==================== level_decoder_fsm_flat
level_decoder_fsm_flat/power_grid.png
Drawn at 4 px/µm. Pins as bars on the die edge.
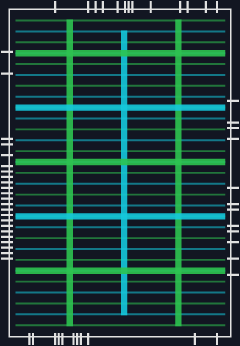
### src/rtl/level_decoder_fsm_pkg.sv
// Shared types and constants for the bubble-level sequencer.
package level_fsm_pkg;

    typedef enum logic [3:0] {
        W_IDLE,
        W_SETUP,
        W_STROBE,
        W_START,
        W_WAIT,
        W_CHECK,
        R_IDLE,
        R_SETUP,
        R_STROBE,
        R_START,
        R_WAIT,
        R_CHECK,
        R_DELAY,
        ERROR
    } state_e;

    localparam logic [6:0] MPU_ADDR7      = 7'h68;
    localparam logic [7:0] REG_PWR_MGMT_1 = 8'h6B;
    localparam logic [7:0] REG_ACCEL_H    = 8'h3D;
    localparam logic [7:0] PWR_WAKE       = 8'h00;
    localparam logic [7:0] NUM_BYTES      = 8'd2;
    localparam int         LED_CENTER     = 4;
    localparam int         LED_W          = 9;

endpackage

### src/rtl/level_decoder_fsm_if.sv
// Control/status bundle between the sequencer (master) and the byte-oriented I2C core (slave).
interface level_i2c_if;

    logic       busy;
    logic       rxak;
    logic       arb_lost;
    logic       write_done;
    logic       data_out_valid;
    logic [7:0] data_out;
    logic       write;
    logic       read;
    logic [7:0] slave_addr;
    logic [7:0] din;
    logic [7:0] command_byte;
    logic [7:0] num_bytes;

    modport master (
        input  busy, rxak, arb_lost, write_done, data_out_valid, data_out,
        output write, read, slave_addr, din, command_byte, num_bytes
    );

    modport slave (
        output busy, rxak, arb_lost, write_done, data_out_valid, data_out,
        input  write, read, slave_addr, din, command_byte, num_bytes
    );

endinterface

### src/rtl/level_decoder_fsm_led_decode.sv
// Signed accelerometer byte to one-hot bar position; one LED step = 2^STEP_SHIFT counts.
module level_led_decode
    import level_fsm_pkg::*;
#(
    parameter int STEP_SHIFT = 1
) (
    input  logic [7:0]       sample_i,
    output logic [LED_W-1:0] led_o
);

    localparam logic signed [9:0] CENTER_S = 10'(LED_CENTER);

    logic [7:0]        mag;
    logic [7:0]        mag_sh;
    logic signed [9:0] q;
    logic signed [9:0] idx;

    // Shift the magnitude, not the two's-complement value, so rounding is toward zero.
    always_comb begin
        mag    = sample_i[7] ? (8'd0 - sample_i) : sample_i;
        mag_sh = mag >> STEP_SHIFT;
        q      = sample_i[7] ? -$signed({2'b00, mag_sh}) : $signed({2'b00, mag_sh});
        idx    = CENTER_S - q;
        led_o  = '0;
        if (idx < 10'sd0) begin
            led_o[0] = 1'b1;
        end else if (idx > 10'sd8) begin
            led_o[LED_W-1] = 1'b1;
        end else begin
            led_o[idx[3:0]] = 1'b1;
        end
    end

endmodule

### src/rtl/level_decoder_fsm.sv
// Wakes the accelerometer once, then polls one axis and drives the 9-LED level bar.
// Optional LEVEL_FSM_READ_DELAY_EN inserts READ_DELAY_CYCLES idle cycles between reads.
module level_decoder_fsm
    import level_fsm_pkg::*;
#(
    parameter int STEP_SHIFT = 1
`ifdef LEVEL_FSM_READ_DELAY_EN
  , parameter int READ_DELAY_CYCLES = 16
`endif
) (
    input  logic             clk_i,
    input  logic             reset_i,
    level_i2c_if.master      i2c,
    output logic             error_led_o,
    output logic [LED_W-1:0] led_o
);

    // state    | meaning
    // W_IDLE   | wait for core idle before the wake-up write
    // W_SETUP  | present address/command/data for PWR_MGMT_1
    // W_STROBE | one-cycle write strobe
    // W_START  | wait for core to go busy
    // W_WAIT   | wait for busy low with write done
    // W_CHECK  | judge latched arb-lost / NACK
    // R_IDLE   | wait for core idle before a read
    // R_SETUP  | present address/command for ACCEL high byte
    // R_STROBE | one-cycle read strobe
    // R_START  | wait for core to go busy
    // R_WAIT   | wait for busy low with data valid
    // R_CHECK  | judge latched arb-lost, update LEDs
    // R_DELAY  | optional inter-read gap
    // ERROR    | sticky fault, left only by reset

    state_e           state_q, state_d;
    logic             write_q, write_d, read_q, read_d, err_q, err_d;
    logic             arb_q, arb_d, rxak_q, rxak_d;
    logic [7:0]       addr_q, addr_d, cmd_q, cmd_d, din_q, din_d, nb_q, nb_d;
    logic [7:0]       sample_q, sample_d;
    logic [LED_W-1:0] led_q, led_d, led_dec;
`ifdef LEVEL_FSM_READ_DELAY_EN
    logic [15:0]      dly_q, dly_d;
`endif

    level_led_decode #(.STEP_SHIFT(STEP_SHIFT)) u_led_decode (
        .sample_i (sample_q),
        .led_o    (led_dec)
    );

    // Status and data are captured as the transfer completes, so CHECK does not depend on the core holding them.
    always_comb begin
        state_d  = state_q;
        arb_d    = arb_q;
        rxak_d   = rxak_q;
        sample_d = sample_q;
`ifdef LEVEL_FSM_READ_DELAY_EN
        dly_d    = dly_q;
`endif
        unique case (state_q)
            W_IDLE:   if (!i2c.busy) state_d = W_SETUP;
            W_SETUP:  state_d = W_STROBE;
            W_STROBE: state_d = W_START;
            W_START:  if (i2c.busy) state_d = W_WAIT;
            W_WAIT: begin
                if (!i2c.busy && i2c.write_done) begin
                    state_d = W_CHECK;
                    arb_d   = i2c.arb_lost;
                    rxak_d  = i2c.rxak;
                end
            end
            W_CHECK:  state_d = (arb_q || rxak_q) ? ERROR : R_IDLE;
            R_IDLE:   if (!i2c.busy) state_d = R_SETUP;
            R_SETUP:  state_d = R_STROBE;
            R_STROBE: state_d = R_START;
            R_START:  if (i2c.busy) state_d = R_WAIT;
            R_WAIT: begin
                if (!i2c.busy && i2c.data_out_valid) begin
                    state_d  = R_CHECK;
                    arb_d    = i2c.arb_lost;
                    sample_d = i2c.data_out;
                end
            end
            R_CHECK: begin
                if (arb_q) begin
                    state_d = ERROR;
                end else begin
`ifdef LEVEL_FSM_READ_DELAY_EN
                    state_d = R_DELAY;
                    dly_d   = 16'(READ_DELAY_CYCLES - 1);
`else
                    state_d = R_IDLE;
`endif
                end
            end
            R_DELAY: begin
`ifdef LEVEL_FSM_READ_DELAY_EN
                if (dly_q == 16'd0) state_d = R_IDLE;
                else                dly_d   = dly_q - 16'd1;
`else
                state_d = R_IDLE;
`endif
            end
            ERROR:    state_d = ERROR;
            default:  state_d = W_IDLE;
        endcase

        // Registered outputs are derived from the next state so they line up with the state they describe.
        write_d = (state_d == W_STROBE);
        read_d  = (state_d == R_STROBE);
        err_d   = err_q | (state_d == ERROR);
        addr_d  = addr_q;
        cmd_d   = cmd_q;
        din_d   = din_q;
        nb_d    = nb_q;
        if (state_d == W_SETUP || state_d == R_SETUP) begin
            addr_d = {MPU_ADDR7, 1'b0};
            cmd_d  = (state_d == W_SETUP) ? REG_PWR_MGMT_1 : REG_ACCEL_H;
            din_d  = PWR_WAKE;
            nb_d   = NUM_BYTES;
        end
        led_d = (state_q == R_CHECK && !arb_q) ? led_dec : led_q;
    end

    always_ff @(posedge clk_i) begin
        if (reset_i) begin
            state_q  <= W_IDLE;
            write_q  <= 1'b0;
            read_q   <= 1'b0;
            err_q    <= 1'b0;
            arb_q    <= 1'b0;
            rxak_q   <= 1'b0;
            addr_q   <= '0;
            cmd_q    <= '0;
            din_q    <= '0;
            nb_q     <= '0;
            sample_q <= '0;
            led_q    <= '0;
`ifdef LEVEL_FSM_READ_DELAY_EN
            dly_q    <= '0;
`endif
        end else begin
            state_q  <= state_d;
            write_q  <= write_d;
            read_q   <= read_d;
            err_q    <= err_d;
            arb_q    <= arb_d;
            rxak_q   <= rxak_d;
            addr_q   <= addr_d;
            cmd_q    <= cmd_d;
            din_q    <= din_d;
            nb_q     <= nb_d;
            sample_q <= sample_d;
            led_q    <= led_d;
`ifdef LEVEL_FSM_READ_DELAY_EN
            dly_q    <= dly_d;
`endif
        end
    end

    assign i2c.write        = write_q;
    assign i2c.read         = read_q;
    assign i2c.slave_addr   = addr_q;
    assign i2c.command_byte = cmd_q;
    assign i2c.din          = din_q;
    assign i2c.num_bytes    = nb_q;
    assign error_led_o      = err_q;
    assign led_o            = led_q;

endmodule

### src/flat_wrapper.sv
// flat-port wrapper written by rule: the top's interface ports become plain ports
module level_decoder_fsm_flat import level_fsm_pkg::*;
#(
    parameter int STEP_SHIFT = 1

)
  (clk_i, reset_i, error_led_o, led_o, i2c_busy, i2c_rxak, i2c_arb_lost, i2c_write_done, i2c_data_out_valid, i2c_data_out, i2c_write, i2c_read, i2c_slave_addr, i2c_din, i2c_command_byte, i2c_num_bytes);
  level_i2c_if i2c_i ();
  input  logic clk_i;
  input  logic reset_i;
  output logic error_led_o;
  output logic [LED_W-1:0] led_o;
  input wire logic [$bits(i2c_i.busy)-1:0] i2c_busy;
  input wire logic [$bits(i2c_i.rxak)-1:0] i2c_rxak;
  input wire logic [$bits(i2c_i.arb_lost)-1:0] i2c_arb_lost;
  input wire logic [$bits(i2c_i.write_done)-1:0] i2c_write_done;
  input wire logic [$bits(i2c_i.data_out_valid)-1:0] i2c_data_out_valid;
  input wire logic [$bits(i2c_i.data_out)-1:0] i2c_data_out;
  output wire logic [$bits(i2c_i.write)-1:0] i2c_write;
  output wire logic [$bits(i2c_i.read)-1:0] i2c_read;
  output wire logic [$bits(i2c_i.slave_addr)-1:0] i2c_slave_addr;
  output wire logic [$bits(i2c_i.din)-1:0] i2c_din;
  output wire logic [$bits(i2c_i.command_byte)-1:0] i2c_command_byte;
  output wire logic [$bits(i2c_i.num_bytes)-1:0] i2c_num_bytes;
  assign i2c_i.busy = i2c_busy;
  assign i2c_i.rxak = i2c_rxak;
  assign i2c_i.arb_lost = i2c_arb_lost;
  assign i2c_i.write_done = i2c_write_done;
  assign i2c_i.data_out_valid = i2c_data_out_valid;
  assign i2c_i.data_out = i2c_data_out;
  assign i2c_write = i2c_i.write;
  assign i2c_read = i2c_i.read;
  assign i2c_slave_addr = i2c_i.slave_addr;
  assign i2c_din = i2c_i.din;
  assign i2c_command_byte = i2c_i.command_byte;
  assign i2c_num_bytes = i2c_i.num_bytes;
  level_decoder_fsm #(.STEP_SHIFT(STEP_SHIFT)) u_core (.clk_i(clk_i), .reset_i(reset_i), .i2c(i2c_i), .error_led_o(error_led_o), .led_o(led_o));
endmodule
### config.mk
export PLATFORM = sky130hd
export DESIGN_NAME = level_decoder_fsm_flat
export DESIGN_NICKNAME = d
export VERILOG_FILES = /design/src/rtl/level_decoder_fsm_pkg.sv /design/src/rtl/level_decoder_fsm_if.sv /design/src/rtl/level_decoder_fsm_led_decode.sv /design/src/rtl/level_decoder_fsm.sv /design/src/flat_wrapper.sv
export SDC_FILE = /design/constraint.sdc
export NUM_CORES = 1
export LEC_CHECK = 0
export ABC_AREA = 1
export CAP_MARGIN = 20
export CORE_ASPECT_RATIO = 1.5
export CORE_UTILIZATION = 48
export CTS_BUF_LIST = sky130_fd_sc_hd__clkbuf_16
export DETAILED_ROUTE_END_ITERATION = 8
export PLACE_DENSITY = 0.81
export SYNTH_ARGS = -nofsm -noshare
export SYNTH_HDL_FRONTEND = slang
export SYNTH_SLANG_ARGS = --single-unit
### constraint.sdc
create_clock -name clk_i -period 3.2 [get_ports clk_i]
set_clock_uncertainty 0.2 [all_clocks]
set_input_delay 0.32 -clock clk_i [delete_from_list [all_inputs] [get_ports clk_i]]
set_output_delay 0.32 -clock clk_i [all_outputs]
set_load 0.1 [all_outputs]
==> impl_metrics.yaml <==
# physical design summary
status:
  status: "finished clean"
worst_setup_path:
  rrSetupSlack_ns: 0.44
  cp.arrival_ns: 2.77
  worstSetupPathType: "reg2reg"
yosys:
  simple_gate_share_pct: 33.9
  ys_cells: 302
cts:
  cts-root-buf: "clkbuf_16"
  cts_resized: 0
timing:
  finalMaxSlewViolations: 0
  setup-violations-final: 0
route:
  wl_um: 4350
  dr_total_vias: 1939
placed_design:
  place_hpwl_um: 3370
layout:
  seqAreaFraction_pct: 24.7
  area_share_nonclk_buffers_pct: 14.2
  comb_area_share_pct: 46.2
  largest_class: "logic gates"
pwr:
  irDropWorstVdd_v: 0.000632
  pg_comb_uw: 539
global_route:
  grt_usage_pct: 21.4
  grt_pass1_wl_um: 7020
  grt_pass1_vias: 1699
hold_path:
  min_to: "u_core.led_o[8]"
Notes on level_decoder_fsm_flat/power_grid.png above:
- green: VSS
- cyan: VDD
- met1 rails: 29
- signal pins: 59
Die Wd: 55.0 µm
die height: 81.5 µm


==================== jtpang_objfetch
`src/rtl/jtpang_obj_pkg.sv`:
```
// Shared definitions for the object row fetcher: FSM states, the default
// transparent pixel value and the object ROM address layout.
package jtpang_obj_pkg;

   // Width of the object ROM slot address
   localparam int OBJ_AW = 18;

   // Pixel value that produces no line-buffer write
   localparam logic [3:0] TRANSP_DEF = 4'hf;

   // Fetcher sequencing states
   typedef enum logic [1:0] {
      ST_IDLE = 2'd0,
      ST_ADDR = 2'd1,
      ST_WAIT = 2'd2,
      ST_DRAW = 2'd3
   } obj_state_t;

   // Object ROM word address: one sprite row = two 32-bit words (halves);
   // the lsb is always zero because the slot is addressed in 16-bit units
   typedef struct packed {
      logic [11:0] code;
      logic [3:0]  vrow;
      logic        half;
      logic        lsb;
   } obj_addr_t;

   // Pack the row/half selection into a ROM slot address
   function automatic logic [OBJ_AW-1:0] obj_addr_f(
      input logic [11:0] code,
      input logic [3:0]  vrow,
      input logic        half
   );
      obj_addr_t a;
      a.code = code;
      a.vrow = vrow;
      a.half = half;
      a.lsb  = 1'b0;
      return a;
   endfunction

endpackage

```
`src/rtl/jtpang_objfetch_unpack.sv`:
```
// Planar to packed pixel extraction: each byte of the ROM word holds one bit
// plane, with pixel 0 in the most significant bit of every byte.
module jtpang_objfetch_unpack
   import jtpang_obj_pkg::*;
(
   input  logic [31:0] i_data,
   input  logic [2:0]  i_idx,
   output logic [3:0]  o_pix
);

   logic [2:0] w_bit;

   // Select bit (7-idx) of each plane byte, plane 3 in the top byte
   always_comb begin
      w_bit = 3'd7 - i_idx;
      o_pix = { i_data[{2'd3, w_bit}],
                i_data[{2'd2, w_bit}],
                i_data[{2'd1, w_bit}],
                i_data[{2'd0, w_bit}] };
   end

endmodule

```
`src/rtl/jtpang_objfetch.sv`:
```
// Object row fetcher: reads one 16-pixel sprite row as two 32-bit ROM words
// and writes its opaque pixels into the scanline buffer, one per cycle.
module jtpang_objfetch
   import jtpang_obj_pkg::*;
#(
   parameter logic [3:0] TRANSP = TRANSP_DEF,
   parameter int         XW     = 9
)(
   input  logic              clk,
   input  logic              rst_n,
   input  logic              hs,
   input  logic              draw,
   input  logic [11:0]       code,
   input  logic [3:0]        vrow,
   input  logic [XW-1:0]     xpos,
   input  logic              hflip,
   input  logic [3:0]        pal,
   output logic              busy,
   output logic              obj_cs,
   output logic [OBJ_AW-1:0] obj_addr,
   input  logic [31:0]       obj_data,
   input  logic              obj_ok,
   output logic [XW-1:0]     buf_addr,
   output logic [7:0]        buf_data,
   output logic              buf_we
);

   // Latched request
   logic [11:0]       r_code;
   logic [3:0]        r_vrow;
   logic [XW-1:0]     r_xpos;
   logic              r_hflip;
   logic [3:0]        r_pal;

   // Sequencing state
   obj_state_t        r_state;
   logic              r_second;   // 0: first fetched half, 1: second
   logic [2:0]        r_k;        // DRAW cycle count within a half
   logic [31:0]       r_data;     // latched ROM word

   // Registered outputs
   logic              r_busy;
   logic              r_cs;
   logic [OBJ_AW-1:0] r_addr;
   logic [XW-1:0]     r_buf_addr;
   logic [7:0]        r_buf_data;
   logic              r_buf_we;

   // Datapath helpers
   logic [2:0]        w_idx;
   logic [3:0]        w_col;
   logic [XW-1:0]     w_x;
   logic [3:0]        w_pix;
   logic              w_opaque;

   // Pixel index within the word and screen column across the whole row.
   // With hflip the first fetched half is the right one and is read from
   // its last pixel, so screen columns always run 0..15 left to right.
   always_comb begin
      w_idx    = r_hflip ? (3'd7 - r_k) : r_k;
      w_col    = {r_second, r_k};
      w_x      = r_xpos + {{(XW-4){1'b0}}, w_col};
      w_opaque = (w_pix != TRANSP);
   end

   jtpang_objfetch_unpack u_unpack (
      .i_data (r_data),
      .i_idx  (w_idx),
      .o_pix  (w_pix)
   );

   // Fetch/draw sequencer with registered slot and line-buffer outputs
   always_ff @(posedge clk or negedge rst_n) begin
      if (!rst_n) begin
         r_state    <= ST_IDLE;
         r_code     <= 12'd0;
         r_vrow     <= 4'd0;
         r_xpos     <= {XW{1'b0}};
         r_hflip    <= 1'b0;
         r_pal      <= 4'd0;
         r_second   <= 1'b0;
         r_k        <= 3'd0;
         r_data     <= 32'd0;
         r_busy     <= 1'b0;
         r_cs       <= 1'b0;
         r_addr     <= {OBJ_AW{1'b0}};
         r_buf_addr <= {XW{1'b0}};
         r_buf_data <= 8'd0;
         r_buf_we   <= 1'b0;
      end else if (hs) begin
         // Line start aborts everything; a simultaneous draw is dropped
         r_state  <= ST_IDLE;
         r_busy   <= 1'b0;
         r_cs     <= 1'b0;
         r_buf_we <= 1'b0;
      end else begin
         case (r_state)
            ST_IDLE: begin
               r_buf_we <= 1'b0;
               if (draw) begin
                  r_code   <= code;
                  r_vrow   <= vrow;
                  r_xpos   <= xpos;
                  r_hflip  <= hflip;
                  r_pal    <= pal;
                  r_second <= 1'b0;
                  r_k      <= 3'd0;
                  // first fetched half is the right one when flipped
                  r_addr   <= obj_addr_f(code, vrow, hflip);
                  r_cs     <= 1'b1;
                  r_busy   <= 1'b1;
                  r_state  <= ST_ADDR;
               end else begin
                  r_state  <= ST_IDLE;
               end
            end
            ST_ADDR: begin
               // single cycle so an ok belonging to the old address is skipped
               r_buf_we <= 1'b0;
               r_state  <= ST_WAIT;
            end
            ST_WAIT: begin
               r_buf_we <= 1'b0;
               if (obj_ok) begin
                  r_data  <= obj_data;
                  r_cs    <= 1'b0;
                  r_k     <= 3'd0;
                  r_state <= ST_DRAW;
               end else begin
                  r_state <= ST_WAIT;
               end
            end
            ST_DRAW: begin
               r_buf_addr <= w_x;
               r_buf_data <= {r_pal, w_pix};
               r_buf_we   <= w_opaque;
               r_k        <= r_k + 3'd1;
               if (r_k == 3'd7) begin
                  if (!r_second) begin
                     r_second <= 1'b1;
                     r_addr   <= obj_addr_f(r_code, r_vrow, ~r_hflip);
                     r_cs     <= 1'b1;
                     r_state  <= ST_ADDR;
                  end else begin
                     r_busy   <= 1'b0;
                     r_state  <= ST_IDLE;
                  end
               end else begin
                  r_state <= ST_DRAW;
               end
            end
            default: begin
               r_state  <= ST_IDLE;
               r_busy   <= 1'b0;
               r_cs     <= 1'b0;
               r_buf_we <= 1'b0;
            end
         endcase
      end
   end

   assign busy     = r_busy;
   assign obj_cs   = r_cs;
   assign obj_addr = r_addr;
   assign buf_addr = r_buf_addr;
   assign buf_data = r_buf_data;
   assign buf_we   = r_buf_we;

endmodule

```
`config.mk`:
```
export PLATFORM = sky130hd
export DESIGN_NAME = jtpang_objfetch
export DESIGN_NICKNAME = d
export VERILOG_FILES = /design/src/rtl/jtpang_obj_pkg.sv /design/src/rtl/jtpang_objfetch_unpack.sv /design/src/rtl/jtpang_objfetch.sv
export SDC_FILE = /design/constraint.sdc
export NUM_CORES = 1
export LEC_CHECK = 0
export CORE_UTILIZATION = 55
export CTS_BUF_LIST = sky130_fd_sc_hd__clkbuf_2
export CTS_CLUSTER_SIZE = 25
export DETAILED_ROUTE_END_ITERATION = 16
export GPL_TIMING_DRIVEN = 0
export PLACE_DENSITY = 0.87
export SETUP_SLACK_MARGIN = 0.5
export SYNTH_ARGS = -nofsm -noshare
export SYNTH_HDL_FRONTEND = slang
export SYNTH_SLANG_ARGS = --single-unit
```
`constraint.sdc`:
```
create_clock -name clk -period 4.3 [get_ports clk]
set_input_delay 0.43 -clock clk [delete_from_list [all_inputs] [get_ports clk]]
set_output_delay 0.43 -clock clk [all_outputs]
set_load 0.1 [all_outputs]
```
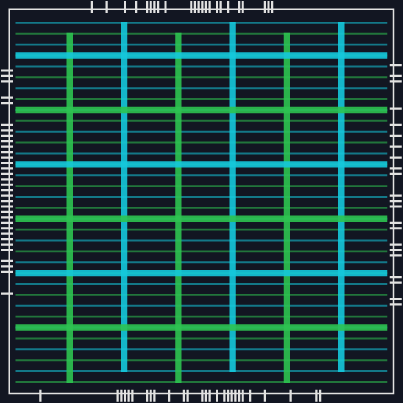
jtpang_objfetch/power_grid.png
Drawn at 4 px/µm. Pins as bars on the die edge.
- green: VSS
- cyan: VDD
- met5 straps: 6
- rows: 33
die height: 95.7 µm
Peak VDD IR: 0.000349 V

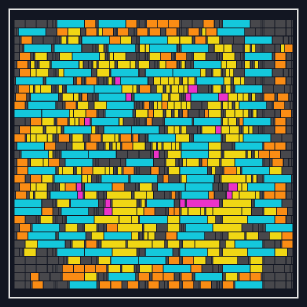
jtpang_objfetch/placement_by_type.png
Drawn at 3 px/µm. Fill, decap, tap and diode cells in grey.
- orange: other buffers and delay cells (cells 126)
- cyan: flops (cells 105)
- magenta: clock drivers and dummy loads (cells 16)
- yellow: combinational and other logic (cells 245)
sequential share of cell area: 42.8%
FP Rows: 33
Layout Utilization: 73.6%

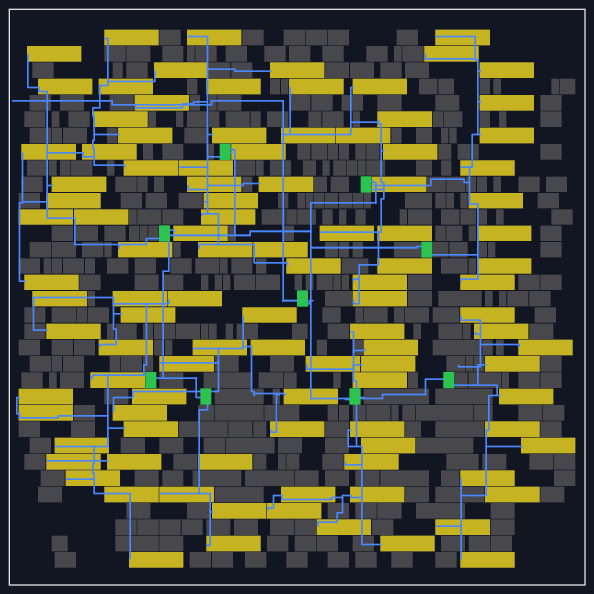
jtpang_objfetch/clk_routes.png
Drawn at 6 px/µm.
- green: clock drivers (count 9)
- yellow: flip-flops (count 105)
- blue: clock wires (length 1110 µm)
- flops lie: spread over the die
Clock Power: 461 µW
clock power share: 13.3%
clk latency of the worst-skew pair: 0.57 ns
skew final: 0.0349 ns

==> impl_metrics.yaml <==
# physical design summary
status:
  status: "finished clean"
yosys:
  async_flop_share_pct: 100
  xor_share_pct: 0.907
  syn_avg_cell_area_um2: 13.0
  edf_count: 0
  ys_seq_share_pct: 54.4
  ys_sh_aoi_pct: 7.28
  syn_inst: 371
worst_setup_path:
  rrSetupSlack_ns: 2.16
  crit_start: "obj_addr[1]"
  cp-end-kind: "output pin"
  r2r-end: "obj_addr[10]"
layout:
  clkCellAreaFrac_pct: 1.94
  logic_gate_count: 242
  mostFrequentLayoutCells: "dfrtp_1 (105), clkdlybuf4s50_1 (102), mux2_1 (60)"
  diodes: 0
  largest_register: "r_data"
  n_all_buffers: 126
  largest_class: "registers"
  seq_area_um2: 2630
timing:
  finalMaxSlewViolations: 0
  timing.final.ws_setup_ns: 1.71
  setup-violations-final: 0
  setup_tns_ns: 0
  hold_violations: 0
  rsz0062_at_grt: "false"
  slew_headroom_pct: 32.1
pwr:
  power_density_nw_per_um2: 565
  pg_comb_mw: 1.55
placed_design:
  gp_congestion: 0.843
cts:
  holdBufCountCts: 1
  clk_pin_slew_worst_paths_ns: 0.29
  cts_buffers: 9
  clockBufferDepth: 2
route:
  wl_um: 10600
  drt-met1-wl_um: 4460
die:
  io_pins: 105
hold_path:
  hold_depth: 3
global_route:
  grt.overflow.total: 0

==================== namuru_time_base
namuru_time_base/wires.png
Drawn at 4 px/µm. Two of the layers only.
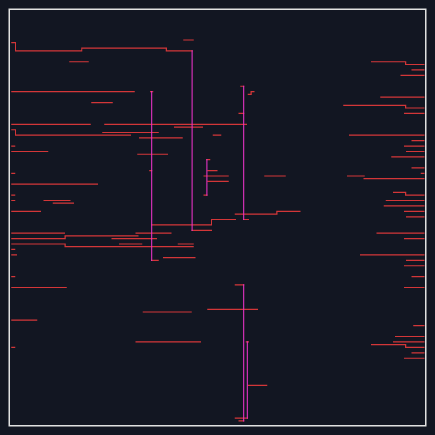
==> src/rtl/namuru_pkg.sv <==
// rtl/namuru_pkg.sv - shared widths, state encoding and default divide constants for the time base
package namuru_pkg;

  localparam int TIC_W_DEF = 24;
  localparam int ACC_W_DEF = 24;

  typedef enum logic {
    ST_IDLE = 1'b0,
    ST_RUN  = 1'b1
  } tb_state_e;

  // 16.368 MHz sample clock: 0.1 s tic, ~0.5 ms accumulation (values are period - 1)
  localparam logic [23:0] TIC_DIVIDE_DEF = 24'd1636799;
  localparam logic [23:0] ACC_DIVIDE_DEF = 24'd8183;

endpackage

==> src/rtl/namuru_divider.sv <==
// rtl/namuru_divider.sv - programmable down-counter with registered terminal pulse (period = divide + 1)
module namuru_divider #(
  parameter int W = 24
) (
  input  logic         clks,
  input  logic         rst,
  input  logic         load,
  input  logic         run,
  input  logic [W-1:0] divide,
  output logic         terminal
);

  logic [W-1:0] cnt_q, cnt_d;
  logic         term_q, term_d;

  always_comb begin
    cnt_d  = cnt_q;
    term_d = 1'b0;
    if (load) begin
      cnt_d = divide;
    end else if (run) begin
      // divide is sampled only here, so mid-period changes wait for the reload
      if (cnt_q == '0) begin
        cnt_d  = divide;
        term_d = 1'b1;
      end else begin
        cnt_d = cnt_q - W'(1);
      end
    end
  end

  always_ff @(posedge clks) begin
    if (rst) begin
      cnt_q  <= '0;
      term_q <= 1'b0;
    end else begin
      cnt_q  <= cnt_d;
      term_q <= term_d;
    end
  end

  assign terminal = term_q;

endmodule

==> src/rtl/namuru_time_base.sv <==
// rtl/namuru_time_base.sv - sample-domain tic / accumulation strobe generator with sticky status and tic counter
module namuru_time_base
  import namuru_pkg::*;
#(
  parameter int TIC_W = TIC_W_DEF,
  parameter int ACC_W = ACC_W_DEF
) (
  input  logic             clks,
  input  logic             rst,
  input  logic             enable,
  input  logic             sw_rst,
  input  logic [TIC_W-1:0] tic_divide,
  input  logic [ACC_W-1:0] accum_divide,
  input  logic             status_read,
  output logic             pre_tic,
  output logic             tic,
  output logic             accum_int,
  output logic             tic_status,
  output logic             accum_status,
  output logic [TIC_W-1:0] tic_count,
  output logic             running
);

  tb_state_e        state_q, state_d;
  logic             pre_tic_q, pre_tic_d;
  logic             tic_q, tic_d;
  logic             accum_int_q, accum_int_d;
  logic             tic_status_q, tic_status_d;
  logic             accum_status_q, accum_status_d;
  logic [TIC_W-1:0] tic_count_q, tic_count_d;

  logic div_load, div_run, clear;
  logic tic_term, acc_term;

  namuru_divider #(.W(TIC_W)) u_tic_div (
    .clks     (clks),
    .rst      (rst),
    .load     (div_load),
    .run      (div_run),
    .divide   (tic_divide),
    .terminal (tic_term)
  );

  namuru_divider #(.W(ACC_W)) u_acc_div (
    .clks     (clks),
    .rst      (rst),
    .load     (div_load),
    .run      (div_run),
    .divide   (accum_divide),
    .terminal (acc_term)
  );

  always_comb begin
    state_d  = state_q;
    div_load = 1'b0;
    div_run  = 1'b0;
    clear    = 1'b0;
    unique case (state_q)
      ST_IDLE: begin
        clear = sw_rst;
        if (enable) begin
          state_d  = ST_RUN;
          div_load = 1'b1;
        end
      end
      ST_RUN: begin
        // dropping enable wins over sw_rst and keeps the count and flags
        if (!enable) begin
          state_d = ST_IDLE;
        end else if (sw_rst) begin
          div_load = 1'b1;
          clear    = 1'b1;
        end else begin
          div_run = 1'b1;
        end
      end
    endcase
  end

  always_comb begin
    pre_tic_d   = div_run & tic_term;
    tic_d       = div_run & pre_tic_q;
    accum_int_d = div_run & acc_term;

    tic_count_d = tic_count_q;
    if (clear)      tic_count_d = '0;
    else if (tic_q) tic_count_d = tic_count_q + TIC_W'(1);

    tic_status_d = tic_status_q;
    if (clear)            tic_status_d = 1'b0;
    else if (tic_q)       tic_status_d = 1'b1;
    else if (status_read) tic_status_d = 1'b0;

    accum_status_d = accum_status_q;
    if (clear)            accum_status_d = 1'b0;
    else if (accum_int_q) accum_status_d = 1'b1;
    else if (status_read) accum_status_d = 1'b0;
  end

  always_ff @(posedge clks) begin
    if (rst) begin
      state_q        <= ST_IDLE;
      pre_tic_q      <= 1'b0;
      tic_q          <= 1'b0;
      accum_int_q    <= 1'b0;
      tic_status_q   <= 1'b0;
      accum_status_q <= 1'b0;
      tic_count_q    <= '0;
    end else begin
      state_q        <= state_d;
      pre_tic_q      <= pre_tic_d;
      tic_q          <= tic_d;
      accum_int_q    <= accum_int_d;
      tic_status_q   <= tic_status_d;
      accum_status_q <= accum_status_d;
      tic_count_q    <= tic_count_d;
    end
  end

  assign pre_tic      = pre_tic_q;
  assign tic          = tic_q;
  assign accum_int    = accum_int_q;
  assign tic_status   = tic_status_q;
  assign accum_status = accum_status_q;
  assign tic_count    = tic_count_q;
  assign running      = (state_q == ST_RUN);

endmodule

==> config.mk <==
export PLATFORM = sky130hd
export DESIGN_NAME = namuru_time_base
export DESIGN_NICKNAME = d
export VERILOG_FILES = /design/src/rtl/namuru_pkg.sv /design/src/rtl/namuru_divider.sv /design/src/rtl/namuru_time_base.sv
export SDC_FILE = /design/constraint.sdc
export NUM_CORES = 1
export LEC_CHECK = 0
export CAP_MARGIN = 20
export CORE_MARGIN = 2
export CORE_UTILIZATION = 46
export DETAILED_ROUTE_END_ITERATION = 8
export DONT_BUFFER_PORTS = 1
export SETUP_SLACK_MARGIN = 0.1
export SLEW_MARGIN = 20
export SYNTH_ARGS = -nofsm -noshare
export SYNTH_HDL_FRONTEND = slang
export SYNTH_SLANG_ARGS = --single-unit
==> constraint.sdc <==
create_clock -name clks -period 7.8 [get_ports clks]
set_clock_uncertainty 0.1 [all_clocks]
set_input_delay 1.17 -clock clks [delete_from_list [all_inputs] [get_ports clks]]
set_output_delay 1.17 -clock clks [all_outputs]
set_load 0.005 [all_outputs]
==> impl_metrics.yaml <==
# physical design summary
yosys:
  simple_gate_share_pct: 29.8
  syn_nets: 628
  syn_inst: 570
  top_area_cell: "dfxtp_1"
pwr:
  p_seq_share_pct: 47.2
  power_uw: 983
  power_leakage_nw: 1.56
die:
  die-height_um: 104
  fp_util_pct: 47.0
  die_x_um: 104
  num_rows: 36
worst_setup_path:
  start_kind: "input port"
  path_cells: "clkinv_1 > nand2_1 > inv_1 > a311o_1"
route:
  drc: 0
  wl_met3_um: 788
timing:
  hold_slack_ns: 0.337
cts:
  cts_tree: "done"
  insertion_delay_ns: 0.35
status:
  status: "finished clean"
layout:
  comb_area_share_pct: 56.6
  lay_top_count: "dfxtp_1"
placed_design:
  numPortBuffers: 0
global_route:
  grt.overflow.total: 0
About namuru_time_base/wires.png:
- magenta: metal 4 (wire length 182 µm)
- red: metal 3 (wire length 788 µm)
Post-Route WL: 12100 µm
Routed WL per cell: 17.7 µm


==================== soc_membus
File: src/rtl/soc_membus.sv
// soc_membus: CPU bus decoder with wait-stated internal RAM and a strobe/ack external port.
// Optional macro SOC_MEMBUS_TIMEOUT_EN adds an ext ack timeout (data 16'hFFFF, sticky err_o).
module soc_membus #(
  parameter int          RAM_AW      = 8,
  parameter logic [15:0] RAM_BASE    = 16'h8000,
  parameter int          RAM_WAIT    = 1,
  parameter int          EXT_TIMEOUT = 64
) (
  input  logic        clk,
  input  logic        rst,
  input  logic [15:0] addr_i,
  input  logic        re_i,
  input  logic        we_i,
  input  logic [15:0] data_i,
  output logic [15:0] data_o,
  output logic        need_wait_o,
  output logic [15:0] ext_addr_o,
  output logic        ext_re_o,
  output logic        ext_we_o,
  output logic [15:0] ext_data_o,
  input  logic [15:0] ext_data_i,
  input  logic        ext_ack_i,
  output logic        err_o
);
  typedef enum logic [1:0] {S_IDLE, S_RAM_WAIT, S_EXT_REQ, S_RESP} state_t;

  localparam logic [16:0] RAM_END = {1'b0, RAM_BASE} + (17'd1 << RAM_AW);
  localparam int CNT_MAX = (RAM_WAIT > EXT_TIMEOUT) ? RAM_WAIT : EXT_TIMEOUT;
  localparam int CNT_W   = $clog2(CNT_MAX + 1);

  state_t            r_state;
  logic [CNT_W-1:0]  r_cnt;
  logic [15:0]       r_addr;
  logic [15:0]       r_wdata;
  logic [15:0]       r_rdata;
  logic [15:0]       r_ram_rd;
  logic              r_we;
  logic              r_src_ram;
  logic              r_ext_re;
  logic              r_ext_we;
  logic [15:0]       r_mem [2**RAM_AW];

  logic              w_req;
  logic              w_is_ext;
  logic              w_is_ram;
  logic              w_unmapped;
  logic              w_unmapped_rd;
  logic              w_cnt_zero;
  logic              w_ram_done;
  logic              w_ram_we;
  logic              w_ram_re;
  logic [RAM_AW-1:0] w_ram_idx;

  assign w_req         = re_i | we_i;
  assign w_is_ext      = addr_i < RAM_BASE;
  assign w_is_ram      = !w_is_ext && ({1'b0, addr_i} < RAM_END);
  assign w_unmapped    = !w_is_ext && !w_is_ram;
  assign w_unmapped_rd = (r_state == S_IDLE) && re_i && !we_i && w_unmapped;
  assign w_cnt_zero    = (r_cnt == '0);
  // The RAM access completes on the edge leaving the last wait cycle; reset on that edge cancels it.
  assign w_ram_done    = (r_state == S_RAM_WAIT) && w_cnt_zero && !rst;
  assign w_ram_we      = w_ram_done && r_we;
  assign w_ram_re      = w_ram_done && !r_we;
  assign w_ram_idx     = r_addr[RAM_AW-1:0];

  // Block RAM with an enabled output register so a completed read holds its value.
  always_ff @(posedge clk) begin
    if (w_ram_we) r_mem[w_ram_idx] <= r_wdata;
    if (w_ram_re) r_ram_rd <= r_mem[w_ram_idx];
  end

`ifdef SOC_MEMBUS_TIMEOUT_EN
  logic r_err;
  assign err_o = r_err;
`else
  assign err_o = 1'b0;
`endif

  always_ff @(posedge clk) begin
    if (rst) begin
      r_state   <= S_IDLE;
      r_cnt     <= '0;
      r_addr    <= '0;
      r_wdata   <= '0;
      r_we      <= 1'b0;
      r_ext_re  <= 1'b0;
      r_ext_we  <= 1'b0;
      r_rdata   <= '0;
      r_src_ram <= 1'b0;
`ifdef SOC_MEMBUS_TIMEOUT_EN
      r_err     <= 1'b0;
`endif
    end else begin
      case (r_state)
        S_IDLE: begin
          if (w_req && w_unmapped) begin
            if (!we_i) begin
              r_rdata   <= '0;
              r_src_ram <= 1'b0;
            end
          end else if (w_req) begin
            r_addr  <= addr_i;
            r_wdata <= data_i;
            r_we    <= we_i;
            if (w_is_ram) begin
              r_cnt   <= CNT_W'(RAM_WAIT);
              r_state <= S_RAM_WAIT;
            end else begin
              r_cnt    <= '0;
              r_ext_re <= !we_i;
              r_ext_we <= we_i;
              r_state  <= S_EXT_REQ;
            end
          end
        end
        S_RAM_WAIT: begin
          if (w_cnt_zero) begin
            if (!r_we) r_src_ram <= 1'b1;
            r_state <= S_RESP;
          end else begin
            r_cnt <= r_cnt - CNT_W'(1);
          end
        end
        S_EXT_REQ: begin
          if (ext_ack_i) begin
            r_ext_re <= 1'b0;
            r_ext_we <= 1'b0;
            if (!r_we) begin
              r_rdata   <= ext_data_i;
              r_src_ram <= 1'b0;
            end
            r_cnt   <= '0;
            r_state <= S_RESP;
          end
`ifdef SOC_MEMBUS_TIMEOUT_EN
          else if (r_cnt == CNT_W'(EXT_TIMEOUT - 1)) begin
            r_ext_re  <= 1'b0;
            r_ext_we  <= 1'b0;
            r_rdata   <= 16'hFFFF;
            r_src_ram <= 1'b0;
            r_err     <= 1'b1;
            r_cnt     <= '0;
            r_state   <= S_RESP;
          end else begin
            r_cnt <= r_cnt + CNT_W'(1);
          end
`endif
        end
        S_RESP: begin
          r_cnt   <= '0;
          r_state <= S_IDLE;
        end
        default: r_state <= S_IDLE;
      endcase
    end
  end

  assign need_wait_o = ((r_state == S_IDLE) && w_req && !w_unmapped) ||
                       (r_state == S_RAM_WAIT) || (r_state == S_EXT_REQ);
  assign data_o      = w_unmapped_rd ? 16'h0000 : (r_src_ram ? r_ram_rd : r_rdata);
  assign ext_addr_o  = r_addr;
  assign ext_data_o  = r_wdata;
  assign ext_re_o    = r_ext_re;
  assign ext_we_o    = r_ext_we;

endmodule

File: config.mk
export PLATFORM = sky130hd
export DESIGN_NAME = soc_membus
export DESIGN_NICKNAME = d
export VERILOG_FILES = /design/src/rtl/soc_membus.sv
export SDC_FILE = /design/constraint.sdc
export NUM_CORES = 2
export LEC_CHECK = 0
export CAP_MARGIN = 20
export CORE_MARGIN = 8
export CORE_UTILIZATION = 51
export DETAILED_ROUTE_END_ITERATION = 8
export HOLD_SLACK_MARGIN = 0.12
export PLACE_DENSITY = 0.67
export SLEW_MARGIN = 20
export SYNTH_ARGS = -nofsm -noshare
export SYNTH_HDL_FRONTEND = slang
export SYNTH_SLANG_ARGS = --single-unit
File: constraint.sdc
create_clock -name clk -period 8.7 [get_ports clk]
set_input_delay 1.305 -clock clk [delete_from_list [all_inputs] [get_ports clk]]
set_output_delay 1.305 -clock clk [all_outputs]
set_load 0.05 [all_outputs]
==> impl_metrics.yaml <==
# physical design summary
route:
  wl_met2_um: 195000
  drt-met1-wl_um: 154000
  via_per_inst: 6.48
  drtAntennaViolNets: 0
  drtIter0Drc: 10765
die:
  num_rows: 204
yosys:
  common_cells: "edfxtp_1 (4112), mux4_2 (1024), a22oi_1 (514)"
  top_area_share_pct: 78.1
  top_area_cell: "edfxtp_1"
  top_cell: "edfxtp_1"
  async_flop_share_pct: 0
  fa_ha_area_share_pct: 0.0554
  muxShareOfSynthArea_pct: 14.7
pwr:
  irDropWorstVdd_v: 0.000194
  p_seq_share_pct: 50.5
  p_seq_mw: 23.0
  combPwrFrac_pct: 12.8
layout:
  fin_util_pct: 57.9
  lay_top_count: "edfxtp_1"
  largest_class: "registers"
  synthToLayoutAreaGrowth_pct: 13.1
  logic_gate_count: 2465
  postLayoutCellArea_um2: 179000
  layout.nets: 7613
  clock_buffer_count: 495
  comb_area_share_pct: 17.8
  final_cell_count_no_fill: 12001
  clkCellAreaFrac_pct: 6.99
  diodes: 17
  mostFrequentLayoutCells: "edfxtp_1 (4112), mux4_2 (1024), a22oi_1 (514)"
worst_setup_path:
  start_kind: "input port"
  endpoint: "need_wait_o"
  crit_start: "addr_i[11]"
  slowest_delay_ns: 0.82
  rrSetupSlack_ns: 3.77
  rr_startpoint: "ext_addr_o[0]"
  r2r-end: "r_ram_rd[10]"
  path_cells: "clkdlybuf4s50_1 > nor4_2 > a21boi_2 > buf_4 > nor3_2 > buf_4 > or3_1 > clkdlybuf4s50_1"
status:
  status: "finished clean"
timing:
  hold_violations: 0
  fin_crit_sh_pct: 65.5
  finalMaxSlewViolations: 0
  hold_slack_ns: 0.456
  skew_ns: 0.0564
hold_path:
  hp-class: "reg2reg"
cts:
  cts_resized: 0
  cts-root-buf: "clkbuf_16"
  cts_setup_buffers: 0
  clk_pin_slew_worst_paths_ns: 0.06
placed_design:
  place_hpwl_um: 238000
  gp_congestion: 0.853
global_route:
  use_met3_pct: 5.33
  grt_usage_pct: 24.5
  grt_pass1_wl_um: 577000
  use_met2_pct: 38.9
job:
  drv_cap: 0
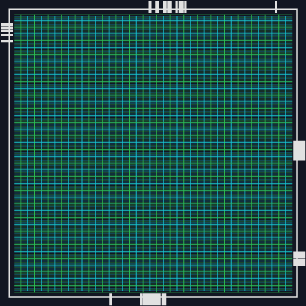
soc_membus/power_grid.png
Drawn at 0.5 px/µm. Pins as bars on the die edge.
- cyan: VDD
- green: VSS
- signal pins: 105
- met4 straps: 40
- rows: 204
die height: 573 µm
Die Wd: 573 µm


==================== carry4_serial_sub
carry4_serial_sub/power_grid.png
Drawn at 4 px/µm. Pins as bars on the die edge.
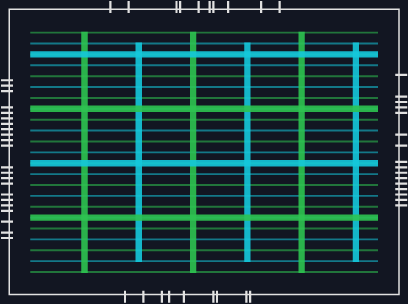
carry4_serial_sub/placement_by_type.png
Drawn at 3 px/µm. Fill, decap, tap and diode cells in grey.
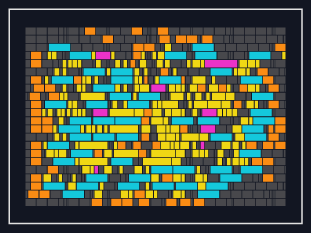
===== src/rtl/carry4_serial_sub.sv =====
`default_nettype none
// ============================================================================
// Module   : carry4_serial_sub
// Brief    : Serial subtractor, D = A - B - BIN, one CARRY4-style slice/cycle.
//            Optional signed overflow flag: define CARRY4_SERIAL_SUB_OVF_EN.
// Revision : 1.0 - initial release
// ============================================================================
module carry4_serial_sub #(
    parameter int WIDTH = 16
) (
    input  logic             CLK,
    input  logic             RST,
    input  logic             IN_VALID,
    output logic             IN_READY,
    input  logic [WIDTH-1:0] A,
    input  logic [WIDTH-1:0] B,
    input  logic             BIN,
    output logic             OUT_VALID,
    input  logic             OUT_READY,
    output logic [WIDTH-1:0] D,
    output logic             BOUT,
    output logic             OVF
);

    localparam int N  = WIDTH / 4;
    localparam int KW = (N > 1) ? $clog2(N) : 1;
    localparam logic [KW-1:0] c_K_LAST = KW'(N - 1);

    typedef enum logic [1:0] {
        S_IDLE = 2'd0,
        S_RUN  = 2'd1,
        S_DONE = 2'd2
    } state_t;

    state_t            state_q, state_d;
    logic [WIDTH-1:0]  a_q, a_d;
    logic [WIDTH-1:0]  nb_q, nb_d;
    logic              carry_q, carry_d;
    logic [KW-1:0]     k_q, k_d;
    logic [WIDTH-1:0]  d_q, d_d;
    logic              bout_q, bout_d;

    logic [3:0]        w_di;
    logic [3:0]        w_s;
    logic [3:0]        w_o;
    logic              w_c;
    logic              w_last;

    // One CARRY4 stage: propagate on S, otherwise the carry comes from DI.
    always_comb begin
        w_di = a_q[{k_q, 2'b00} +: 4];
        w_s  = w_di ^ nb_q[{k_q, 2'b00} +: 4];
        w_c  = carry_q;
        w_o  = 4'b0000;
        for (int i = 0; i < 4; i++) begin
            w_o[i] = w_s[i] ^ w_c;
            w_c    = w_s[i] ? w_c : w_di[i];
        end
    end

    assign w_last = (state_q == S_RUN) && (k_q == c_K_LAST);

    always_comb begin
        state_d = state_q;
        a_d     = a_q;
        nb_d    = nb_q;
        carry_d = carry_q;
        k_d     = k_q;
        d_d     = d_q;
        bout_d  = bout_q;
        case (state_q)
            S_IDLE: begin
                if (IN_VALID) begin
                    a_d     = A;
                    nb_d    = ~B;
                    carry_d = ~BIN;
                    k_d     = '0;
                    state_d = S_RUN;
                end
            end
            S_RUN: begin
                d_d[{k_q, 2'b00} +: 4] = w_o;
                carry_d = w_c;
                k_d     = k_q + KW'(1);
                if (w_last) begin
                    k_d     = '0;
                    bout_d  = ~w_c;
                    state_d = S_DONE;
                end
            end
            S_DONE: begin
                if (OUT_READY) begin
                    state_d = S_IDLE;
                end
            end
            default: state_d = S_IDLE;
        endcase
    end

    always_ff @(posedge CLK) begin
        if (RST) begin
            state_q <= S_IDLE;
            a_q     <= '0;
            nb_q    <= '0;
            carry_q <= 1'b0;
            k_q     <= '0;
            d_q     <= '0;
            bout_q  <= 1'b0;
        end else begin
            state_q <= state_d;
            a_q     <= a_d;
            nb_q    <= nb_d;
            carry_q <= carry_d;
            k_q     <= k_d;
            d_q     <= d_d;
            bout_q  <= bout_d;
        end
    end

`ifdef CARRY4_SERIAL_SUB_OVF_EN
    logic ovf_q, ovf_d;

    // nb_q holds ~B, so the B sign is the inverse of its MSB; w_o[3] is the new D MSB.
    always_comb begin
        ovf_d = ovf_q;
        if (w_last) begin
            ovf_d = (a_q[WIDTH-1] == nb_q[WIDTH-1]) && (w_o[3] != a_q[WIDTH-1]);
        end
    end

    always_ff @(posedge CLK) begin
        if (RST) begin
            ovf_q <= 1'b0;
        end else begin
            ovf_q <= ovf_d;
        end
    end

    assign OVF = ovf_q;
`else
    assign OVF = 1'b0;
`endif

    assign IN_READY  = (state_q == S_IDLE);
    assign OUT_VALID = (state_q == S_DONE);
    assign D         = d_q;
    assign BOUT      = bout_q;

endmodule
`default_nettype wire


===== config.mk =====
export PLATFORM = sky130hd
export DESIGN_NAME = carry4_serial_sub
export DESIGN_NICKNAME = d
export VERILOG_FILES = /design/src/rtl/carry4_serial_sub.sv
export SDC_FILE = /design/constraint.sdc
export NUM_CORES = 1
export LEC_CHECK = 0
export CAP_MARGIN = 15
export CORE_ASPECT_RATIO = 0.7
export CORE_MARGIN = 5
export CORE_UTILIZATION = 44
export DETAILED_ROUTE_END_ITERATION = 12
export GPL_ROUTABILITY_DRIVEN = 1
export PLACE_DENSITY = 0.75
export RECOVER_POWER = 100
export SYNTH_ARGS = -nofsm -noshare
export SYNTH_HDL_FRONTEND = slang
export SYNTH_SLANG_ARGS = --single-unit

===== constraint.sdc =====
create_clock -name CLK -period 2.2 [get_ports CLK]
set_input_delay 0.33 -clock CLK [delete_from_list [all_inputs] [get_ports CLK]]
set_output_delay 0.33 -clock CLK [all_outputs]
set_load 0.01 [all_outputs]

==> impl_metrics.yaml <==
# physical design summary
yosys:
  ys_sh_aoi_pct: 17.5
  async_flop_share_pct: 0
  simple_gate_share_pct: 17.8
  ys_types: 35
  yosys_area_um2: 2330
  syn_nets: 297
worst_setup_path:
  crit_required_ns: 2.44
  critPathSlowestCell: "mux4_2"
  critPathTopFamily: "multiplexers"
cts:
  clk_pin_slew_worst_paths_ns: 0.09
  cts-root-buf: "clkbuf_8"
  cts_setup_buffers: 0
  cts_sinks: 54
  holdBufCountCts: 0
layout:
  lay_top_count: "dfxtp_1"
  mostFrequentLayoutCells: "dfxtp_1 (53), nand2_1 (45), clkdlybuf4s50_1 (35)"
  synthToLayoutAreaGrowth_pct: 34.7
  inverters: 3
  clkCellAreaFrac_pct: 3.38
  comb_area_share_pct: 37.4
placed_design:
  pre_cts_ws_ns: -0.0623
timing:
  period_needed_ns: 2.15
  finalMaxSlewViolations: 0
route:
  drt-met1-wl_um: 2450
  post_drt_wl_per_cell_um: 12.9
status:
  status: "finished clean"
pwr:
  p_int_mw: 1.57
## Picture notes: carry4_serial_sub/power_grid.png
- green: VSS
- cyan: VDD
- met5 straps: 4
- met4 straps: 6
- met1 rails: 23
- signal pins: 57
Peak VDD IR: 0.000291 V
Core ar.: 5200 µm²
Die Wd: 97.1 µm
die height: 70.9 µm

## Picture notes: carry4_serial_sub/placement_by_type.png
- yellow: combinational and other logic (cells 184)
- orange: other buffers and delay cells (cells 74)
- magenta: clock drivers and dummy loads (cells 8)
- cyan: flops (cells 54)
Layout Utilization: 60.5%
FP Rows: 22
Design Area, Final: 3150 µm²


==================== intcon_ctrl
intcon_ctrl/power_grid.png
Drawn at 8 px/µm. Pins as bars on the die edge.
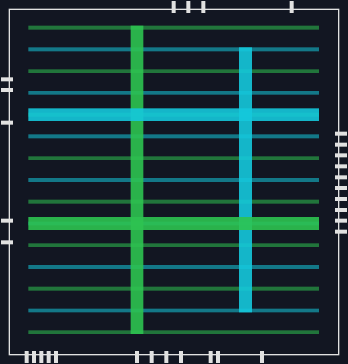
intcon_ctrl/placement_by_type.png
Drawn at 6 px/µm. Fill, decap, tap and diode cells in grey.
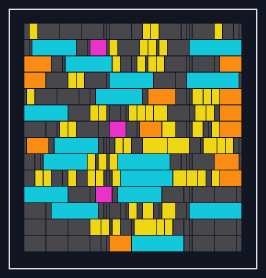
intcon_ctrl/clk_routes.png
Drawn at 12 px/µm.
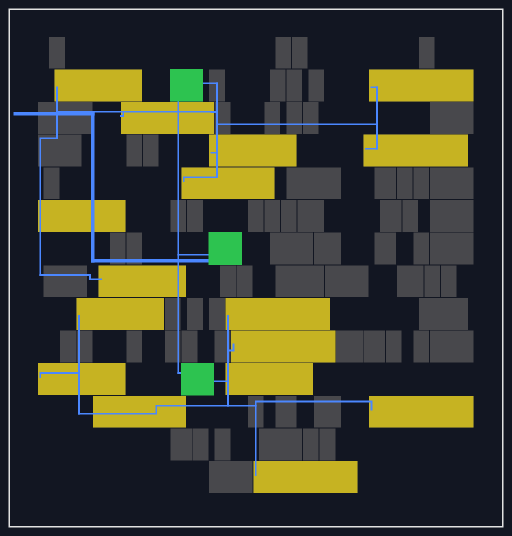
`config.mk`:
```
export PLATFORM = sky130hd
export DESIGN_NAME = intcon_ctrl
export DESIGN_NICKNAME = d
export VERILOG_FILES = /design/src/rtl/intcon_pkg.sv /design/src/rtl/sync_edge.sv /design/src/rtl/intcon_ctrl.sv
export SDC_FILE = /design/constraint.sdc
export NUM_CORES = 1
export LEC_CHECK = 0
export ABC_AREA = 1
export CORE_AREA = 2 2 39 41
export DETAILED_ROUTE_END_ITERATION = 7
export DIE_AREA = 0 0 41 43
export DONT_BUFFER_PORTS = 1
export GPL_ROUTABILITY_DRIVEN = 0
export SETUP_SLACK_MARGIN = 0.1
export SLEW_MARGIN = 10
export SYNTH_ARGS = -nofsm -noshare
export SYNTH_HDL_FRONTEND = slang
export SYNTH_HIERARCHICAL = 1
export SYNTH_SLANG_ARGS = --single-unit
```
`constraint.sdc`:
```
create_clock -name oscIn -period 0.8 [get_ports oscIn]
set_input_delay 0.08 -clock oscIn [delete_from_list [all_inputs] [get_ports oscIn]]
set_output_delay 0.08 -clock oscIn [all_outputs]
set_load 0.01 [all_outputs]
```
`src/rtl/intcon_pkg.sv`:
```
// INTCON bit positions, reset value and the shared pending-interrupt term.
// Latency: n/a (constants and a pure function only).
// Backpressure: n/a.
package intcon_pkg;

  // INTCON layout: {GIE,EEIE,T0IE,INTE,RBIE,T0IF,INTF,RBIF}
  localparam int GIE_B  = 7;
  localparam int EEIE_B = 6;
  localparam int T0IE_B = 5;
  localparam int INTE_B = 4;
  localparam int RBIE_B = 3;
  localparam int T0IF_B = 2;
  localparam int INTF_B = 1;
  localparam int RBIF_B = 0;

  localparam logic [7:0] INTCON_RST = 8'h00;

  // Any enabled source pending; GIE is applied by the caller so the same
  // term serves both irq and wake.
  function automatic logic int_pending(input logic [7:0] r, input logic eelat);
    logic [2:0] en;
    logic [2:0] fl;
    en = {r[T0IE_B], r[INTE_B], r[RBIE_B]};
    fl = {r[T0IF_B], r[INTF_B], r[RBIF_B]};
    return (|(en & fl)) | (r[EEIE_B] & eelat);
  endfunction

endpackage

```
`src/rtl/sync_edge.sv`:
```
// Two-flop synchronizer with rise/fall detection for one asynchronous pin.
// Latency: a pin change shows up on rise_o/fall_o two clocks after it is first sampled.
// Backpressure: none; ports: clk, rst_n (sync, active-low), din -> sync_o, vld_o, rise_o, fall_o.
module sync_edge (
  input  logic clk,
  input  logic rst_n,
  input  logic din,
  output logic sync_o,
  output logic vld_o,
  output logic rise_o,
  output logic fall_o
);

  logic s1_q, s1_d;
  logic s2_q, s2_d;
  logic prev_q, prev_d;
  logic [2:0] fill_q, fill_d;

  always_comb begin
    s1_d   = din;
    s2_d   = s1_q;
    prev_d = s2_q;
    // Marks which stages hold real pin samples since reset release, so the
    // cleared reset values are never mistaken for a pin edge.
    fill_d = {fill_q[1:0], 1'b1};
  end

  always_ff @(posedge clk) begin
    if (!rst_n) begin
      s1_q   <= 1'b0;
      s2_q   <= 1'b0;
      prev_q <= 1'b0;
      fill_q <= 3'b000;
    end else begin
      s1_q   <= s1_d;
      s2_q   <= s2_d;
      prev_q <= prev_d;
      fill_q <= fill_d;
    end
  end

  assign sync_o = s2_q;
  assign vld_o  = fill_q[2];
  assign rise_o = fill_q[2] &  s2_q & ~prev_q;
  assign fall_o = fill_q[2] & ~s2_q &  prev_q;

endmodule

```
`src/rtl/intcon_ctrl.sv`:
```
// INTCON interrupt controller: flag capture, enables, GIE handling, irq/wake generation.
// Latency: T0IF one clock after the t0if_in rise is sampled, INTF/RBIF three clocks after a pin change; irq/wake combinational from state.
// Backpressure: none. Macro INTCON_RBCHG_EN enables RB7:RB4 port-change logic (RBIF); otherwise rb_hi is ignored and RBIF reads 0.
// Ports: oscIn clock, mclr_n sync active-low reset, t0if_in/int_pin/intedg/rb_hi/eeif_in event sources,
//        intcon_we/intcon_wdata CPU write, irq_ack/retfie core pulses, intcon_out/irq/wake outputs.
module intcon_ctrl
  import intcon_pkg::*;
(
  input  logic       oscIn,
  input  logic       mclr_n,
  input  logic       t0if_in,
  input  logic       int_pin,
  input  logic       intedg,
  input  logic [3:0] rb_hi,
  input  logic       eeif_in,
  input  logic       intcon_we,
  input  logic [7:0] intcon_wdata,
  input  logic       irq_ack,
  input  logic       retfie,
  output logic [7:0] intcon_out,
  output logic       irq,
  output logic       wake
);

  logic [7:0] intcon_q, intcon_d;
  logic       eelat_q, eelat_d;
  logic       t0_prev_q, t0_prev_d;
  logic       t0_arm_q, t0_arm_d;
  logic       t0_rise;
  logic       int_set;
  logic       pend;

  // External INT pin
  logic int_sync, int_vld, int_rise, int_fall;
  logic unused_int;

  sync_edge u_int_sync (
    .clk    (oscIn),
    .rst_n  (mclr_n),
    .din    (int_pin),
    .sync_o (int_sync),
    .vld_o  (int_vld),
    .rise_o (int_rise),
    .fall_o (int_fall)
  );

  assign unused_int = int_sync ^ int_vld;

`ifdef INTCON_RBCHG_EN
  // RB7:RB4 port change
  logic [3:0] rb_sync, rb_vld, rb_rise, rb_fall;
  logic [3:0] rb_lat_q, rb_lat_d;
  logic       rb_all_vld;
  logic       rbif_set;
  logic       unused_rb_edges;

  for (genvar i = 0; i < 4; i++) begin : g_rb
    sync_edge u_rb_sync (
      .clk    (oscIn),
      .rst_n  (mclr_n),
      .din    (rb_hi[i]),
      .sync_o (rb_sync[i]),
      .vld_o  (rb_vld[i]),
      .rise_o (rb_rise[i]),
      .fall_o (rb_fall[i])
    );
  end

  assign rb_all_vld      = &rb_vld;
  assign unused_rb_edges = ^{rb_rise, rb_fall};

  always_comb begin
    // Until the synchronizers hold real samples the latch just tracks them,
    // so pin levels present at reset release do not count as a change.
    rb_lat_d = (intcon_we || !rb_all_vld) ? rb_sync : rb_lat_q;
    rbif_set = rb_all_vld && (rb_sync != rb_lat_q);
  end

  always_ff @(posedge oscIn) begin
    if (!mclr_n) begin
      rb_lat_q <= 4'h0;
    end else begin
      rb_lat_q <= rb_lat_d;
    end
  end
`else
  logic unused_rb;
  assign unused_rb = ^rb_hi;
`endif

  always_comb begin
    // t0_arm_q keeps a t0if_in that is already high at reset release from
    // looking like a fresh rise.
    t0_rise   = t0_arm_q & t0if_in & ~t0_prev_q;
    t0_prev_d = t0if_in;
    t0_arm_d  = 1'b1;
    int_set   = intedg ? int_rise : int_fall;

    intcon_d = intcon_q;
    if (intcon_we) begin
      intcon_d = intcon_wdata;
    end else if (retfie) begin
      intcon_d[GIE_B] = 1'b1;
    end else if (irq_ack) begin
      intcon_d[GIE_B] = 1'b0;
    end

    // Hardware sets are ORed in after the write so a simultaneous set wins.
    intcon_d[T0IF_B] = intcon_d[T0IF_B] | t0_rise;
    intcon_d[INTF_B] = intcon_d[INTF_B] | int_set;
`ifdef INTCON_RBCHG_EN
    intcon_d[RBIF_B] = intcon_d[RBIF_B] | rbif_set;
`else
    intcon_d[RBIF_B] = 1'b0;
`endif

    eelat_d = eeif_in | (eelat_q & ~(intcon_we & ~intcon_wdata[EEIE_B]));
  end

  always_ff @(posedge oscIn) begin
    if (!mclr_n) begin
      intcon_q  <= INTCON_RST;
      eelat_q   <= 1'b0;
      t0_prev_q <= 1'b0;
      t0_arm_q  <= 1'b0;
    end else begin
      intcon_q  <= intcon_d;
      eelat_q   <= eelat_d;
      t0_prev_q <= t0_prev_d;
      t0_arm_q  <= t0_arm_d;
    end
  end

  assign pend       = int_pending(intcon_q, eelat_q);
  assign irq        = intcon_q[GIE_B] & pend;
  assign wake       = pend;
  assign intcon_out = intcon_q;

endmodule

```
==> impl_metrics.yaml <==
# physical design summary
timing:
  timing.final.ws_setup_ns: -0.213
  period_needed_ns: 1.01
  setup_tns_ns: -0.406
  fin_crit_sh_pct: 127
  fmax_ghz: 0.987
  hold_slack_ns: -0.0580
  setup-violations-final: 2
  hold_violations: 5
yosys:
  top_cell: "nand2_1"
  yosysWarnings: 6
  ys_cells: 78
  edf_count: 0
  top_area_share_pct: 54.4
  fa_ha_area_share_pct: 0
  muxShareOfSynthArea_pct: 0
route:
  wl_um: 1090
  drtPass1Iterations: 2
pwr:
  pg_clk_uw: 396
global_route:
  use_met1_pct: 14.5
  grt.overflow.total: 0
job:
  drv_cap: 0
  openroad.warnings: 36
status:
  violations: "negative hold slack, negative setup slack"
  status: "complete, but fails checks"
die:
  io_pins: 31
layout:
  seq_area_um2: 347
  final_cell_count_no_fill: 107
  ff_count: 16
  logic_area_um2: 213
cts:
  clk_pin_slew_worst_paths_ns: 0.08
  cts_sinks: 16
  cts-root-buf: "clkbuf_4"
hold_path:
  hold_depth: 1
placed_design:
  numPortBuffers: 0
About intcon_ctrl/power_grid.png:
- green: VSS
- cyan: VDD
- met1 rails: 15
- met5 straps: 2
Peak VDD IR: 0.00123 V
die height: 43 µm
Die Wd: 41 µm
Core ar.: 1380 µm²

About intcon_ctrl/placement_by_type.png:
- cyan: flops (cells 16)
- magenta: clock drivers (cells 3)
- orange: other buffers and delay cells (cells 12)
- yellow: combinational and other logic (cells 60)
Design Area, Final: 781 µm²
sequential share of cell area: 44.4%
FP Rows: 14

About intcon_ctrl/clk_routes.png:
- yellow: flip-flops (count 16)
- green: clock drivers (count 3)
- blue: clock wires (length 182 µm)
- routed clock nets: 4
clock power share: 27.8%
clk latency of the worst-skew pair: 0.27 ns


==================== regfile_writeback
regfile_writeback/power_grid.png
Drawn at 4 px/µm. Pins as bars on the die edge.
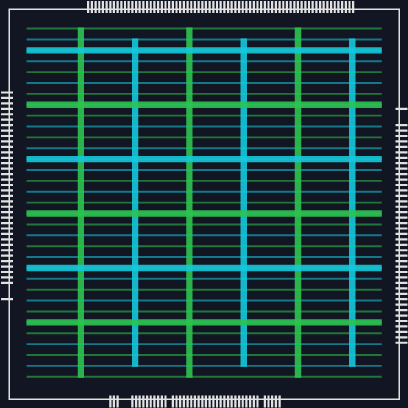
## src/rtl/regfile_writeback.sv

```systemverilog
// Write-side front end for the register file: round-robin arbitration of two
// write-back producers, a registered write port, and a same-cycle read bypass.
`ifndef WORD_WIDTH
`define WORD_WIDTH 32
`endif
`ifndef REG_COUNT
`define REG_COUNT 32
`endif

module regfile_writeback #(
  parameter int unsigned WIDTH      = `WORD_WIDTH,
  parameter int unsigned COUNT      = `REG_COUNT,
  parameter int unsigned ADDR_WIDTH = $clog2(COUNT),
  parameter bit          ZERO_REG   = 1'b0
) (
  input  logic                  clk,
  input  logic                  rst,
  input  logic                  s0_valid,
  output logic                  s0_ready,
  input  logic [ADDR_WIDTH-1:0] s0_addr,
  input  logic [WIDTH-1:0]      s0_data,
  input  logic                  s1_valid,
  output logic                  s1_ready,
  input  logic [ADDR_WIDTH-1:0] s1_addr,
  input  logic [WIDTH-1:0]      s1_data,
  output logic [ADDR_WIDTH-1:0] addr_d,
  output logic                  we_d,
  output logic [WIDTH-1:0]      d,
  input  logic [ADDR_WIDTH-1:0] addr_a,
  input  logic [ADDR_WIDTH-1:0] addr_b,
  output logic                  fwd_a_hit,
  output logic [WIDTH-1:0]      fwd_a,
  output logic                  fwd_b_hit,
  output logic [WIDTH-1:0]      fwd_b
);

  // last = index of the source granted most recently
  logic                  last;
  logic                  gnt0;
  logic                  gnt1;
  logic                  gnt_any;
  logic [ADDR_WIDTH-1:0] sel_addr;
  logic [WIDTH-1:0]      sel_data;
  logic                  sel_drop;

  // Round-robin grant; nothing is granted while reset is held
  always_comb begin
    gnt0     = 1'b0;
    gnt1     = 1'b0;
    sel_addr = s0_addr;
    sel_data = s0_data;
    if (!rst) begin
      gnt0 = s0_valid && (!s1_valid || last);
      gnt1 = s1_valid && (!s0_valid || !last);
    end
    if (gnt1) begin
      sel_addr = s1_addr;
      sel_data = s1_data;
    end
    gnt_any  = gnt0 || gnt1;
    sel_drop = ZERO_REG && (sel_addr == '0);
  end

  assign s0_ready = gnt0;
  assign s1_ready = gnt1;

  always_ff @(posedge clk or posedge rst) begin
    if (rst) begin
      last   <= 1'b1;
      we_d   <= 1'b0;
      addr_d <= '0;
      d      <= '0;
    end else begin
      we_d <= gnt_any && !sel_drop;
      if (gnt_any) begin
        last   <= gnt1;
        addr_d <= sel_addr;
        d      <= sel_data;
      end
    end
  end

  // Bypass of the write currently on the port
  always_comb begin
    fwd_a_hit = we_d && (addr_d == addr_a);
    fwd_b_hit = we_d && (addr_d == addr_b);
    fwd_a     = fwd_a_hit ? d : '0;
    fwd_b     = fwd_b_hit ? d : '0;
  end

endmodule

```

## config.mk

```make
export PLATFORM = sky130hd
export DESIGN_NAME = regfile_writeback
export DESIGN_NICKNAME = d
export VERILOG_FILES = /design/src/rtl/regfile_writeback.sv
export SDC_FILE = /design/constraint.sdc
export NUM_CORES = 1
export LEC_CHECK = 0
export CORE_MARGIN = 4
export CORE_UTILIZATION = 37
export DETAILED_ROUTE_END_ITERATION = 8
export GPL_TIMING_DRIVEN = 0
export MAX_ROUTING_LAYER = met4
export PLACE_DENSITY = 0.82
export SYNTH_ARGS = -nofsm -noshare
export SYNTH_HDL_FRONTEND = slang
export SYNTH_SLANG_ARGS = --single-unit
```

## constraint.sdc

```tcl
create_clock -name clk -period 2 [get_ports clk]
set_input_delay 0.4 -clock clk [delete_from_list [all_inputs] [get_ports clk]]
set_output_delay 0.4 -clock clk [all_outputs]
set_load 0.05 [all_outputs]
```

==> impl_metrics.yaml <==
# physical design summary
yosys:
  yosys_register_bits: 39
  common_cells: "nor2_1 (66), nand3_1 (63), dfrtp_1 (38)"
  ys_seq_share_pct: 33.2
  ys_sh_aoi_pct: 14.9
  ys_cells: 372
  yosys-top-cells-area: "dfrtp_1 (32%), nand3_1 (11%), nor2_1 (8.4%)"
  ys.flop_type: "dfrtp_1"
layout:
  layout.nets: 681
  area_share_nonclk_buffers_pct: 43.8
  inverters: 11
  clock_buffer_count: 6
worst_setup_path:
  slowest_delay_ns: 0.46
  r2r-end: "d[12]"
  rr_startpoint: "last"
  endpoint: "fwd_a[17]"
  crit_fanout: 5
timing:
  setup-violations-final: 67
  fin_crit_sh_pct: 112
  timing.final.ws_setup_ns: -0.245
status:
  violations: "negative setup slack"
  status: "complete, but fails checks"
die:
  io_pins: 194
  fp_util_pct: 38.0
cts:
  cts_setup_buffers: 12
route:
  post_drt_wl_per_cell_um: 22.5
job:
  drv_cap: 0
pwr:
  power_density_nw_per_um2: 630
placed_design:
  place_hpwl_um: 9700
global_route:
  grt_pass1_wl_um: 22000
Notes on regfile_writeback/power_grid.png above:
- cyan: VDD
- green: VSS
- met4 straps: 6
- signal pins: 194
Core ar.: 7730 µm²
Die Wd: 97.1 µm
die height: 97.1 µm
Peak VDD IR: 0.000440 V


==================== id_ex_stage
### src/rtl/id_ex_stage.sv
// ID/EX pipeline register with operand forwarding and load-use hazard stalls.
// Build option: define IDEX_FORWARD_EN for EX/MEM and MEM/WB forwarding; when it is undefined, decode stalls on any pending write.
module id_ex_stage #(
    parameter int DATA_W = 16,
    parameter int REG_AW = 3
) (
    input  logic              clk_i,
    input  logic              rst_i,
    input  logic              flush_i,
    input  logic              ex_hold_i,
    input  logic              id_valid_i,
    input  logic [REG_AW-1:0] id_rs_addr_i,
    input  logic [REG_AW-1:0] id_rt_addr_i,
    input  logic [REG_AW-1:0] id_rd_addr_i,
    input  logic [DATA_W-1:0] id_rs_data_i,
    input  logic [DATA_W-1:0] id_rt_data_i,
    input  logic [DATA_W-1:0] id_imm_i,
    input  logic              id_use_imm_i,
    input  logic [1:0]        id_alu_sel_i,
    input  logic [1:0]        id_s_i,
    input  logic              id_sel_i,
    input  logic [1:0]        id_mul_i,
    input  logic              id_reg_write_i,
    input  logic              id_mem_read_i,
    input  logic              id_mem_write_i,
    input  logic              exm_reg_write_i,
    input  logic [REG_AW-1:0] exm_rd_i,
    input  logic [DATA_W-1:0] exm_result_i,
    input  logic              mwb_reg_write_i,
    input  logic [REG_AW-1:0] mwb_rd_i,
    input  logic [DATA_W-1:0] mwb_data_i,
    output logic              id_stall_o,
    output logic              ex_valid_o,
    output logic [REG_AW-1:0] ex_rd_o,
    output logic              ex_reg_write_o,
    output logic              ex_mem_read_o,
    output logic              ex_mem_write_o,
    output logic [DATA_W-1:0] alu_a_o,
    output logic [DATA_W-1:0] alu_b_o,
    output logic [1:0]        alu_alu_sel_o,
    output logic [1:0]        alu_s_o,
    output logic              alu_sel_o,
    output logic [1:0]        alu_mul_o,
    output logic [DATA_W-1:0] ex_store_data_o
);

    typedef struct packed {
        logic              valid;
        logic [REG_AW-1:0] rs;
        logic [REG_AW-1:0] rt;
        logic [REG_AW-1:0] rd;
        logic              reg_write;
        logic              mem_read;
        logic              mem_write;
        logic [DATA_W-1:0] rs_data;
        logic [DATA_W-1:0] rt_data;
        logic [DATA_W-1:0] imm;
        logic              use_imm;
        logic [1:0]        alu_sel;
        logic [1:0]        s;
        logic              sel;
        logic [1:0]        mul;
    } ex_t;

    ex_t  ex_q, ex_d, load_val;
    logic hazard;
    logic rt_read;

    logic [REG_AW-1:0] src_addr [2];
    logic [DATA_W-1:0] src_data [2];
    logic [DATA_W-1:0] fwd_data [2];

    // True when a writer with destination rd clobbers a register that ID actually reads.
    function automatic logic src_hit(input logic              we,
                                     input logic [REG_AW-1:0] rd,
                                     input logic [REG_AW-1:0] rs,
                                     input logic [REG_AW-1:0] rt,
                                     input logic              rt_used);
        return we && (rd != '0) && ((rd == rs) || (rt_used && (rd == rt)));
    endfunction

    assign rt_read = !id_use_imm_i || id_mem_write_i;

`ifdef IDEX_FORWARD_EN
    assign hazard = src_hit(ex_q.valid && ex_q.mem_read, ex_q.rd,
                            id_rs_addr_i, id_rt_addr_i, rt_read);
`else
    assign hazard = src_hit(ex_q.valid && ex_q.reg_write, ex_q.rd,
                            id_rs_addr_i, id_rt_addr_i, rt_read)
                 || src_hit(exm_reg_write_i, exm_rd_i,
                            id_rs_addr_i, id_rt_addr_i, rt_read)
                 || src_hit(mwb_reg_write_i, mwb_rd_i,
                            id_rs_addr_i, id_rt_addr_i, rt_read);
`endif

    assign id_stall_o = !flush_i && (ex_hold_i || hazard);

    always_comb begin
        load_val           = '0;
        load_val.valid     = id_valid_i;
        load_val.rs        = id_rs_addr_i;
        load_val.rt        = id_rt_addr_i;
        load_val.rd        = id_rd_addr_i;
        load_val.reg_write = id_reg_write_i && id_valid_i;
        load_val.mem_read  = id_mem_read_i && id_valid_i;
        load_val.mem_write = id_mem_write_i && id_valid_i;
        load_val.rs_data   = id_rs_data_i;
        load_val.rt_data   = id_rt_data_i;
        load_val.imm       = id_imm_i;
        load_val.use_imm   = id_use_imm_i;
        load_val.alu_sel   = id_alu_sel_i;
        load_val.s         = id_s_i;
        load_val.sel       = id_sel_i;
        load_val.mul       = id_mul_i;
    end

    always_comb begin
        ex_d = ex_q;
        if (flush_i) begin
            ex_d = '0;
        end else if (ex_hold_i) begin
            ex_d = ex_q;
        end else if (hazard) begin
            ex_d = '0;
        end else begin
            ex_d = load_val;
        end
    end

    always_ff @(posedge clk_i or posedge rst_i) begin
        if (rst_i) begin
            ex_q <= '0;
        end else begin
            ex_q <= ex_d;
        end
    end

    assign src_addr[0] = ex_q.rs;
    assign src_addr[1] = ex_q.rt;
    assign src_data[0] = ex_q.rs_data;
    assign src_data[1] = ex_q.rt_data;

    genvar gi;
    generate
        for (gi = 0; gi < 2; gi++) begin : g_operand
`ifdef IDEX_FORWARD_EN
            // EX/MEM is the younger result, so it beats MEM/WB.
            always_comb begin
                fwd_data[gi] = src_data[gi];
                if (exm_reg_write_i && (exm_rd_i != '0) && (exm_rd_i == src_addr[gi])) begin
                    fwd_data[gi] = exm_result_i;
                end else if (mwb_reg_write_i && (mwb_rd_i != '0) && (mwb_rd_i == src_addr[gi])) begin
                    fwd_data[gi] = mwb_data_i;
                end
            end
`else
            assign fwd_data[gi] = src_data[gi];
`endif
        end
    endgenerate

`ifndef IDEX_FORWARD_EN
    logic unused_fwd;
    assign unused_fwd = ^{exm_result_i, mwb_data_i, src_addr[0], src_addr[1]};
`endif

    assign alu_a_o         = fwd_data[0];
    assign alu_b_o         = ex_q.use_imm ? ex_q.imm : fwd_data[1];
    assign ex_store_data_o = fwd_data[1];

    assign ex_valid_o     = ex_q.valid;
    assign ex_rd_o        = ex_q.rd;
    assign ex_reg_write_o = ex_q.reg_write;
    assign ex_mem_read_o  = ex_q.mem_read;
    assign ex_mem_write_o = ex_q.mem_write;
    assign alu_alu_sel_o  = ex_q.alu_sel;
    assign alu_s_o        = ex_q.s;
    assign alu_sel_o      = ex_q.sel;
    assign alu_mul_o      = ex_q.mul;

endmodule

### config.mk
export PLATFORM = sky130hd
export DESIGN_NAME = id_ex_stage
export DESIGN_NICKNAME = d
export VERILOG_FILES = /design/src/rtl/id_ex_stage.sv
export SDC_FILE = /design/constraint.sdc
export NUM_CORES = 1
export LEC_CHECK = 0
export ABC_AREA = 0
export CAP_MARGIN = 10
export CELL_PAD_IN_SITES_DETAIL_PLACEMENT = 1
export CELL_PAD_IN_SITES_GLOBAL_PLACEMENT = 1
export CORE_MARGIN = 4
export CORE_UTILIZATION = 31
export DETAILED_ROUTE_END_ITERATION = 8
export GPL_TIMING_DRIVEN = 0
export PLACE_DENSITY = 0.81
export SLEW_MARGIN = 10
export SYNTH_ARGS = -nofsm -noshare
export SYNTH_HDL_FRONTEND = slang
export SYNTH_SLANG_ARGS = --single-unit
### constraint.sdc
create_clock -name clk_i -period 2.7 [get_ports clk_i]
set_clock_uncertainty 0.2 [all_clocks]
set_input_delay 0.54 -clock clk_i [delete_from_list [all_inputs] [get_ports clk_i]]
set_output_delay 0.54 -clock clk_i [all_outputs]
set_load 0.02 [all_outputs]
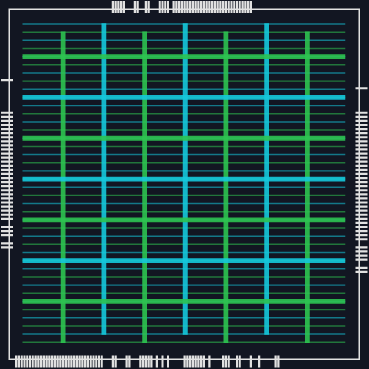
id_ex_stage/power_grid.png
Drawn at 3 px/µm. Pins as bars on the die edge.
- cyan: VDD
- green: VSS
- met5 straps: 7
- signal pins: 176
- rows: 39
- met4 straps: 7
- met1 rails: 40
Core ar.: 11400 µm²
Peak VDD IR: 0.000333 V
Die Wd: 116 µm
die height: 116 µm

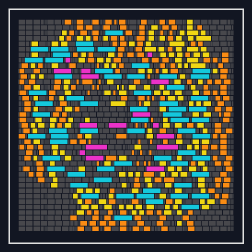
id_ex_stage/placement_by_type.png
Drawn at 2 px/µm. Fill, decap, tap and diode cells in grey.
- orange: other buffers and delay cells (cells 224)
- yellow: combinational and other logic (cells 174)
- cyan: flops (cells 63)
- magenta: clock drivers and dummy loads (cells 16)
sequential share of cell area: 27.8%
FP Rows: 39

==> impl_metrics.yaml <==
# physical design summary
cts:
  clockBufferDepth: 2
  cts_setup_buffers: 4
  clk_pin_slew_worst_paths_ns: 0.06
layout:
  n_all_buffers: 224
  largest_class: "buffers"
  seq_area_um2: 1580
  lay_top_count: "clkdlybuf4s50_1"
  drive_gt1_share_pct: 23.7
pwr:
  p_seq_mw: 1.05
  p_seq_share_pct: 34.2
timing:
  rsz0062_at_grt: "false"
  fmax_ghz: 0.383
worst_setup_path:
  start_kind: "register"
  path_cells: "xor2_2 > nor4_4 > a31oi_1 > o22a_2 > a31oi_4 > buf_6"
  r2r_cells: 8
  cp.arrival_ns: 1.87
  crit_required_ns: 1.96
  rrSetupSlack_ns: 0.35
yosys:
  ys_sh_aoi_pct: 19.0
  ys_cells: 313
  ys_types: 26
route:
  drt-met1-wl_um: 5480
placed_design:
  placed_cell_area_um2: 5220
  place_hpwl_um: 9380
hold_path:
  min_to: "alu_alu_sel_o[0]"
status:
  status: "finished clean"
global_route:
  grt_pass1_wl_um: 20200

==================== pwm_ramp_ctrl
File: src/rtl/pwm_ctrl_pkg.sv
// Shared types for the PWM duty ramp controller.
// Holds the FSM state encoding, the duty width and a ramp-state helper.
package pwm_ctrl_pkg;

  localparam int DUTY_W = 8;

  typedef enum logic [2:0] {
    IDLE      = 3'd0,
    RAMP_UP   = 3'd1,
    RUN       = 3'd2,
    RAMP_DOWN = 3'd3,
    FAULT     = 3'd4
  } state_e;

  function automatic logic is_ramp(input state_e s);
    return (s == RAMP_UP) || (s == RAMP_DOWN);
  endfunction

endpackage

File: src/rtl/ramp_tick_gen.sv
// Ramp prescaler: counts 0..RAMP_DIV-1 and pulses tick for one cycle on wrap.
// Latency: first tick RAMP_DIV cycles after clear drops; clear holds the count at 0.
// Backpressure: none, free-running whenever clear is low.
module ramp_tick_gen #(
  parameter int RAMP_DIV = 1000
) (
  input  logic clk,
  input  logic rst,
  input  logic clear,
  output logic tick
);

  localparam int CW = (RAMP_DIV > 1) ? $clog2(RAMP_DIV) : 1;

  logic [CW-1:0] cnt;

  assign tick = ~clear & (cnt == CW'(RAMP_DIV - 1));

  always_ff @(posedge clk) begin
    if (rst || clear || tick) begin
      cnt <= '0;
    end else begin
      cnt <= cnt + CW'(1);
    end
  end

endmodule

File: src/rtl/pwm_ramp_ctrl.sv
// Duty slew controller for one motor channel; optional cmd watchdog via PWM_RAMP_CMD_TIMEOUT_EN.
// Latency: duty_out registered, one step of STEP every RAMP_DIV cycles while ramping; ir forces 0 next edge.
// Backpressure: cmd_ready = enable & ~ir & not FAULT, combinational, independent of cmd_valid.
module pwm_ramp_ctrl
  import pwm_ctrl_pkg::*;
#(
  parameter int RAMP_DIV    = 1000,
  parameter int STEP        = 4,
  parameter int IR_HOLDOFF  = 50000,
  parameter int CMD_TIMEOUT = 2**20
) (
  input  logic              clk,
  input  logic              rst,
  input  logic              enable,
  input  logic              ir,
  input  logic              cmd_valid,
  input  logic [DUTY_W-1:0] cmd_duty,
  output logic              cmd_ready,
  output logic [DUTY_W-1:0] duty_out,
  output logic [2:0]        state_out,
  output logic              busy,
  output logic              fault
);

  localparam int HW = $clog2(IR_HOLDOFF + 1);

  if (RAMP_DIV < 1 || STEP < 1 || STEP > 255 || IR_HOLDOFF < 1 || CMD_TIMEOUT < 1) begin : g_param_chk
    $error("pwm_ramp_ctrl: parameter out of range");
  end

  state_e            state_q, state_d;
  logic [DUTY_W-1:0] duty_q, duty_d;
  logic [DUTY_W-1:0] target_q, target_d;
  logic [HW-1:0]     hold_q, hold_d;
  logic              tick;
  logic              accept;
  logic              wd_expired;
  logic              wd_to;

  ramp_tick_gen #(.RAMP_DIV(RAMP_DIV)) u_tick (
    .clk   (clk),
    .rst   (rst),
    .clear (~is_ramp(state_q)),
    .tick  (tick)
  );

  assign cmd_ready = enable & ~ir & (state_q != FAULT);
  assign accept    = cmd_valid & cmd_ready;

`ifdef PWM_RAMP_CMD_TIMEOUT_EN
  localparam int WW = $clog2(CMD_TIMEOUT + 1);

  logic [WW-1:0] wd_q;

  assign wd_expired = (wd_q == WW'(CMD_TIMEOUT));

  // Saturates at CMD_TIMEOUT so the expiry stays visible until a cmd or IDLE/FAULT clears it.
  always_ff @(posedge clk) begin
    if (rst || accept || state_q == IDLE || state_q == FAULT) begin
      wd_q <= '0;
    end else if (!wd_expired) begin
      wd_q <= wd_q + WW'(1);
    end
  end
`else
  assign wd_expired = 1'b0;
`endif

  assign wd_to = wd_expired & ~accept & ((state_q == RUN) || (state_q == RAMP_UP));

  logic [DUTY_W:0]        up_sum;
  logic [DUTY_W-1:0]      up_val;
  logic [DUTY_W-1:0]      dn_tgt;
  logic signed [DUTY_W:0] dn_diff;
  logic [DUTY_W-1:0]      dn_val;

  assign up_sum  = {1'b0, duty_q} + (DUTY_W+1)'(STEP);
  assign up_val  = (up_sum > {1'b0, target_q}) ? target_q : up_sum[DUTY_W-1:0];
  assign dn_tgt  = enable ? target_q : '0;
  assign dn_diff = $signed({1'b0, duty_q}) - $signed((DUTY_W+1)'(STEP));
  assign dn_val  = (dn_diff < $signed({1'b0, dn_tgt})) ? dn_tgt : dn_diff[DUTY_W-1:0];

  always_comb begin
    state_d  = state_q;
    duty_d   = duty_q;
    target_d = target_q;
    hold_d   = '0;

    if (ir) begin
      state_d  = FAULT;
      duty_d   = '0;
      target_d = '0;
    end else if (state_q == FAULT) begin
      duty_d   = '0;
      target_d = '0;
      if (hold_q == HW'(IR_HOLDOFF - 1)) begin
        state_d = IDLE;
      end else begin
        hold_d = hold_q + HW'(1);
      end
    end else begin
      if (!enable || wd_to) begin
        target_d = '0;
      end else if (accept) begin
        target_d = cmd_duty;
      end

      // FSM decisions use the registered target; a freshly accepted cmd acts next cycle.
      case (state_q)
        IDLE: begin
          duty_d = '0;
          if (accept && cmd_duty != '0) state_d = RAMP_UP;
        end
        RAMP_UP: begin
          if (!enable || wd_to) begin
            state_d = (duty_q == '0) ? IDLE : RAMP_DOWN;
          end else if (target_q < duty_q) begin
            state_d = RAMP_DOWN;
          end else if (target_q == duty_q) begin
            state_d = (target_q == '0) ? IDLE : RUN;
          end else if (tick) begin
            duty_d = up_val;
            if (up_val == target_q) state_d = RUN;
          end
        end
        RUN: begin
          if (!enable || wd_to) begin
            state_d = (duty_q == '0) ? IDLE : RAMP_DOWN;
          end else if (target_q > duty_q) begin
            state_d = RAMP_UP;
          end else if (target_q < duty_q) begin
            state_d = RAMP_DOWN;
          end
        end
        RAMP_DOWN: begin
          if (dn_tgt > duty_q) begin
            state_d = RAMP_UP;
          end else if (dn_tgt == duty_q) begin
            state_d = (dn_tgt == '0) ? IDLE : RUN;
          end else if (tick) begin
            duty_d = dn_val;
            if (dn_val == dn_tgt) state_d = (dn_tgt == '0) ? IDLE : RUN;
          end
        end
        default: begin
          state_d = IDLE;
          duty_d  = '0;
        end
      endcase
    end
  end

  always_ff @(posedge clk) begin
    if (rst) begin
      state_q  <= IDLE;
      duty_q   <= '0;
      target_q <= '0;
      hold_q   <= '0;
    end else begin
      state_q  <= state_d;
      duty_q   <= duty_d;
      target_q <= target_d;
      hold_q   <= hold_d;
    end
  end

  assign duty_out  = duty_q;
  assign state_out = state_q;
  assign busy      = is_ramp(state_q);
  assign fault     = (state_q == FAULT);

endmodule

File: config.mk
export PLATFORM = sky130hd
export DESIGN_NAME = pwm_ramp_ctrl
export DESIGN_NICKNAME = d
export VERILOG_FILES = /design/src/rtl/pwm_ctrl_pkg.sv /design/src/rtl/ramp_tick_gen.sv /design/src/rtl/pwm_ramp_ctrl.sv
export SDC_FILE = /design/constraint.sdc
export NUM_CORES = 1
export LEC_CHECK = 0
export ABC_AREA = 1
export CORE_MARGIN = 2
export CORE_UTILIZATION = 55
export DETAILED_ROUTE_END_ITERATION = 8
export PLACE_DENSITY = 0.73
export SYNTH_ARGS = -nofsm -noshare
export SYNTH_HDL_FRONTEND = slang
export SYNTH_SLANG_ARGS = --single-unit
File: constraint.sdc
create_clock -name clk -period 3.3 [get_ports clk]
set_input_delay 0.66 -clock clk [delete_from_list [all_inputs] [get_ports clk]]
set_output_delay 0.66 -clock clk [all_outputs]
set_load 0.01 [all_outputs]
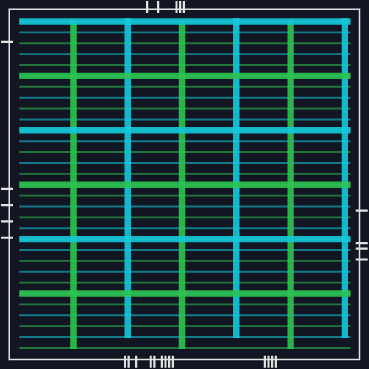
pwm_ramp_ctrl/power_grid.png
Drawn at 4 px/µm. Pins as bars on the die edge.
- green: VSS
- cyan: VDD
- rows: 30
- met5 straps: 6
- met4 straps: 6
Core ar.: 6760 µm²
Peak VDD IR: 0.000232 V

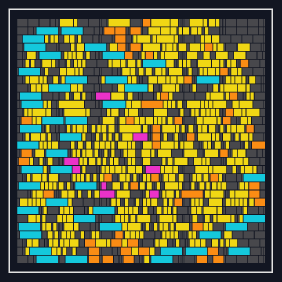
pwm_ramp_ctrl/placement_by_type.png
Drawn at 3 px/µm. Fill, decap, tap and diode cells in grey.
- orange: other buffers and delay cells (cells 54)
- magenta: clock drivers and dummy loads (cells 8)
- yellow: combinational and other logic (cells 505)
- cyan: flops (cells 45)
sequential share of cell area: 20.4%
Layout Utilization: 65.6%
Design Area, Final: 4430 µm²
FP Rows: 30

==> impl_metrics.yaml <==
# physical design summary
layout:
  logic_area_um2: 2520
  logic_gate_count: 420
  lay_top_count: "nand2_1"
  comb_area_share_pct: 56.8
  nFillCells: 620
  n_all_buffers: 54
  drive_gt1_share_pct: 10.9
  seq_area_um2: 906
  clock_buffer_count: 5
timing:
  finalMaxSlewViolations: 0
  hold_violations: 0
  timing.final.ws_setup_ns: 0.247
  fmax_ghz: 0.328
hold_path:
  hold_depth: 1
yosys:
  edf_count: 0
  ys_sh_aoi_pct: 13.2
  xor_share_pct: 3.45
  top_area_share_pct: 23.7
  yosys_area_um2: 3810
  ys_types: 44
  fa_ha_area_share_pct: 12.2
placed_design:
  gp_congestion: 0.966
  place_hpwl_um: 7750
  placed_cell_area_um2: 4320
worst_setup_path:
  rr_startpoint: "duty_out[2]"
  critPathSlowestCell: "dfxtp_2"
  endpoint: "state_out[1]"
  r2r-end: "state_out[1]"
  start_kind: "register"
  cp.arrival_ns: 3.30
  r2r_cells: 20
  crit_required_ns: 3.55
pwr:
  pg_comb_uw: 522
  switching_power_uw: 537
  p_int_uw: 913
  p_seq_share_pct: 39.2
  swShare_pct: 37.0
die:
  die_x_um: 87.2
cts:
  cts_tree: "done"
  cts_buffers: 5
  cts_sinks: 45
route:
  via_per_inst: 5.62
  wl_um: 9850
  wl_met3_um: 451
  drtPass1Iterations: 4
  drtIter0Drc: 300
global_route:
  antenna_found_initial: 0
  use_met2_pct: 46.2
  grt_usage_pct: 27.2
  grt_pass1_wl_um: 16400
  use_met1_pct: 35.5
status:
  status: "finished clean"
job:
  openroad.warnings: 34
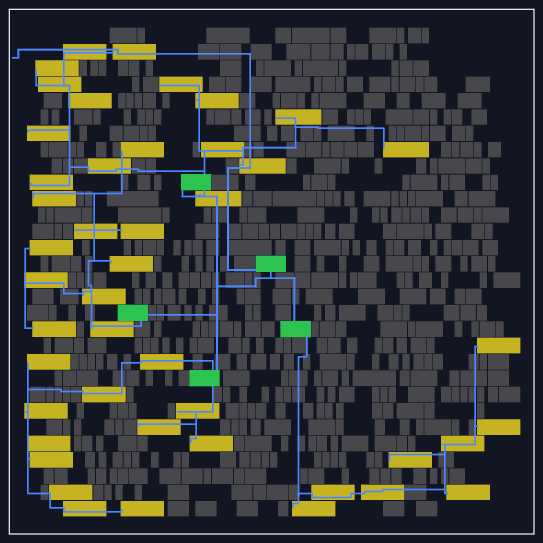
pwm_ramp_ctrl/clk_routes.png
Drawn at 6 px/µm.
- green: clock drivers (count 5)
- yellow: flip-flops (count 45)
- blue: clock wires (length 634 µm)
- routed clock nets: 6
- flops lie: spread over the die
clk latency of the worst-skew pair: 0.31 ns
skew final: 0.0120 ns
clock power share: 24.8%
Clock Power: 360 µW


==================== pc_gen
[src/rtl/pc_gen_pkg.sv]
// Shared definitions for the fetch PC generator: reset vector, PC increment
// and next-pc select encodings.
package pc_gen_pkg;

  localparam logic [31:0] INIT_PC = 32'hBFC0_0000;
  localparam int          PC_STEP = 4;

  typedef enum logic [2:0] {
    SEL_HOLD,
    SEL_FLUSH,
    SEL_PEND,
    SEL_BRANCH,
    SEL_SEQ
  } pc_sel_e;

  function automatic logic misaligned(input logic [1:0] lsb);
    return lsb != 2'b00;
  endfunction

endpackage

[src/rtl/pc_gen_redirect_buffer.sv]
// Single-entry buffer for a redirect and a delay-slot tag that arrive while
// the fetch stage is stalled.
module pc_gen_redirect_buffer #(
  parameter int ADDR_W = 32
) (
  input  logic              clk,
  input  logic              rst_n,
  input  logic              capture,
  input  logic [ADDR_W-1:0] capture_addr,
  input  logic              consume,
  input  logic              clear,
  input  logic              ds_set,
  input  logic              ds_clear,
  output logic              pend_valid,
  output logic [ADDR_W-1:0] pend_addr,
  output logic              ds_pend
);

  always_ff @(posedge clk or negedge rst_n) begin
    if (!rst_n) begin
      pend_valid <= 1'b0;
      pend_addr  <= '0;
      ds_pend    <= 1'b0;
    end else if (clear) begin
      pend_valid <= 1'b0;
      ds_pend    <= 1'b0;
    end else begin
      // ID holds its outputs while stalled, so the first capture is kept.
      if (capture && !pend_valid) begin
        pend_valid <= 1'b1;
        pend_addr  <= capture_addr;
      end else if (consume) begin
        pend_valid <= 1'b0;
      end
      if (ds_set) begin
        ds_pend <= 1'b1;
      end else if (ds_clear) begin
        ds_pend <= 1'b0;
      end
    end
  end

endmodule

[src/rtl/pc_gen.sv]
// Fetch PC generator: owns the fetch PC and ROM enable, applies flush,
// stall, buffered and direct branch redirects, and tags delay slots.
module pc_gen
  import pc_gen_pkg::*;
#(
  parameter int                ADDR_W   = 32,
  parameter logic [ADDR_W-1:0] RESET_PC = ADDR_W'(INIT_PC)
) (
  input  logic              clk,
  input  logic              rst_n,
  input  logic              stall,
  input  logic              flush,
  input  logic [ADDR_W-1:0] flush_pc,
  input  logic              branch_flag,
  input  logic [ADDR_W-1:0] branch_addr,
  input  logic              next_inst_delayslot_flag,
  output logic              rom_en,
  output logic [ADDR_W-1:0] pc,
  output logic              fetch_adel,
  output logic              if_delayslot
);

  pc_sel_e           sel;
  logic [ADDR_W-1:0] next_pc;
  logic              next_ds;
  logic              pend_valid;
  logic [ADDR_W-1:0] pend_addr;
  logic              ds_pend;
  logic              live_stall;
  logic              advance;

  assign live_stall = rom_en && !flush && stall;
  assign advance    = rom_en && !flush && !stall;

  pc_gen_redirect_buffer #(.ADDR_W(ADDR_W)) u_rb (
    .clk          (clk),
    .rst_n        (rst_n),
    .capture      (live_stall && branch_flag),
    .capture_addr (branch_addr),
    .consume      (sel == SEL_PEND),
    .clear        (rom_en && flush),
    .ds_set       (live_stall && next_inst_delayslot_flag),
    .ds_clear     (advance),
    .pend_valid   (pend_valid),
    .pend_addr    (pend_addr),
    .ds_pend      (ds_pend)
  );

  always_comb begin
    sel     = SEL_HOLD;
    next_pc = pc;
    next_ds = if_delayslot;
    if (rom_en) begin
      if (flush) begin
        sel     = SEL_FLUSH;
        next_pc = flush_pc;
        next_ds = 1'b0;
      end else if (!stall) begin
        next_ds = next_inst_delayslot_flag | ds_pend;
        // A held redirect beats branch_flag, which is the same request.
        if (pend_valid) begin
          sel     = SEL_PEND;
          next_pc = pend_addr;
        end else if (branch_flag) begin
          sel     = SEL_BRANCH;
          next_pc = branch_addr;
        end else begin
          sel     = SEL_SEQ;
          next_pc = pc + ADDR_W'(PC_STEP);
        end
      end
    end
  end

  always_ff @(posedge clk or negedge rst_n) begin
    if (!rst_n) begin
      rom_en       <= 1'b0;
      pc           <= RESET_PC;
      fetch_adel   <= 1'b0;
      if_delayslot <= 1'b0;
    end else begin
      rom_en       <= 1'b1;
      pc           <= next_pc;
      fetch_adel   <= misaligned(next_pc[1:0]);
      if_delayslot <= next_ds;
    end
  end

endmodule

[config.mk]
export PLATFORM = sky130hd
export DESIGN_NAME = pc_gen
export DESIGN_NICKNAME = d
export VERILOG_FILES = /design/src/rtl/pc_gen_pkg.sv /design/src/rtl/pc_gen_redirect_buffer.sv /design/src/rtl/pc_gen.sv
export SDC_FILE = /design/constraint.sdc
export NUM_CORES = 1
export LEC_CHECK = 0
export ABC_AREA = 0
export CORE_ASPECT_RATIO = 1.1
export CORE_MARGIN = 4
export CORE_UTILIZATION = 49
export CTS_BUF_LIST = sky130_fd_sc_hd__clkbuf_16
export DETAILED_ROUTE_END_ITERATION = 8
export PLACE_DENSITY = 0.8
export SLEW_MARGIN = 40
export SYNTH_ARGS = -nofsm -noshare
export SYNTH_HDL_FRONTEND = slang
export SYNTH_SLANG_ARGS = --single-unit
[constraint.sdc]
create_clock -name clk -period 2.1 [get_ports clk]
set_input_delay 0.315 -clock clk [delete_from_list [all_inputs] [get_ports clk]]
set_output_delay 0.315 -clock clk [all_outputs]
set_load 0.01 [all_outputs]
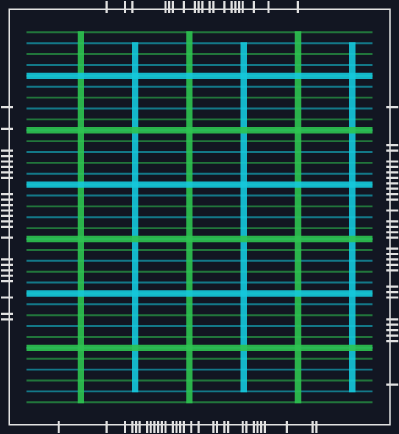
pc_gen/power_grid.png
Drawn at 4 px/µm. Pins as bars on the die edge.
- cyan: VDD
- green: VSS
- met4 straps: 6
- met5 straps: 6
- met1 rails: 35
- rows: 34
Peak VDD IR: 0.000538 V
Die Wd: 94.8 µm
Core ar.: 8000 µm²

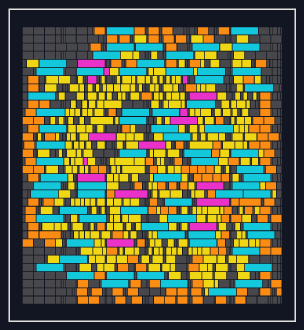
pc_gen/placement_by_type.png
Drawn at 3 px/µm. Fill, decap, tap and diode cells in grey.
- magenta: clock drivers and dummy loads (cells 16)
- orange: other buffers and delay cells (cells 145)
- cyan: flops (cells 69)
- yellow: combinational and other logic (cells 321)
Design Area, Final: 5750 µm²
sequential share of cell area: 30.2%

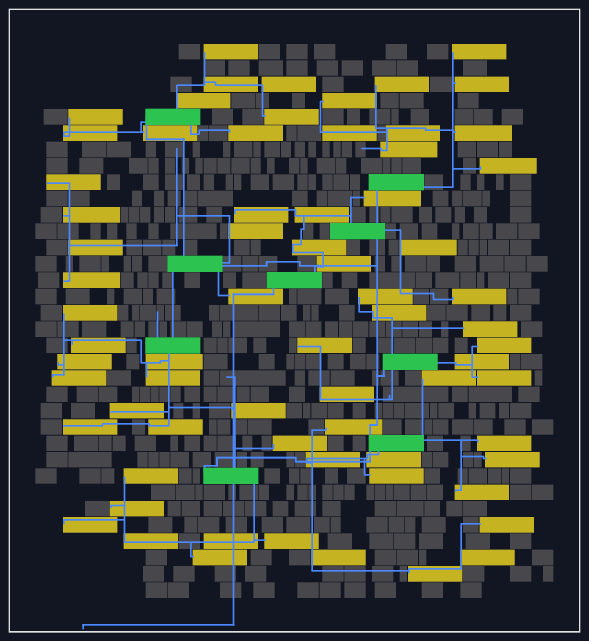
pc_gen/clk_routes.png
Drawn at 6 px/µm.
- yellow: flip-flops (count 69)
- green: clock drivers (count 9)
- blue: clock wires (length 962 µm)
- flops lie: spread over the die
Clock Power: 1.62 mW
skew final: 0.00807 ns
clock power share: 34.4%

==> impl_metrics.yaml <==
# physical design summary
hold_path:
  hp-class: "reg2reg"
cts:
  clk_pin_slew_worst_paths_ns: 0.06
  holdBufCountCts: 1
  cts_sinks: 69
  cts_tree: "done"
layout:
  mostFrequentLayoutCells: "clkdlybuf4s50_1 (103), dfrtp_1 (60), a21oi_1 (43)"
  layout.nets: 617
  area_share_nonclk_buffers_pct: 23.8
  largest_class: "logic gates"
  synthToLayoutAreaGrowth_pct: 41.6
  ff_count: 69
route:
  drtAntennaViolNets: 0
  drtIter0Drc: 350
  drtPass1Iterations: 5
yosys:
  edf_count: 0
  yosys_area_um2: 4060
  top_area_share_pct: 37.0
  top_area_cell: "dfrtp_1"
  ys_types: 67
  yosysWarnings: 0
pwr:
  power_density_nw_per_um2: 821
  power_mw: 4.72
  pg_comb_mw: 1.24
  p_int_mw: 3.33
placed_design:
  numPortBuffers: 104
  gp_congestion: 0.898
  placed_cell_area_um2: 5420
die:
  num_rows: 34
status:
  status: "finished clean"
timing:
  finalMaxSlewViolations: 0
  fin_crit_sh_pct: 94.1
job:
  drv_cap: 0
global_route:
  grt_pass1_vias: 4323
  grt_pass1_wl_um: 22000
worst_setup_path:
  cp.arrival_ns: 2.22

==================== adma_desc_submitter_flat
adma_desc_submitter_flat/power_grid.png
Drawn at 3 px/µm. Pins as bars on the die edge.
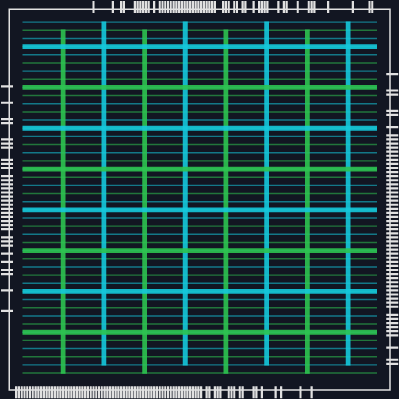
==> src/rtl/adma_desc_submitter_if.sv <==
// rtl/adma_desc_submitter_if.sv - AXI4 write-channel bundle between the descriptor submitter and the DMA CSR slave
interface adma_desc_submitter_if #(
  parameter int MST_ID_W   = 5,
  parameter int S_ADDR_W   = 32,
  parameter int S_DATA_W   = 32,
  parameter int ATX_LEN_W  = 8,
  parameter int ATX_RESP_W = 2
);
  logic [MST_ID_W-1:0]   m_awid_o;
  logic [S_ADDR_W-1:0]   m_awaddr_o;
  logic [1:0]            m_awburst_o;
  logic [ATX_LEN_W-1:0]  m_awlen_o;
  logic                  m_awvalid_o;
  logic                  m_awready_i;
  logic [S_DATA_W-1:0]   m_wdata_o;
  logic                  m_wlast_o;
  logic                  m_wvalid_o;
  logic                  m_wready_i;
  logic [MST_ID_W-1:0]   m_bid_i;
  logic [ATX_RESP_W-1:0] m_bresp_i;
  logic                  m_bvalid_i;
  logic                  m_bready_o;

  modport master (
    output m_awid_o, m_awaddr_o, m_awburst_o, m_awlen_o, m_awvalid_o,
    output m_wdata_o, m_wlast_o, m_wvalid_o, m_bready_o,
    input  m_awready_i, m_wready_i, m_bid_i, m_bresp_i, m_bvalid_i
  );

  modport slave (
    input  m_awid_o, m_awaddr_o, m_awburst_o, m_awlen_o, m_awvalid_o,
    input  m_wdata_o, m_wlast_o, m_wvalid_o, m_bready_o,
    output m_awready_i, m_wready_i, m_bid_i, m_bresp_i, m_bvalid_i
  );
endinterface

==> src/rtl/adma_desc_submitter.sv <==
// rtl/adma_desc_submitter.sv - programs one DMA descriptor over AXI4 writes and rings the channel doorbell (2D fields under ADMA_DESC_SUB_2D_EN)
module adma_desc_submitter #(
  parameter logic [31:0] DMA_BASE_ADDR   = 32'h8000_0000,
  parameter int          DMA_CHN_NUM     = 4,
  parameter int          DMA_LENGTH_W    = 16,
  parameter int          S_DATA_W        = 32,
  parameter int          S_ADDR_W        = 32,
  parameter int          SRC_ADDR_W      = 32,
  parameter int          DST_ADDR_W      = 32,
  parameter int          MST_ID_W        = 5,
  parameter int          ATX_LEN_W       = 8,
  parameter int          ATX_RESP_W      = 2,
  parameter int          REG_STRIDE      = 4,
  parameter int          DOORBELL_STRIDE = 16,
  parameter int          SUB_ID          = 0,
  localparam int         CHN_W           = (DMA_CHN_NUM > 1) ? $clog2(DMA_CHN_NUM) : 1
) (
  input  logic                    aclk,
  input  logic                    areset,
  input  logic                    desc_vld_i,
  output logic                    desc_rdy_o,
  input  logic [CHN_W-1:0]        desc_chn_i,
  input  logic [SRC_ADDR_W-1:0]   desc_src_addr_i,
  input  logic [DST_ADDR_W-1:0]   desc_dst_addr_i,
  input  logic [DMA_LENGTH_W-1:0] desc_xfer_xlen_i,
  input  logic [DMA_LENGTH_W-1:0] desc_xfer_ylen_i,
  input  logic [DMA_LENGTH_W-1:0] desc_src_strd_i,
  input  logic [DMA_LENGTH_W-1:0] desc_dst_strd_i,
  adma_desc_submitter_if.master   m_axi,
  output logic                    busy_o,
  output logic                    done_o,
  output logic                    err_o,
  input  logic                    err_clr_i
);

`ifdef ADMA_DESC_SUB_2D_EN
  localparam logic [2:0] LAST_IDX = 3'd6;
`else
  localparam logic [2:0] LAST_IDX = 3'd3;
  // ylen and strides have no register to land in without 2D support
  logic unused_2d_fields;
  assign unused_2d_fields = ^{desc_xfer_ylen_i, desc_src_strd_i, desc_dst_strd_i};
`endif

  typedef enum logic [1:0] {S_IDLE, S_ISSUE, S_RESP, S_DONE} state_t;

  state_t                  state_q, state_d;
  logic [2:0]              idx_q, idx_d;
  logic [CHN_W-1:0]        chn_q, chn_d;
  logic [SRC_ADDR_W-1:0]   src_q, src_d;
  logic [DST_ADDR_W-1:0]   dst_q, dst_d;
  logic [DMA_LENGTH_W-1:0] xlen_q, xlen_d;
`ifdef ADMA_DESC_SUB_2D_EN
  logic [DMA_LENGTH_W-1:0] ylen_q, ylen_d;
  logic [DMA_LENGTH_W-1:0] sstrd_q, sstrd_d;
  logic [DMA_LENGTH_W-1:0] dstrd_q, dstrd_d;
`endif
  logic                    bad_chn_q, bad_chn_d;
  logic                    awvalid_q, awvalid_d;
  logic                    wvalid_q, wvalid_d;
  logic                    bready_q, bready_d;
  logic [S_ADDR_W-1:0]     awaddr_q, awaddr_d;
  logic [S_DATA_W-1:0]     wdata_q, wdata_d;
  logic                    rdy_q, rdy_d;
  logic                    busy_q, busy_d;
  logic                    done_q, done_d;
  logic                    err_q, err_d;
  logic                    set_err;
  logic                    load_wr;
  logic                    b_err;

  // Descriptor registers sit at 0x09+idx inside the channel window; the last write hits the doorbell page
  function automatic logic [S_ADDR_W-1:0] addr_of(input logic [CHN_W-1:0] chn, input logic [2:0] idx);
    logic [31:0] off;
    if (idx == LAST_IDX) begin
      off = 32'h1000 + 32'(chn) * 32'(DOORBELL_STRIDE);
    end else begin
      off = (32'(chn) * 32'd16 + 32'd9 + 32'(idx)) * 32'(REG_STRIDE);
    end
    return S_ADDR_W'(DMA_BASE_ADDR) + S_ADDR_W'(off);
  endfunction

  assign b_err = (m_axi.m_bresp_i != '0) || (m_axi.m_bid_i != MST_ID_W'(SUB_ID));

  // Next-state and next-output computation for the submit sequencer
  always_comb begin
    state_d   = state_q;
    idx_d     = idx_q;
    chn_d     = chn_q;
    src_d     = src_q;
    dst_d     = dst_q;
    xlen_d    = xlen_q;
`ifdef ADMA_DESC_SUB_2D_EN
    ylen_d    = ylen_q;
    sstrd_d   = sstrd_q;
    dstrd_d   = dstrd_q;
`endif
    bad_chn_d = bad_chn_q;
    awvalid_d = awvalid_q;
    wvalid_d  = wvalid_q;
    bready_d  = bready_q;
    awaddr_d  = awaddr_q;
    wdata_d   = wdata_q;
    rdy_d     = rdy_q;
    busy_d    = busy_q;
    done_d    = 1'b0;
    set_err   = 1'b0;
    load_wr   = 1'b0;

    case (state_q)
      S_IDLE: begin
        if (desc_vld_i && rdy_q) begin
          chn_d   = desc_chn_i;
          src_d   = desc_src_addr_i;
          dst_d   = desc_dst_addr_i;
          xlen_d  = desc_xfer_xlen_i;
`ifdef ADMA_DESC_SUB_2D_EN
          ylen_d  = desc_xfer_ylen_i;
          sstrd_d = desc_src_strd_i;
          dstrd_d = desc_dst_strd_i;
`endif
          idx_d   = 3'd0;
          rdy_d   = 1'b0;
          busy_d  = 1'b1;
          state_d = S_ISSUE;
          // A bad channel spends one ISSUE cycle idle so done lands two cycles after acceptance
          if (32'(desc_chn_i) >= 32'(DMA_CHN_NUM)) begin
            bad_chn_d = 1'b1;
          end else begin
            bad_chn_d = 1'b0;
            awvalid_d = 1'b1;
            wvalid_d  = 1'b1;
            load_wr   = 1'b1;
          end
        end
      end
      S_ISSUE: begin
        if (bad_chn_q) begin
          set_err = 1'b1;
          state_d = S_DONE;
          done_d  = 1'b1;
          busy_d  = 1'b0;
        end else begin
          if (awvalid_q && m_axi.m_awready_i) awvalid_d = 1'b0;
          if (wvalid_q && m_axi.m_wready_i)   wvalid_d  = 1'b0;
          if (!awvalid_d && !wvalid_d) begin
            state_d  = S_RESP;
            bready_d = 1'b1;
          end
        end
      end
      S_RESP: begin
        if (m_axi.m_bvalid_i) begin
          bready_d = 1'b0;
          // Abort on error so a half-written descriptor never gets its doorbell
          if (b_err || idx_q == LAST_IDX) begin
            set_err = b_err;
            state_d = S_DONE;
            done_d  = 1'b1;
            busy_d  = 1'b0;
          end else begin
            idx_d     = idx_q + 3'd1;
            state_d   = S_ISSUE;
            awvalid_d = 1'b1;
            wvalid_d  = 1'b1;
            load_wr   = 1'b1;
          end
        end
      end
      S_DONE: begin
        rdy_d   = 1'b1;
        state_d = S_IDLE;
      end
      default: begin
        state_d = S_IDLE;
      end
    endcase

    if (load_wr) begin
      awaddr_d = addr_of(chn_d, idx_d);
      case (idx_d)
        3'd0:    wdata_d = S_DATA_W'(src_d);
        3'd1:    wdata_d = S_DATA_W'(dst_d);
        3'd2:    wdata_d = S_DATA_W'(xlen_d);
`ifdef ADMA_DESC_SUB_2D_EN
        3'd3:    wdata_d = S_DATA_W'(ylen_d);
        3'd4:    wdata_d = S_DATA_W'(sstrd_d);
        3'd5:    wdata_d = S_DATA_W'(dstrd_d);
`endif
        default: wdata_d = S_DATA_W'(1);
      endcase
    end

    // Sticky error; a new error in the same cycle as a clear takes priority
    if (set_err)        err_d = 1'b1;
    else if (err_clr_i) err_d = 1'b0;
    else                err_d = err_q;
  end

  // State and registered outputs; reset drops all valids and any pending response
  always_ff @(posedge aclk) begin
    if (areset) begin
      state_q   <= S_IDLE;
      idx_q     <= 3'd0;
      chn_q     <= '0;
      src_q     <= '0;
      dst_q     <= '0;
      xlen_q    <= '0;
`ifdef ADMA_DESC_SUB_2D_EN
      ylen_q    <= '0;
      sstrd_q   <= '0;
      dstrd_q   <= '0;
`endif
      bad_chn_q <= 1'b0;
      awvalid_q <= 1'b0;
      wvalid_q  <= 1'b0;
      bready_q  <= 1'b0;
      awaddr_q  <= '0;
      wdata_q   <= '0;
      rdy_q     <= 1'b1;
      busy_q    <= 1'b0;
      done_q    <= 1'b0;
      err_q     <= 1'b0;
    end else begin
      state_q   <= state_d;
      idx_q     <= idx_d;
      chn_q     <= chn_d;
      src_q     <= src_d;
      dst_q     <= dst_d;
      xlen_q    <= xlen_d;
`ifdef ADMA_DESC_SUB_2D_EN
      ylen_q    <= ylen_d;
      sstrd_q   <= sstrd_d;
      dstrd_q   <= dstrd_d;
`endif
      bad_chn_q <= bad_chn_d;
      awvalid_q <= awvalid_d;
      wvalid_q  <= wvalid_d;
      bready_q  <= bready_d;
      awaddr_q  <= awaddr_d;
      wdata_q   <= wdata_d;
      rdy_q     <= rdy_d;
      busy_q    <= busy_d;
      done_q    <= done_d;
      err_q     <= err_d;
    end
  end

  assign desc_rdy_o        = rdy_q;
  assign busy_o            = busy_q;
  assign done_o            = done_q;
  assign err_o             = err_q;
  assign m_axi.m_awid_o    = MST_ID_W'(SUB_ID);
  assign m_axi.m_awaddr_o  = awaddr_q;
  assign m_axi.m_awburst_o = 2'b01;
  assign m_axi.m_awlen_o   = '0;
  assign m_axi.m_awvalid_o = awvalid_q;
  assign m_axi.m_wdata_o   = wdata_q;
  assign m_axi.m_wlast_o   = wvalid_q;
  assign m_axi.m_wvalid_o  = wvalid_q;
  assign m_axi.m_bready_o  = bready_q;

endmodule

==> src/flat_wrapper.sv <==
// flat-port wrapper written by rule: the top's interface ports become plain ports
module adma_desc_submitter_flat 
#(
  parameter logic [31:0] DMA_BASE_ADDR   = 32'h8000_0000,
  parameter int          DMA_CHN_NUM     = 4,
  parameter int          DMA_LENGTH_W    = 16,
  parameter int          S_DATA_W        = 32,
  parameter int          S_ADDR_W        = 32,
  parameter int          SRC_ADDR_W      = 32,
  parameter int          DST_ADDR_W      = 32,
  parameter int          MST_ID_W        = 5,
  parameter int          ATX_LEN_W       = 8,
  parameter int          ATX_RESP_W      = 2,
  parameter int          REG_STRIDE      = 4,
  parameter int          DOORBELL_STRIDE = 16,
  parameter int          SUB_ID          = 0,
  localparam int         CHN_W           = (DMA_CHN_NUM > 1) ? $clog2(DMA_CHN_NUM) : 1
)
  (aclk, areset, desc_vld_i, desc_rdy_o, desc_chn_i, desc_src_addr_i, desc_dst_addr_i, desc_xfer_xlen_i, desc_xfer_ylen_i, desc_src_strd_i, desc_dst_strd_i, busy_o, done_o, err_o, err_clr_i, m_axi_m_awid_o, m_axi_m_awaddr_o, m_axi_m_awburst_o, m_axi_m_awlen_o, m_axi_m_awvalid_o, m_axi_m_wdata_o, m_axi_m_wlast_o, m_axi_m_wvalid_o, m_axi_m_bready_o, m_axi_m_awready_i, m_axi_m_wready_i, m_axi_m_bid_i, m_axi_m_bresp_i, m_axi_m_bvalid_i);
  adma_desc_submitter_if #(.MST_ID_W(MST_ID_W), .S_ADDR_W(S_ADDR_W), .S_DATA_W(S_DATA_W), .ATX_LEN_W(ATX_LEN_W), .ATX_RESP_W(ATX_RESP_W)) m_axi_i ();
  input  logic aclk;
  input  logic areset;
  input  logic desc_vld_i;
  output logic desc_rdy_o;
  input  logic [CHN_W-1:0] desc_chn_i;
  input  logic [SRC_ADDR_W-1:0] desc_src_addr_i;
  input  logic [DST_ADDR_W-1:0] desc_dst_addr_i;
  input  logic [DMA_LENGTH_W-1:0] desc_xfer_xlen_i;
  input  logic [DMA_LENGTH_W-1:0] desc_xfer_ylen_i;
  input  logic [DMA_LENGTH_W-1:0] desc_src_strd_i;
  input  logic [DMA_LENGTH_W-1:0] desc_dst_strd_i;
  output logic busy_o;
  output logic done_o;
  output logic err_o;
  input  logic err_clr_i;
  output wire logic [$bits(m_axi_i.m_awid_o)-1:0] m_axi_m_awid_o;
  output wire logic [$bits(m_axi_i.m_awaddr_o)-1:0] m_axi_m_awaddr_o;
  output wire logic [$bits(m_axi_i.m_awburst_o)-1:0] m_axi_m_awburst_o;
  output wire logic [$bits(m_axi_i.m_awlen_o)-1:0] m_axi_m_awlen_o;
  output wire logic [$bits(m_axi_i.m_awvalid_o)-1:0] m_axi_m_awvalid_o;
  output wire logic [$bits(m_axi_i.m_wdata_o)-1:0] m_axi_m_wdata_o;
  output wire logic [$bits(m_axi_i.m_wlast_o)-1:0] m_axi_m_wlast_o;
  output wire logic [$bits(m_axi_i.m_wvalid_o)-1:0] m_axi_m_wvalid_o;
  output wire logic [$bits(m_axi_i.m_bready_o)-1:0] m_axi_m_bready_o;
  input wire logic [$bits(m_axi_i.m_awready_i)-1:0] m_axi_m_awready_i;
  input wire logic [$bits(m_axi_i.m_wready_i)-1:0] m_axi_m_wready_i;
  input wire logic [$bits(m_axi_i.m_bid_i)-1:0] m_axi_m_bid_i;
  input wire logic [$bits(m_axi_i.m_bresp_i)-1:0] m_axi_m_bresp_i;
  input wire logic [$bits(m_axi_i.m_bvalid_i)-1:0] m_axi_m_bvalid_i;
  assign m_axi_m_awid_o = m_axi_i.m_awid_o;
  assign m_axi_m_awaddr_o = m_axi_i.m_awaddr_o;
  assign m_axi_m_awburst_o = m_axi_i.m_awburst_o;
  assign m_axi_m_awlen_o = m_axi_i.m_awlen_o;
  assign m_axi_m_awvalid_o = m_axi_i.m_awvalid_o;
  assign m_axi_m_wdata_o = m_axi_i.m_wdata_o;
  assign m_axi_m_wlast_o = m_axi_i.m_wlast_o;
  assign m_axi_m_wvalid_o = m_axi_i.m_wvalid_o;
  assign m_axi_m_bready_o = m_axi_i.m_bready_o;
  assign m_axi_i.m_awready_i = m_axi_m_awready_i;
  assign m_axi_i.m_wready_i = m_axi_m_wready_i;
  assign m_axi_i.m_bid_i = m_axi_m_bid_i;
  assign m_axi_i.m_bresp_i = m_axi_m_bresp_i;
  assign m_axi_i.m_bvalid_i = m_axi_m_bvalid_i;
  adma_desc_submitter #(.DMA_BASE_ADDR(DMA_BASE_ADDR), .DMA_CHN_NUM(DMA_CHN_NUM), .DMA_LENGTH_W(DMA_LENGTH_W), .S_DATA_W(S_DATA_W), .S_ADDR_W(S_ADDR_W), .SRC_ADDR_W(SRC_ADDR_W), .DST_ADDR_W(DST_ADDR_W), .MST_ID_W(MST_ID_W), .ATX_LEN_W(ATX_LEN_W), .ATX_RESP_W(ATX_RESP_W), .REG_STRIDE(REG_STRIDE), .DOORBELL_STRIDE(DOORBELL_STRIDE), .SUB_ID(SUB_ID)) u_core (.aclk(aclk), .areset(areset), .desc_vld_i(desc_vld_i), .desc_rdy_o(desc_rdy_o), .desc_chn_i(desc_chn_i), .desc_src_addr_i(desc_src_addr_i), .desc_dst_addr_i(desc_dst_addr_i), .desc_xfer_xlen_i(desc_xfer_xlen_i), .desc_xfer_ylen_i(desc_xfer_ylen_i), .desc_src_strd_i(desc_src_strd_i), .desc_dst_strd_i(desc_dst_strd_i), .m_axi(m_axi_i), .busy_o(busy_o), .done_o(done_o), .err_o(err_o), .err_clr_i(err_clr_i));
endmodule
==> config.mk <==
export PLATFORM = sky130hd
export DESIGN_NAME = adma_desc_submitter_flat
export DESIGN_NICKNAME = d
export VERILOG_FILES = /design/src/rtl/adma_desc_submitter_if.sv /design/src/rtl/adma_desc_submitter.sv /design/src/flat_wrapper.sv
export SDC_FILE = /design/constraint.sdc
export NUM_CORES = 1
export LEC_CHECK = 0
export ABC_AREA = 1
export CAP_MARGIN = 10
export CORE_MARGIN = 4
export CORE_UTILIZATION = 45
export DETAILED_ROUTE_END_ITERATION = 8
export GPL_ROUTABILITY_DRIVEN = 0
export GPL_TIMING_DRIVEN = 0
export PLACE_DENSITY = 0.82
export REMOVE_ABC_BUFFERS = 1
export SLEW_MARGIN = 20
export SYNTH_ARGS = -nofsm -noshare
export SYNTH_HDL_FRONTEND = slang
export SYNTH_SLANG_ARGS = --single-unit
==> constraint.sdc <==
create_clock -name aclk -period 2.9 [get_ports aclk]
set_input_delay 0.435 -clock aclk [delete_from_list [all_inputs] [get_ports aclk]]
set_output_delay 0.435 -clock aclk [all_outputs]
set_load 0.03 [all_outputs]
==> impl_metrics.yaml <==
# physical design summary
status:
  status: "finished clean"
layout:
  n_all_buffers: 154
  largest_class: "logic gates"
  fin_util_pct: 61.1
  inverters: 151
  layout.nets: 1169
  final_cell_count_no_fill: 1214
  clock_buffer_count: 24
pwr:
  combPwrFrac_pct: 34.6
  p_seq_mw: 2.37
  p_clk_share_pct: 31.0
worst_setup_path:
  cp-end-kind: "register"
  endpoint: "u_core.m_axi.m_wdata_o[24]"
  crit_required_ns: 3.23
  cp.arrival_ns: 3.01
route:
  wl_met2_um: 8050
  wl_um: 16400
die:
  fp_util_pct: 45.7
  io_pins: 231
yosys:
  simple_gate_share_pct: 24.5
  syn_avg_cell_area_um2: 7.04
  muxShareOfSynthArea_pct: 2.70
hold_path:
  hp-class: "in2reg"
  min_to: "u_core.src_q[30]"
  hold_depth: 2
global_route:
  grt.overflow.total: 0
  grt_pass1_wl_um: 25600
  grt_max_degree: 94
cts:
  clockBufferDepth: 2
  cts_resized: 8
  clk_pin_slew_worst_paths_ns: 0.06
  cts_tree: "done"
  insertion_delay_ns: 0.41
  cts_sinks: 135
job:
  drv_cap: 0
  openroad.warnings: 74
placed_design:
  numPortBuffers: 144
timing:
  hold_slack_ns: 0.362
  hold_violations: 0
  setup_tns_ns: 0
## Picture notes: adma_desc_submitter_flat/power_grid.png
- green: VSS
- cyan: VDD
- met5 straps: 8
- met1 rails: 44
Core ar.: 13800 µm²
die height: 126 µm
Die Wd: 126 µm


==================== otp_cipher_stream
<file path="src/rtl/otp_cipher_stream.sv">
// otp_cipher_stream: one-time-pad cipher stage with valid/ready streaming.
// Encrypt XORs the data with a fresh LFSR pad and stores that pad in the next
// slot; decrypt XORs the data with a stored pad picked by index. The result
// sits in a 1-deep output register until the consumer takes it.
// Optional build macro OTP_ONE_TIME_EN enables one-time enforcement: each pad
// may be consumed once, refused requests raise out_err, and pad_full reports
// that the next encrypt slot still holds an unconsumed pad.

module otp_cipher_stream #(
  parameter int          DATA_W    = 8,
  parameter int          PAD_DEPTH = 8,
  parameter logic [31:0] LFSR_SEED = 32'hBDCA2C92,
  localparam int         IDX_W     = $clog2(PAD_DEPTH)
) (
  input  logic              clk,
  input  logic              rst_n,
  input  logic              en,
  input  logic              in_valid,
  output logic              in_ready,
  input  logic              in_decrypt,
  input  logic [IDX_W-1:0]  in_idx,
  input  logic [DATA_W-1:0] in_data,
  output logic              out_valid,
  input  logic              out_ready,
  output logic [DATA_W-1:0] out_data,
  output logic [IDX_W-1:0]  out_idx,
  output logic              out_err,
  output logic              pad_full
);

  logic [31:0]       lfsr;
  logic              lfsr_fb;
  logic [IDX_W-1:0]  wr_ptr;
  logic [DATA_W-1:0] pads [PAD_DEPTH];
  logic [DATA_W-1:0] pad;
  logic              accept;

  logic [DATA_W-1:0] res_data;
  logic [IDX_W-1:0]  res_idx;
  logic              res_err;
  logic              do_store;

`ifdef OTP_ONE_TIME_EN
  logic [PAD_DEPTH-1:0] used;
  logic                 do_clear;
`endif

  // The output register can take a new result when empty or when it is being
  // drained in the same cycle.
  assign in_ready = en & (~out_valid | out_ready);
  assign accept   = in_valid & in_ready;

  // The pad is the low bits of the LFSR before it advances.
  assign pad     = lfsr[DATA_W-1:0];
  assign lfsr_fb = ~(~(~(lfsr[31] ^ lfsr[21]) ^ lfsr[1]) ^ lfsr[0]);

`ifdef OTP_ONE_TIME_EN
  assign pad_full = used[wr_ptr];
`else
  assign pad_full = 1'b0;
`endif

  // Result of the request currently presented, plus which store update it implies.
  always_comb begin
    // NOTE: every output gets a default first so no path leaves a value held, which would infer a latch.
    res_data = '0;
    res_idx  = wr_ptr;
    res_err  = 1'b0;
    do_store = 1'b0;
`ifdef OTP_ONE_TIME_EN
    do_clear = 1'b0;
`endif
    if (in_decrypt) begin
      res_idx = in_idx;
`ifdef OTP_ONE_TIME_EN
      if (!used[in_idx]) begin
        res_err = 1'b1;
      end else begin
        res_data = in_data ^ pads[in_idx];
        do_clear = 1'b1;
      end
`else
      res_data = in_data ^ pads[in_idx];
`endif
    end else begin
`ifdef OTP_ONE_TIME_EN
      if (pad_full) begin
        res_err = 1'b1;
      end else begin
        res_data = in_data ^ pad;
        do_store = 1'b1;
      end
`else
      res_data = in_data ^ pad;
      do_store = 1'b1;
`endif
    end
  end

  // Output register: load on accept, empty on drain, otherwise hold.
  always_ff @(posedge clk or negedge rst_n) begin
    if (!rst_n) begin
      // NOTE: sequential state uses non-blocking assignments so every flop samples pre-edge values.
      out_valid <= 1'b0;
      out_data  <= '0;
      out_idx   <= '0;
      out_err   <= 1'b0;
    end else if (accept) begin
      out_valid <= 1'b1;
      out_data  <= res_data;
      out_idx   <= res_idx;
      out_err   <= res_err;
    end else if (out_ready) begin
      out_valid <= 1'b0;
    end
  end

  // LFSR and write pointer advance only when a pad is actually issued.
  always_ff @(posedge clk or negedge rst_n) begin
    if (!rst_n) begin
      lfsr   <= LFSR_SEED;
      wr_ptr <= '0;
    end else if (accept && do_store) begin
      lfsr   <= {lfsr[30:0], lfsr_fb};
      wr_ptr <= wr_ptr + IDX_W'(1);
    end
  end

  // Pad store: written on encrypt, zeroized on a consuming decrypt.
  always_ff @(posedge clk or negedge rst_n) begin
    if (!rst_n) begin
      // NOTE: the pad store is small and must read as zero after reset, so it is reset like ordinary flops.
      for (int i = 0; i < PAD_DEPTH; i++) pads[i] <= '0;
    end else if (accept && do_store) begin
      pads[wr_ptr] <= pad;
`ifdef OTP_ONE_TIME_EN
    end else if (accept && do_clear) begin
      pads[in_idx] <= '0;
`endif
    end
  end

`ifdef OTP_ONE_TIME_EN
  // Slot occupancy: set when a pad is stored, cleared when it is consumed.
  always_ff @(posedge clk or negedge rst_n) begin
    if (!rst_n) begin
      used <= '0;
    end else if (accept && do_store) begin
      used[wr_ptr] <= 1'b1;
    end else if (accept && do_clear) begin
      used[in_idx] <= 1'b0;
    end
  end
`endif

endmodule

</file>
<file path="config.mk">
export PLATFORM = sky130hd
export DESIGN_NAME = otp_cipher_stream
export DESIGN_NICKNAME = d
export VERILOG_FILES = /design/src/rtl/otp_cipher_stream.sv
export SDC_FILE = /design/constraint.sdc
export NUM_CORES = 1
export LEC_CHECK = 0
export CAP_MARGIN = 20
export CORE_AREA = 4 4 95 97
export DETAILED_ROUTE_END_ITERATION = 10
export DIE_AREA = 0 0 99 101
export PLACE_DENSITY_LB_ADDON = 0.2
export SLEW_MARGIN = 10
export SYNTH_ARGS = -nofsm -noshare
export SYNTH_HDL_FRONTEND = slang
export SYNTH_SLANG_ARGS = --single-unit
</file>
<file path="constraint.sdc">
create_clock -name clk -period 4.44 [get_ports clk]
set_input_delay 1.11 -clock clk [delete_from_list [all_inputs] [get_ports clk]]
set_output_delay 1.11 -clock clk [all_outputs]
set_load 0.02 [all_outputs]
</file>
==> impl_metrics.yaml <==
# physical design summary
yosys:
  yosys_register_bits: 111
  top_area_cell: "dfrtp_1"
die:
  io_pins: 32
pwr:
  power_density_nw_per_um2: 459
placed_design:
  dp.cells: 520
  place_hpwl_um: 6420
  numPortBuffers: 29
  pre_cts_ws_ns: 0.863
hold_path:
  worstHoldStart: "lfsr[23]"
layout:
  logic_gate_count: 268
  drive_gt1_share_pct: 29.5
  final_cell_count_no_fill: 536
worst_setup_path:
  r2r_cells: 4
  r2r-end: "pads[14]"
  path_cells: "clkdlybuf4s50_1 > nand2b_2 > and2_1 > clkdlybuf4s50_1"
  crit_required_ns: 3.33
  rrSetupSlack_ns: 2.15
timing:
  timing.final.ws_setup_ns: 0.871
  rsz0062_at_grt: "false"
  setup_tns_ns: 0
  finalMaxSlewViolations: 0
global_route:
  use_met1_pct: 28.8
  use_met3_pct: 3.74
cts:
  cts_buffers: 9
  clk_pin_slew_worst_paths_ns: 0.11
  cts_tree: "done"
route:
  drtPass1Iterations: 4
  drt-met1-wl_um: 4420
  dr_total_vias: 3063
status:
  status: "finished clean"
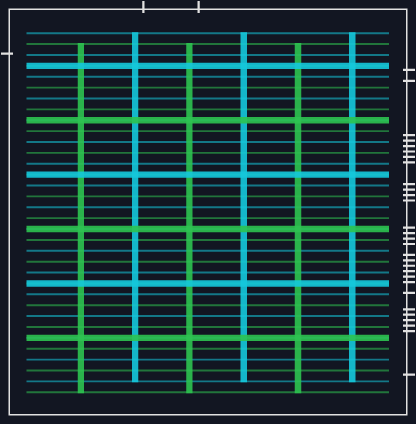
otp_cipher_stream/power_grid.png
Drawn at 4 px/µm. Pins as bars on the die edge.
- green: VSS
- cyan: VDD
- met1 rails: 34
- met5 straps: 6
- rows: 33
Die Wd: 99 µm
Peak VDD IR: 0.000234 V
Core ar.: 8130 µm²
die height: 101 µm

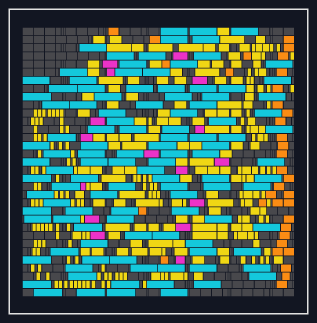
otp_cipher_stream/placement_by_type.png
Drawn at 3 px/µm. Fill, decap, tap and diode cells in grey.
- magenta: clock drivers and dummy loads (cells 16)
- yellow: combinational and other logic (cells 269)
- cyan: flops (cells 111)
- orange: other buffers and delay cells (cells 35)
Design Area, Final: 5550 µm²
Layout Utilization: 68.3%



==> notes/layouts.md <==
Pictures saved along the way, in no particular order.

Cell classes on the final placement.
panel A
Drawn at 2 px/µm. Fill, decap, tap and diode cells in grey.
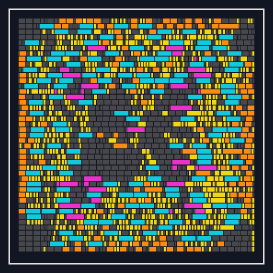
panel B
Drawn at 3 px/µm. Fill, decap, tap and diode cells in grey.
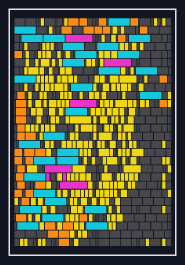
panel C
Drawn at 3 px/µm. Fill, decap, tap and diode cells in grey.
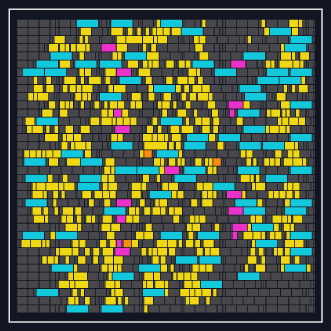
panel D
Drawn at 1 px/µm. Fill, decap, tap and diode cells in grey.
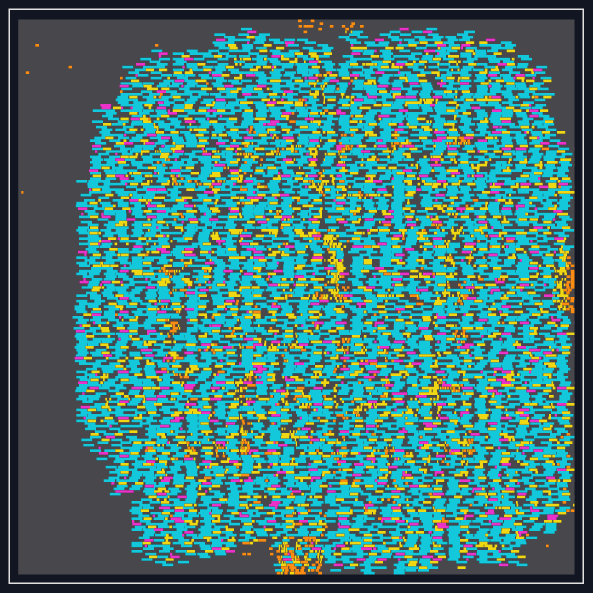
panel E
Drawn at 3 px/µm. Fill, decap, tap and diode cells in grey.
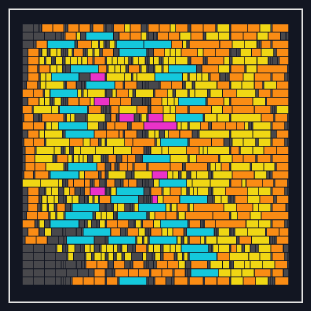
panel C -> namuru_time_base
panel A -> adma_desc_submitter_flat
panel D -> soc_membus
panel B -> level_decoder_fsm_flat
panel E -> regfile_writeback
Of these, most cells: panel D


==> notes/layouts.md <==
Pictures saved along the way, in no particular order.

Cell placement.
image #1
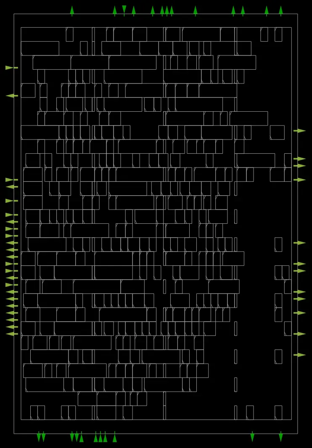
image #2
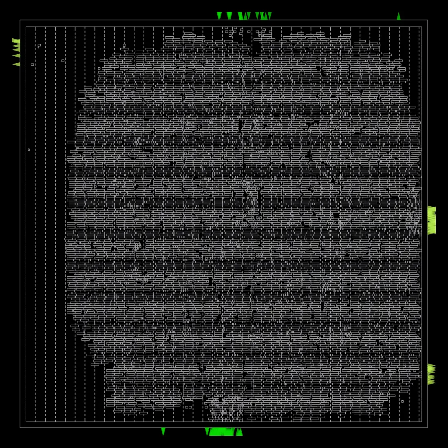
image #3
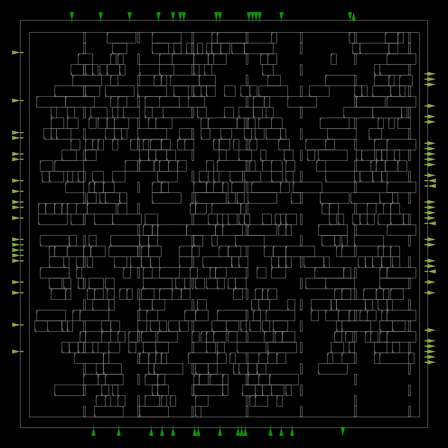
image #4
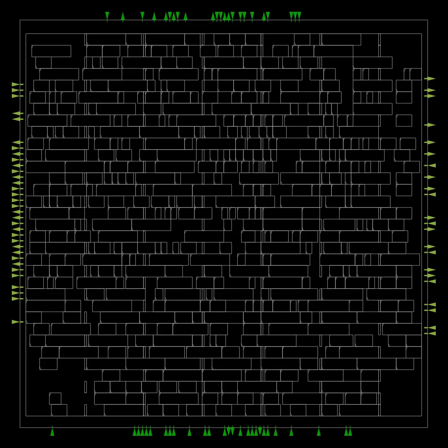
image #5
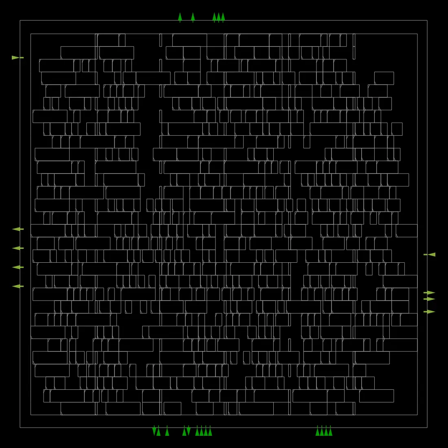
image #6
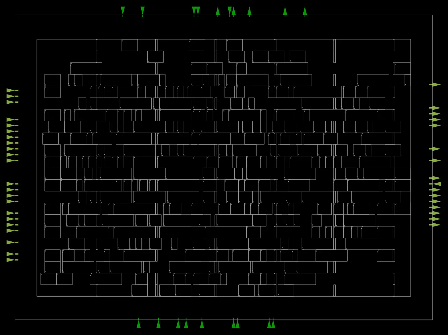
Of these, fewest sequential cells: image #1
For carry4_serial_sub, see image #6.
For soc_membus, see image #2.
For namuru_time_base, see image #3.
For level_decoder_fsm_flat, see image #1.
For jtpang_objfetch, see image #4.
For pwm_ramp_ctrl, see image #5.

Power and IR drop assume default switching activity.
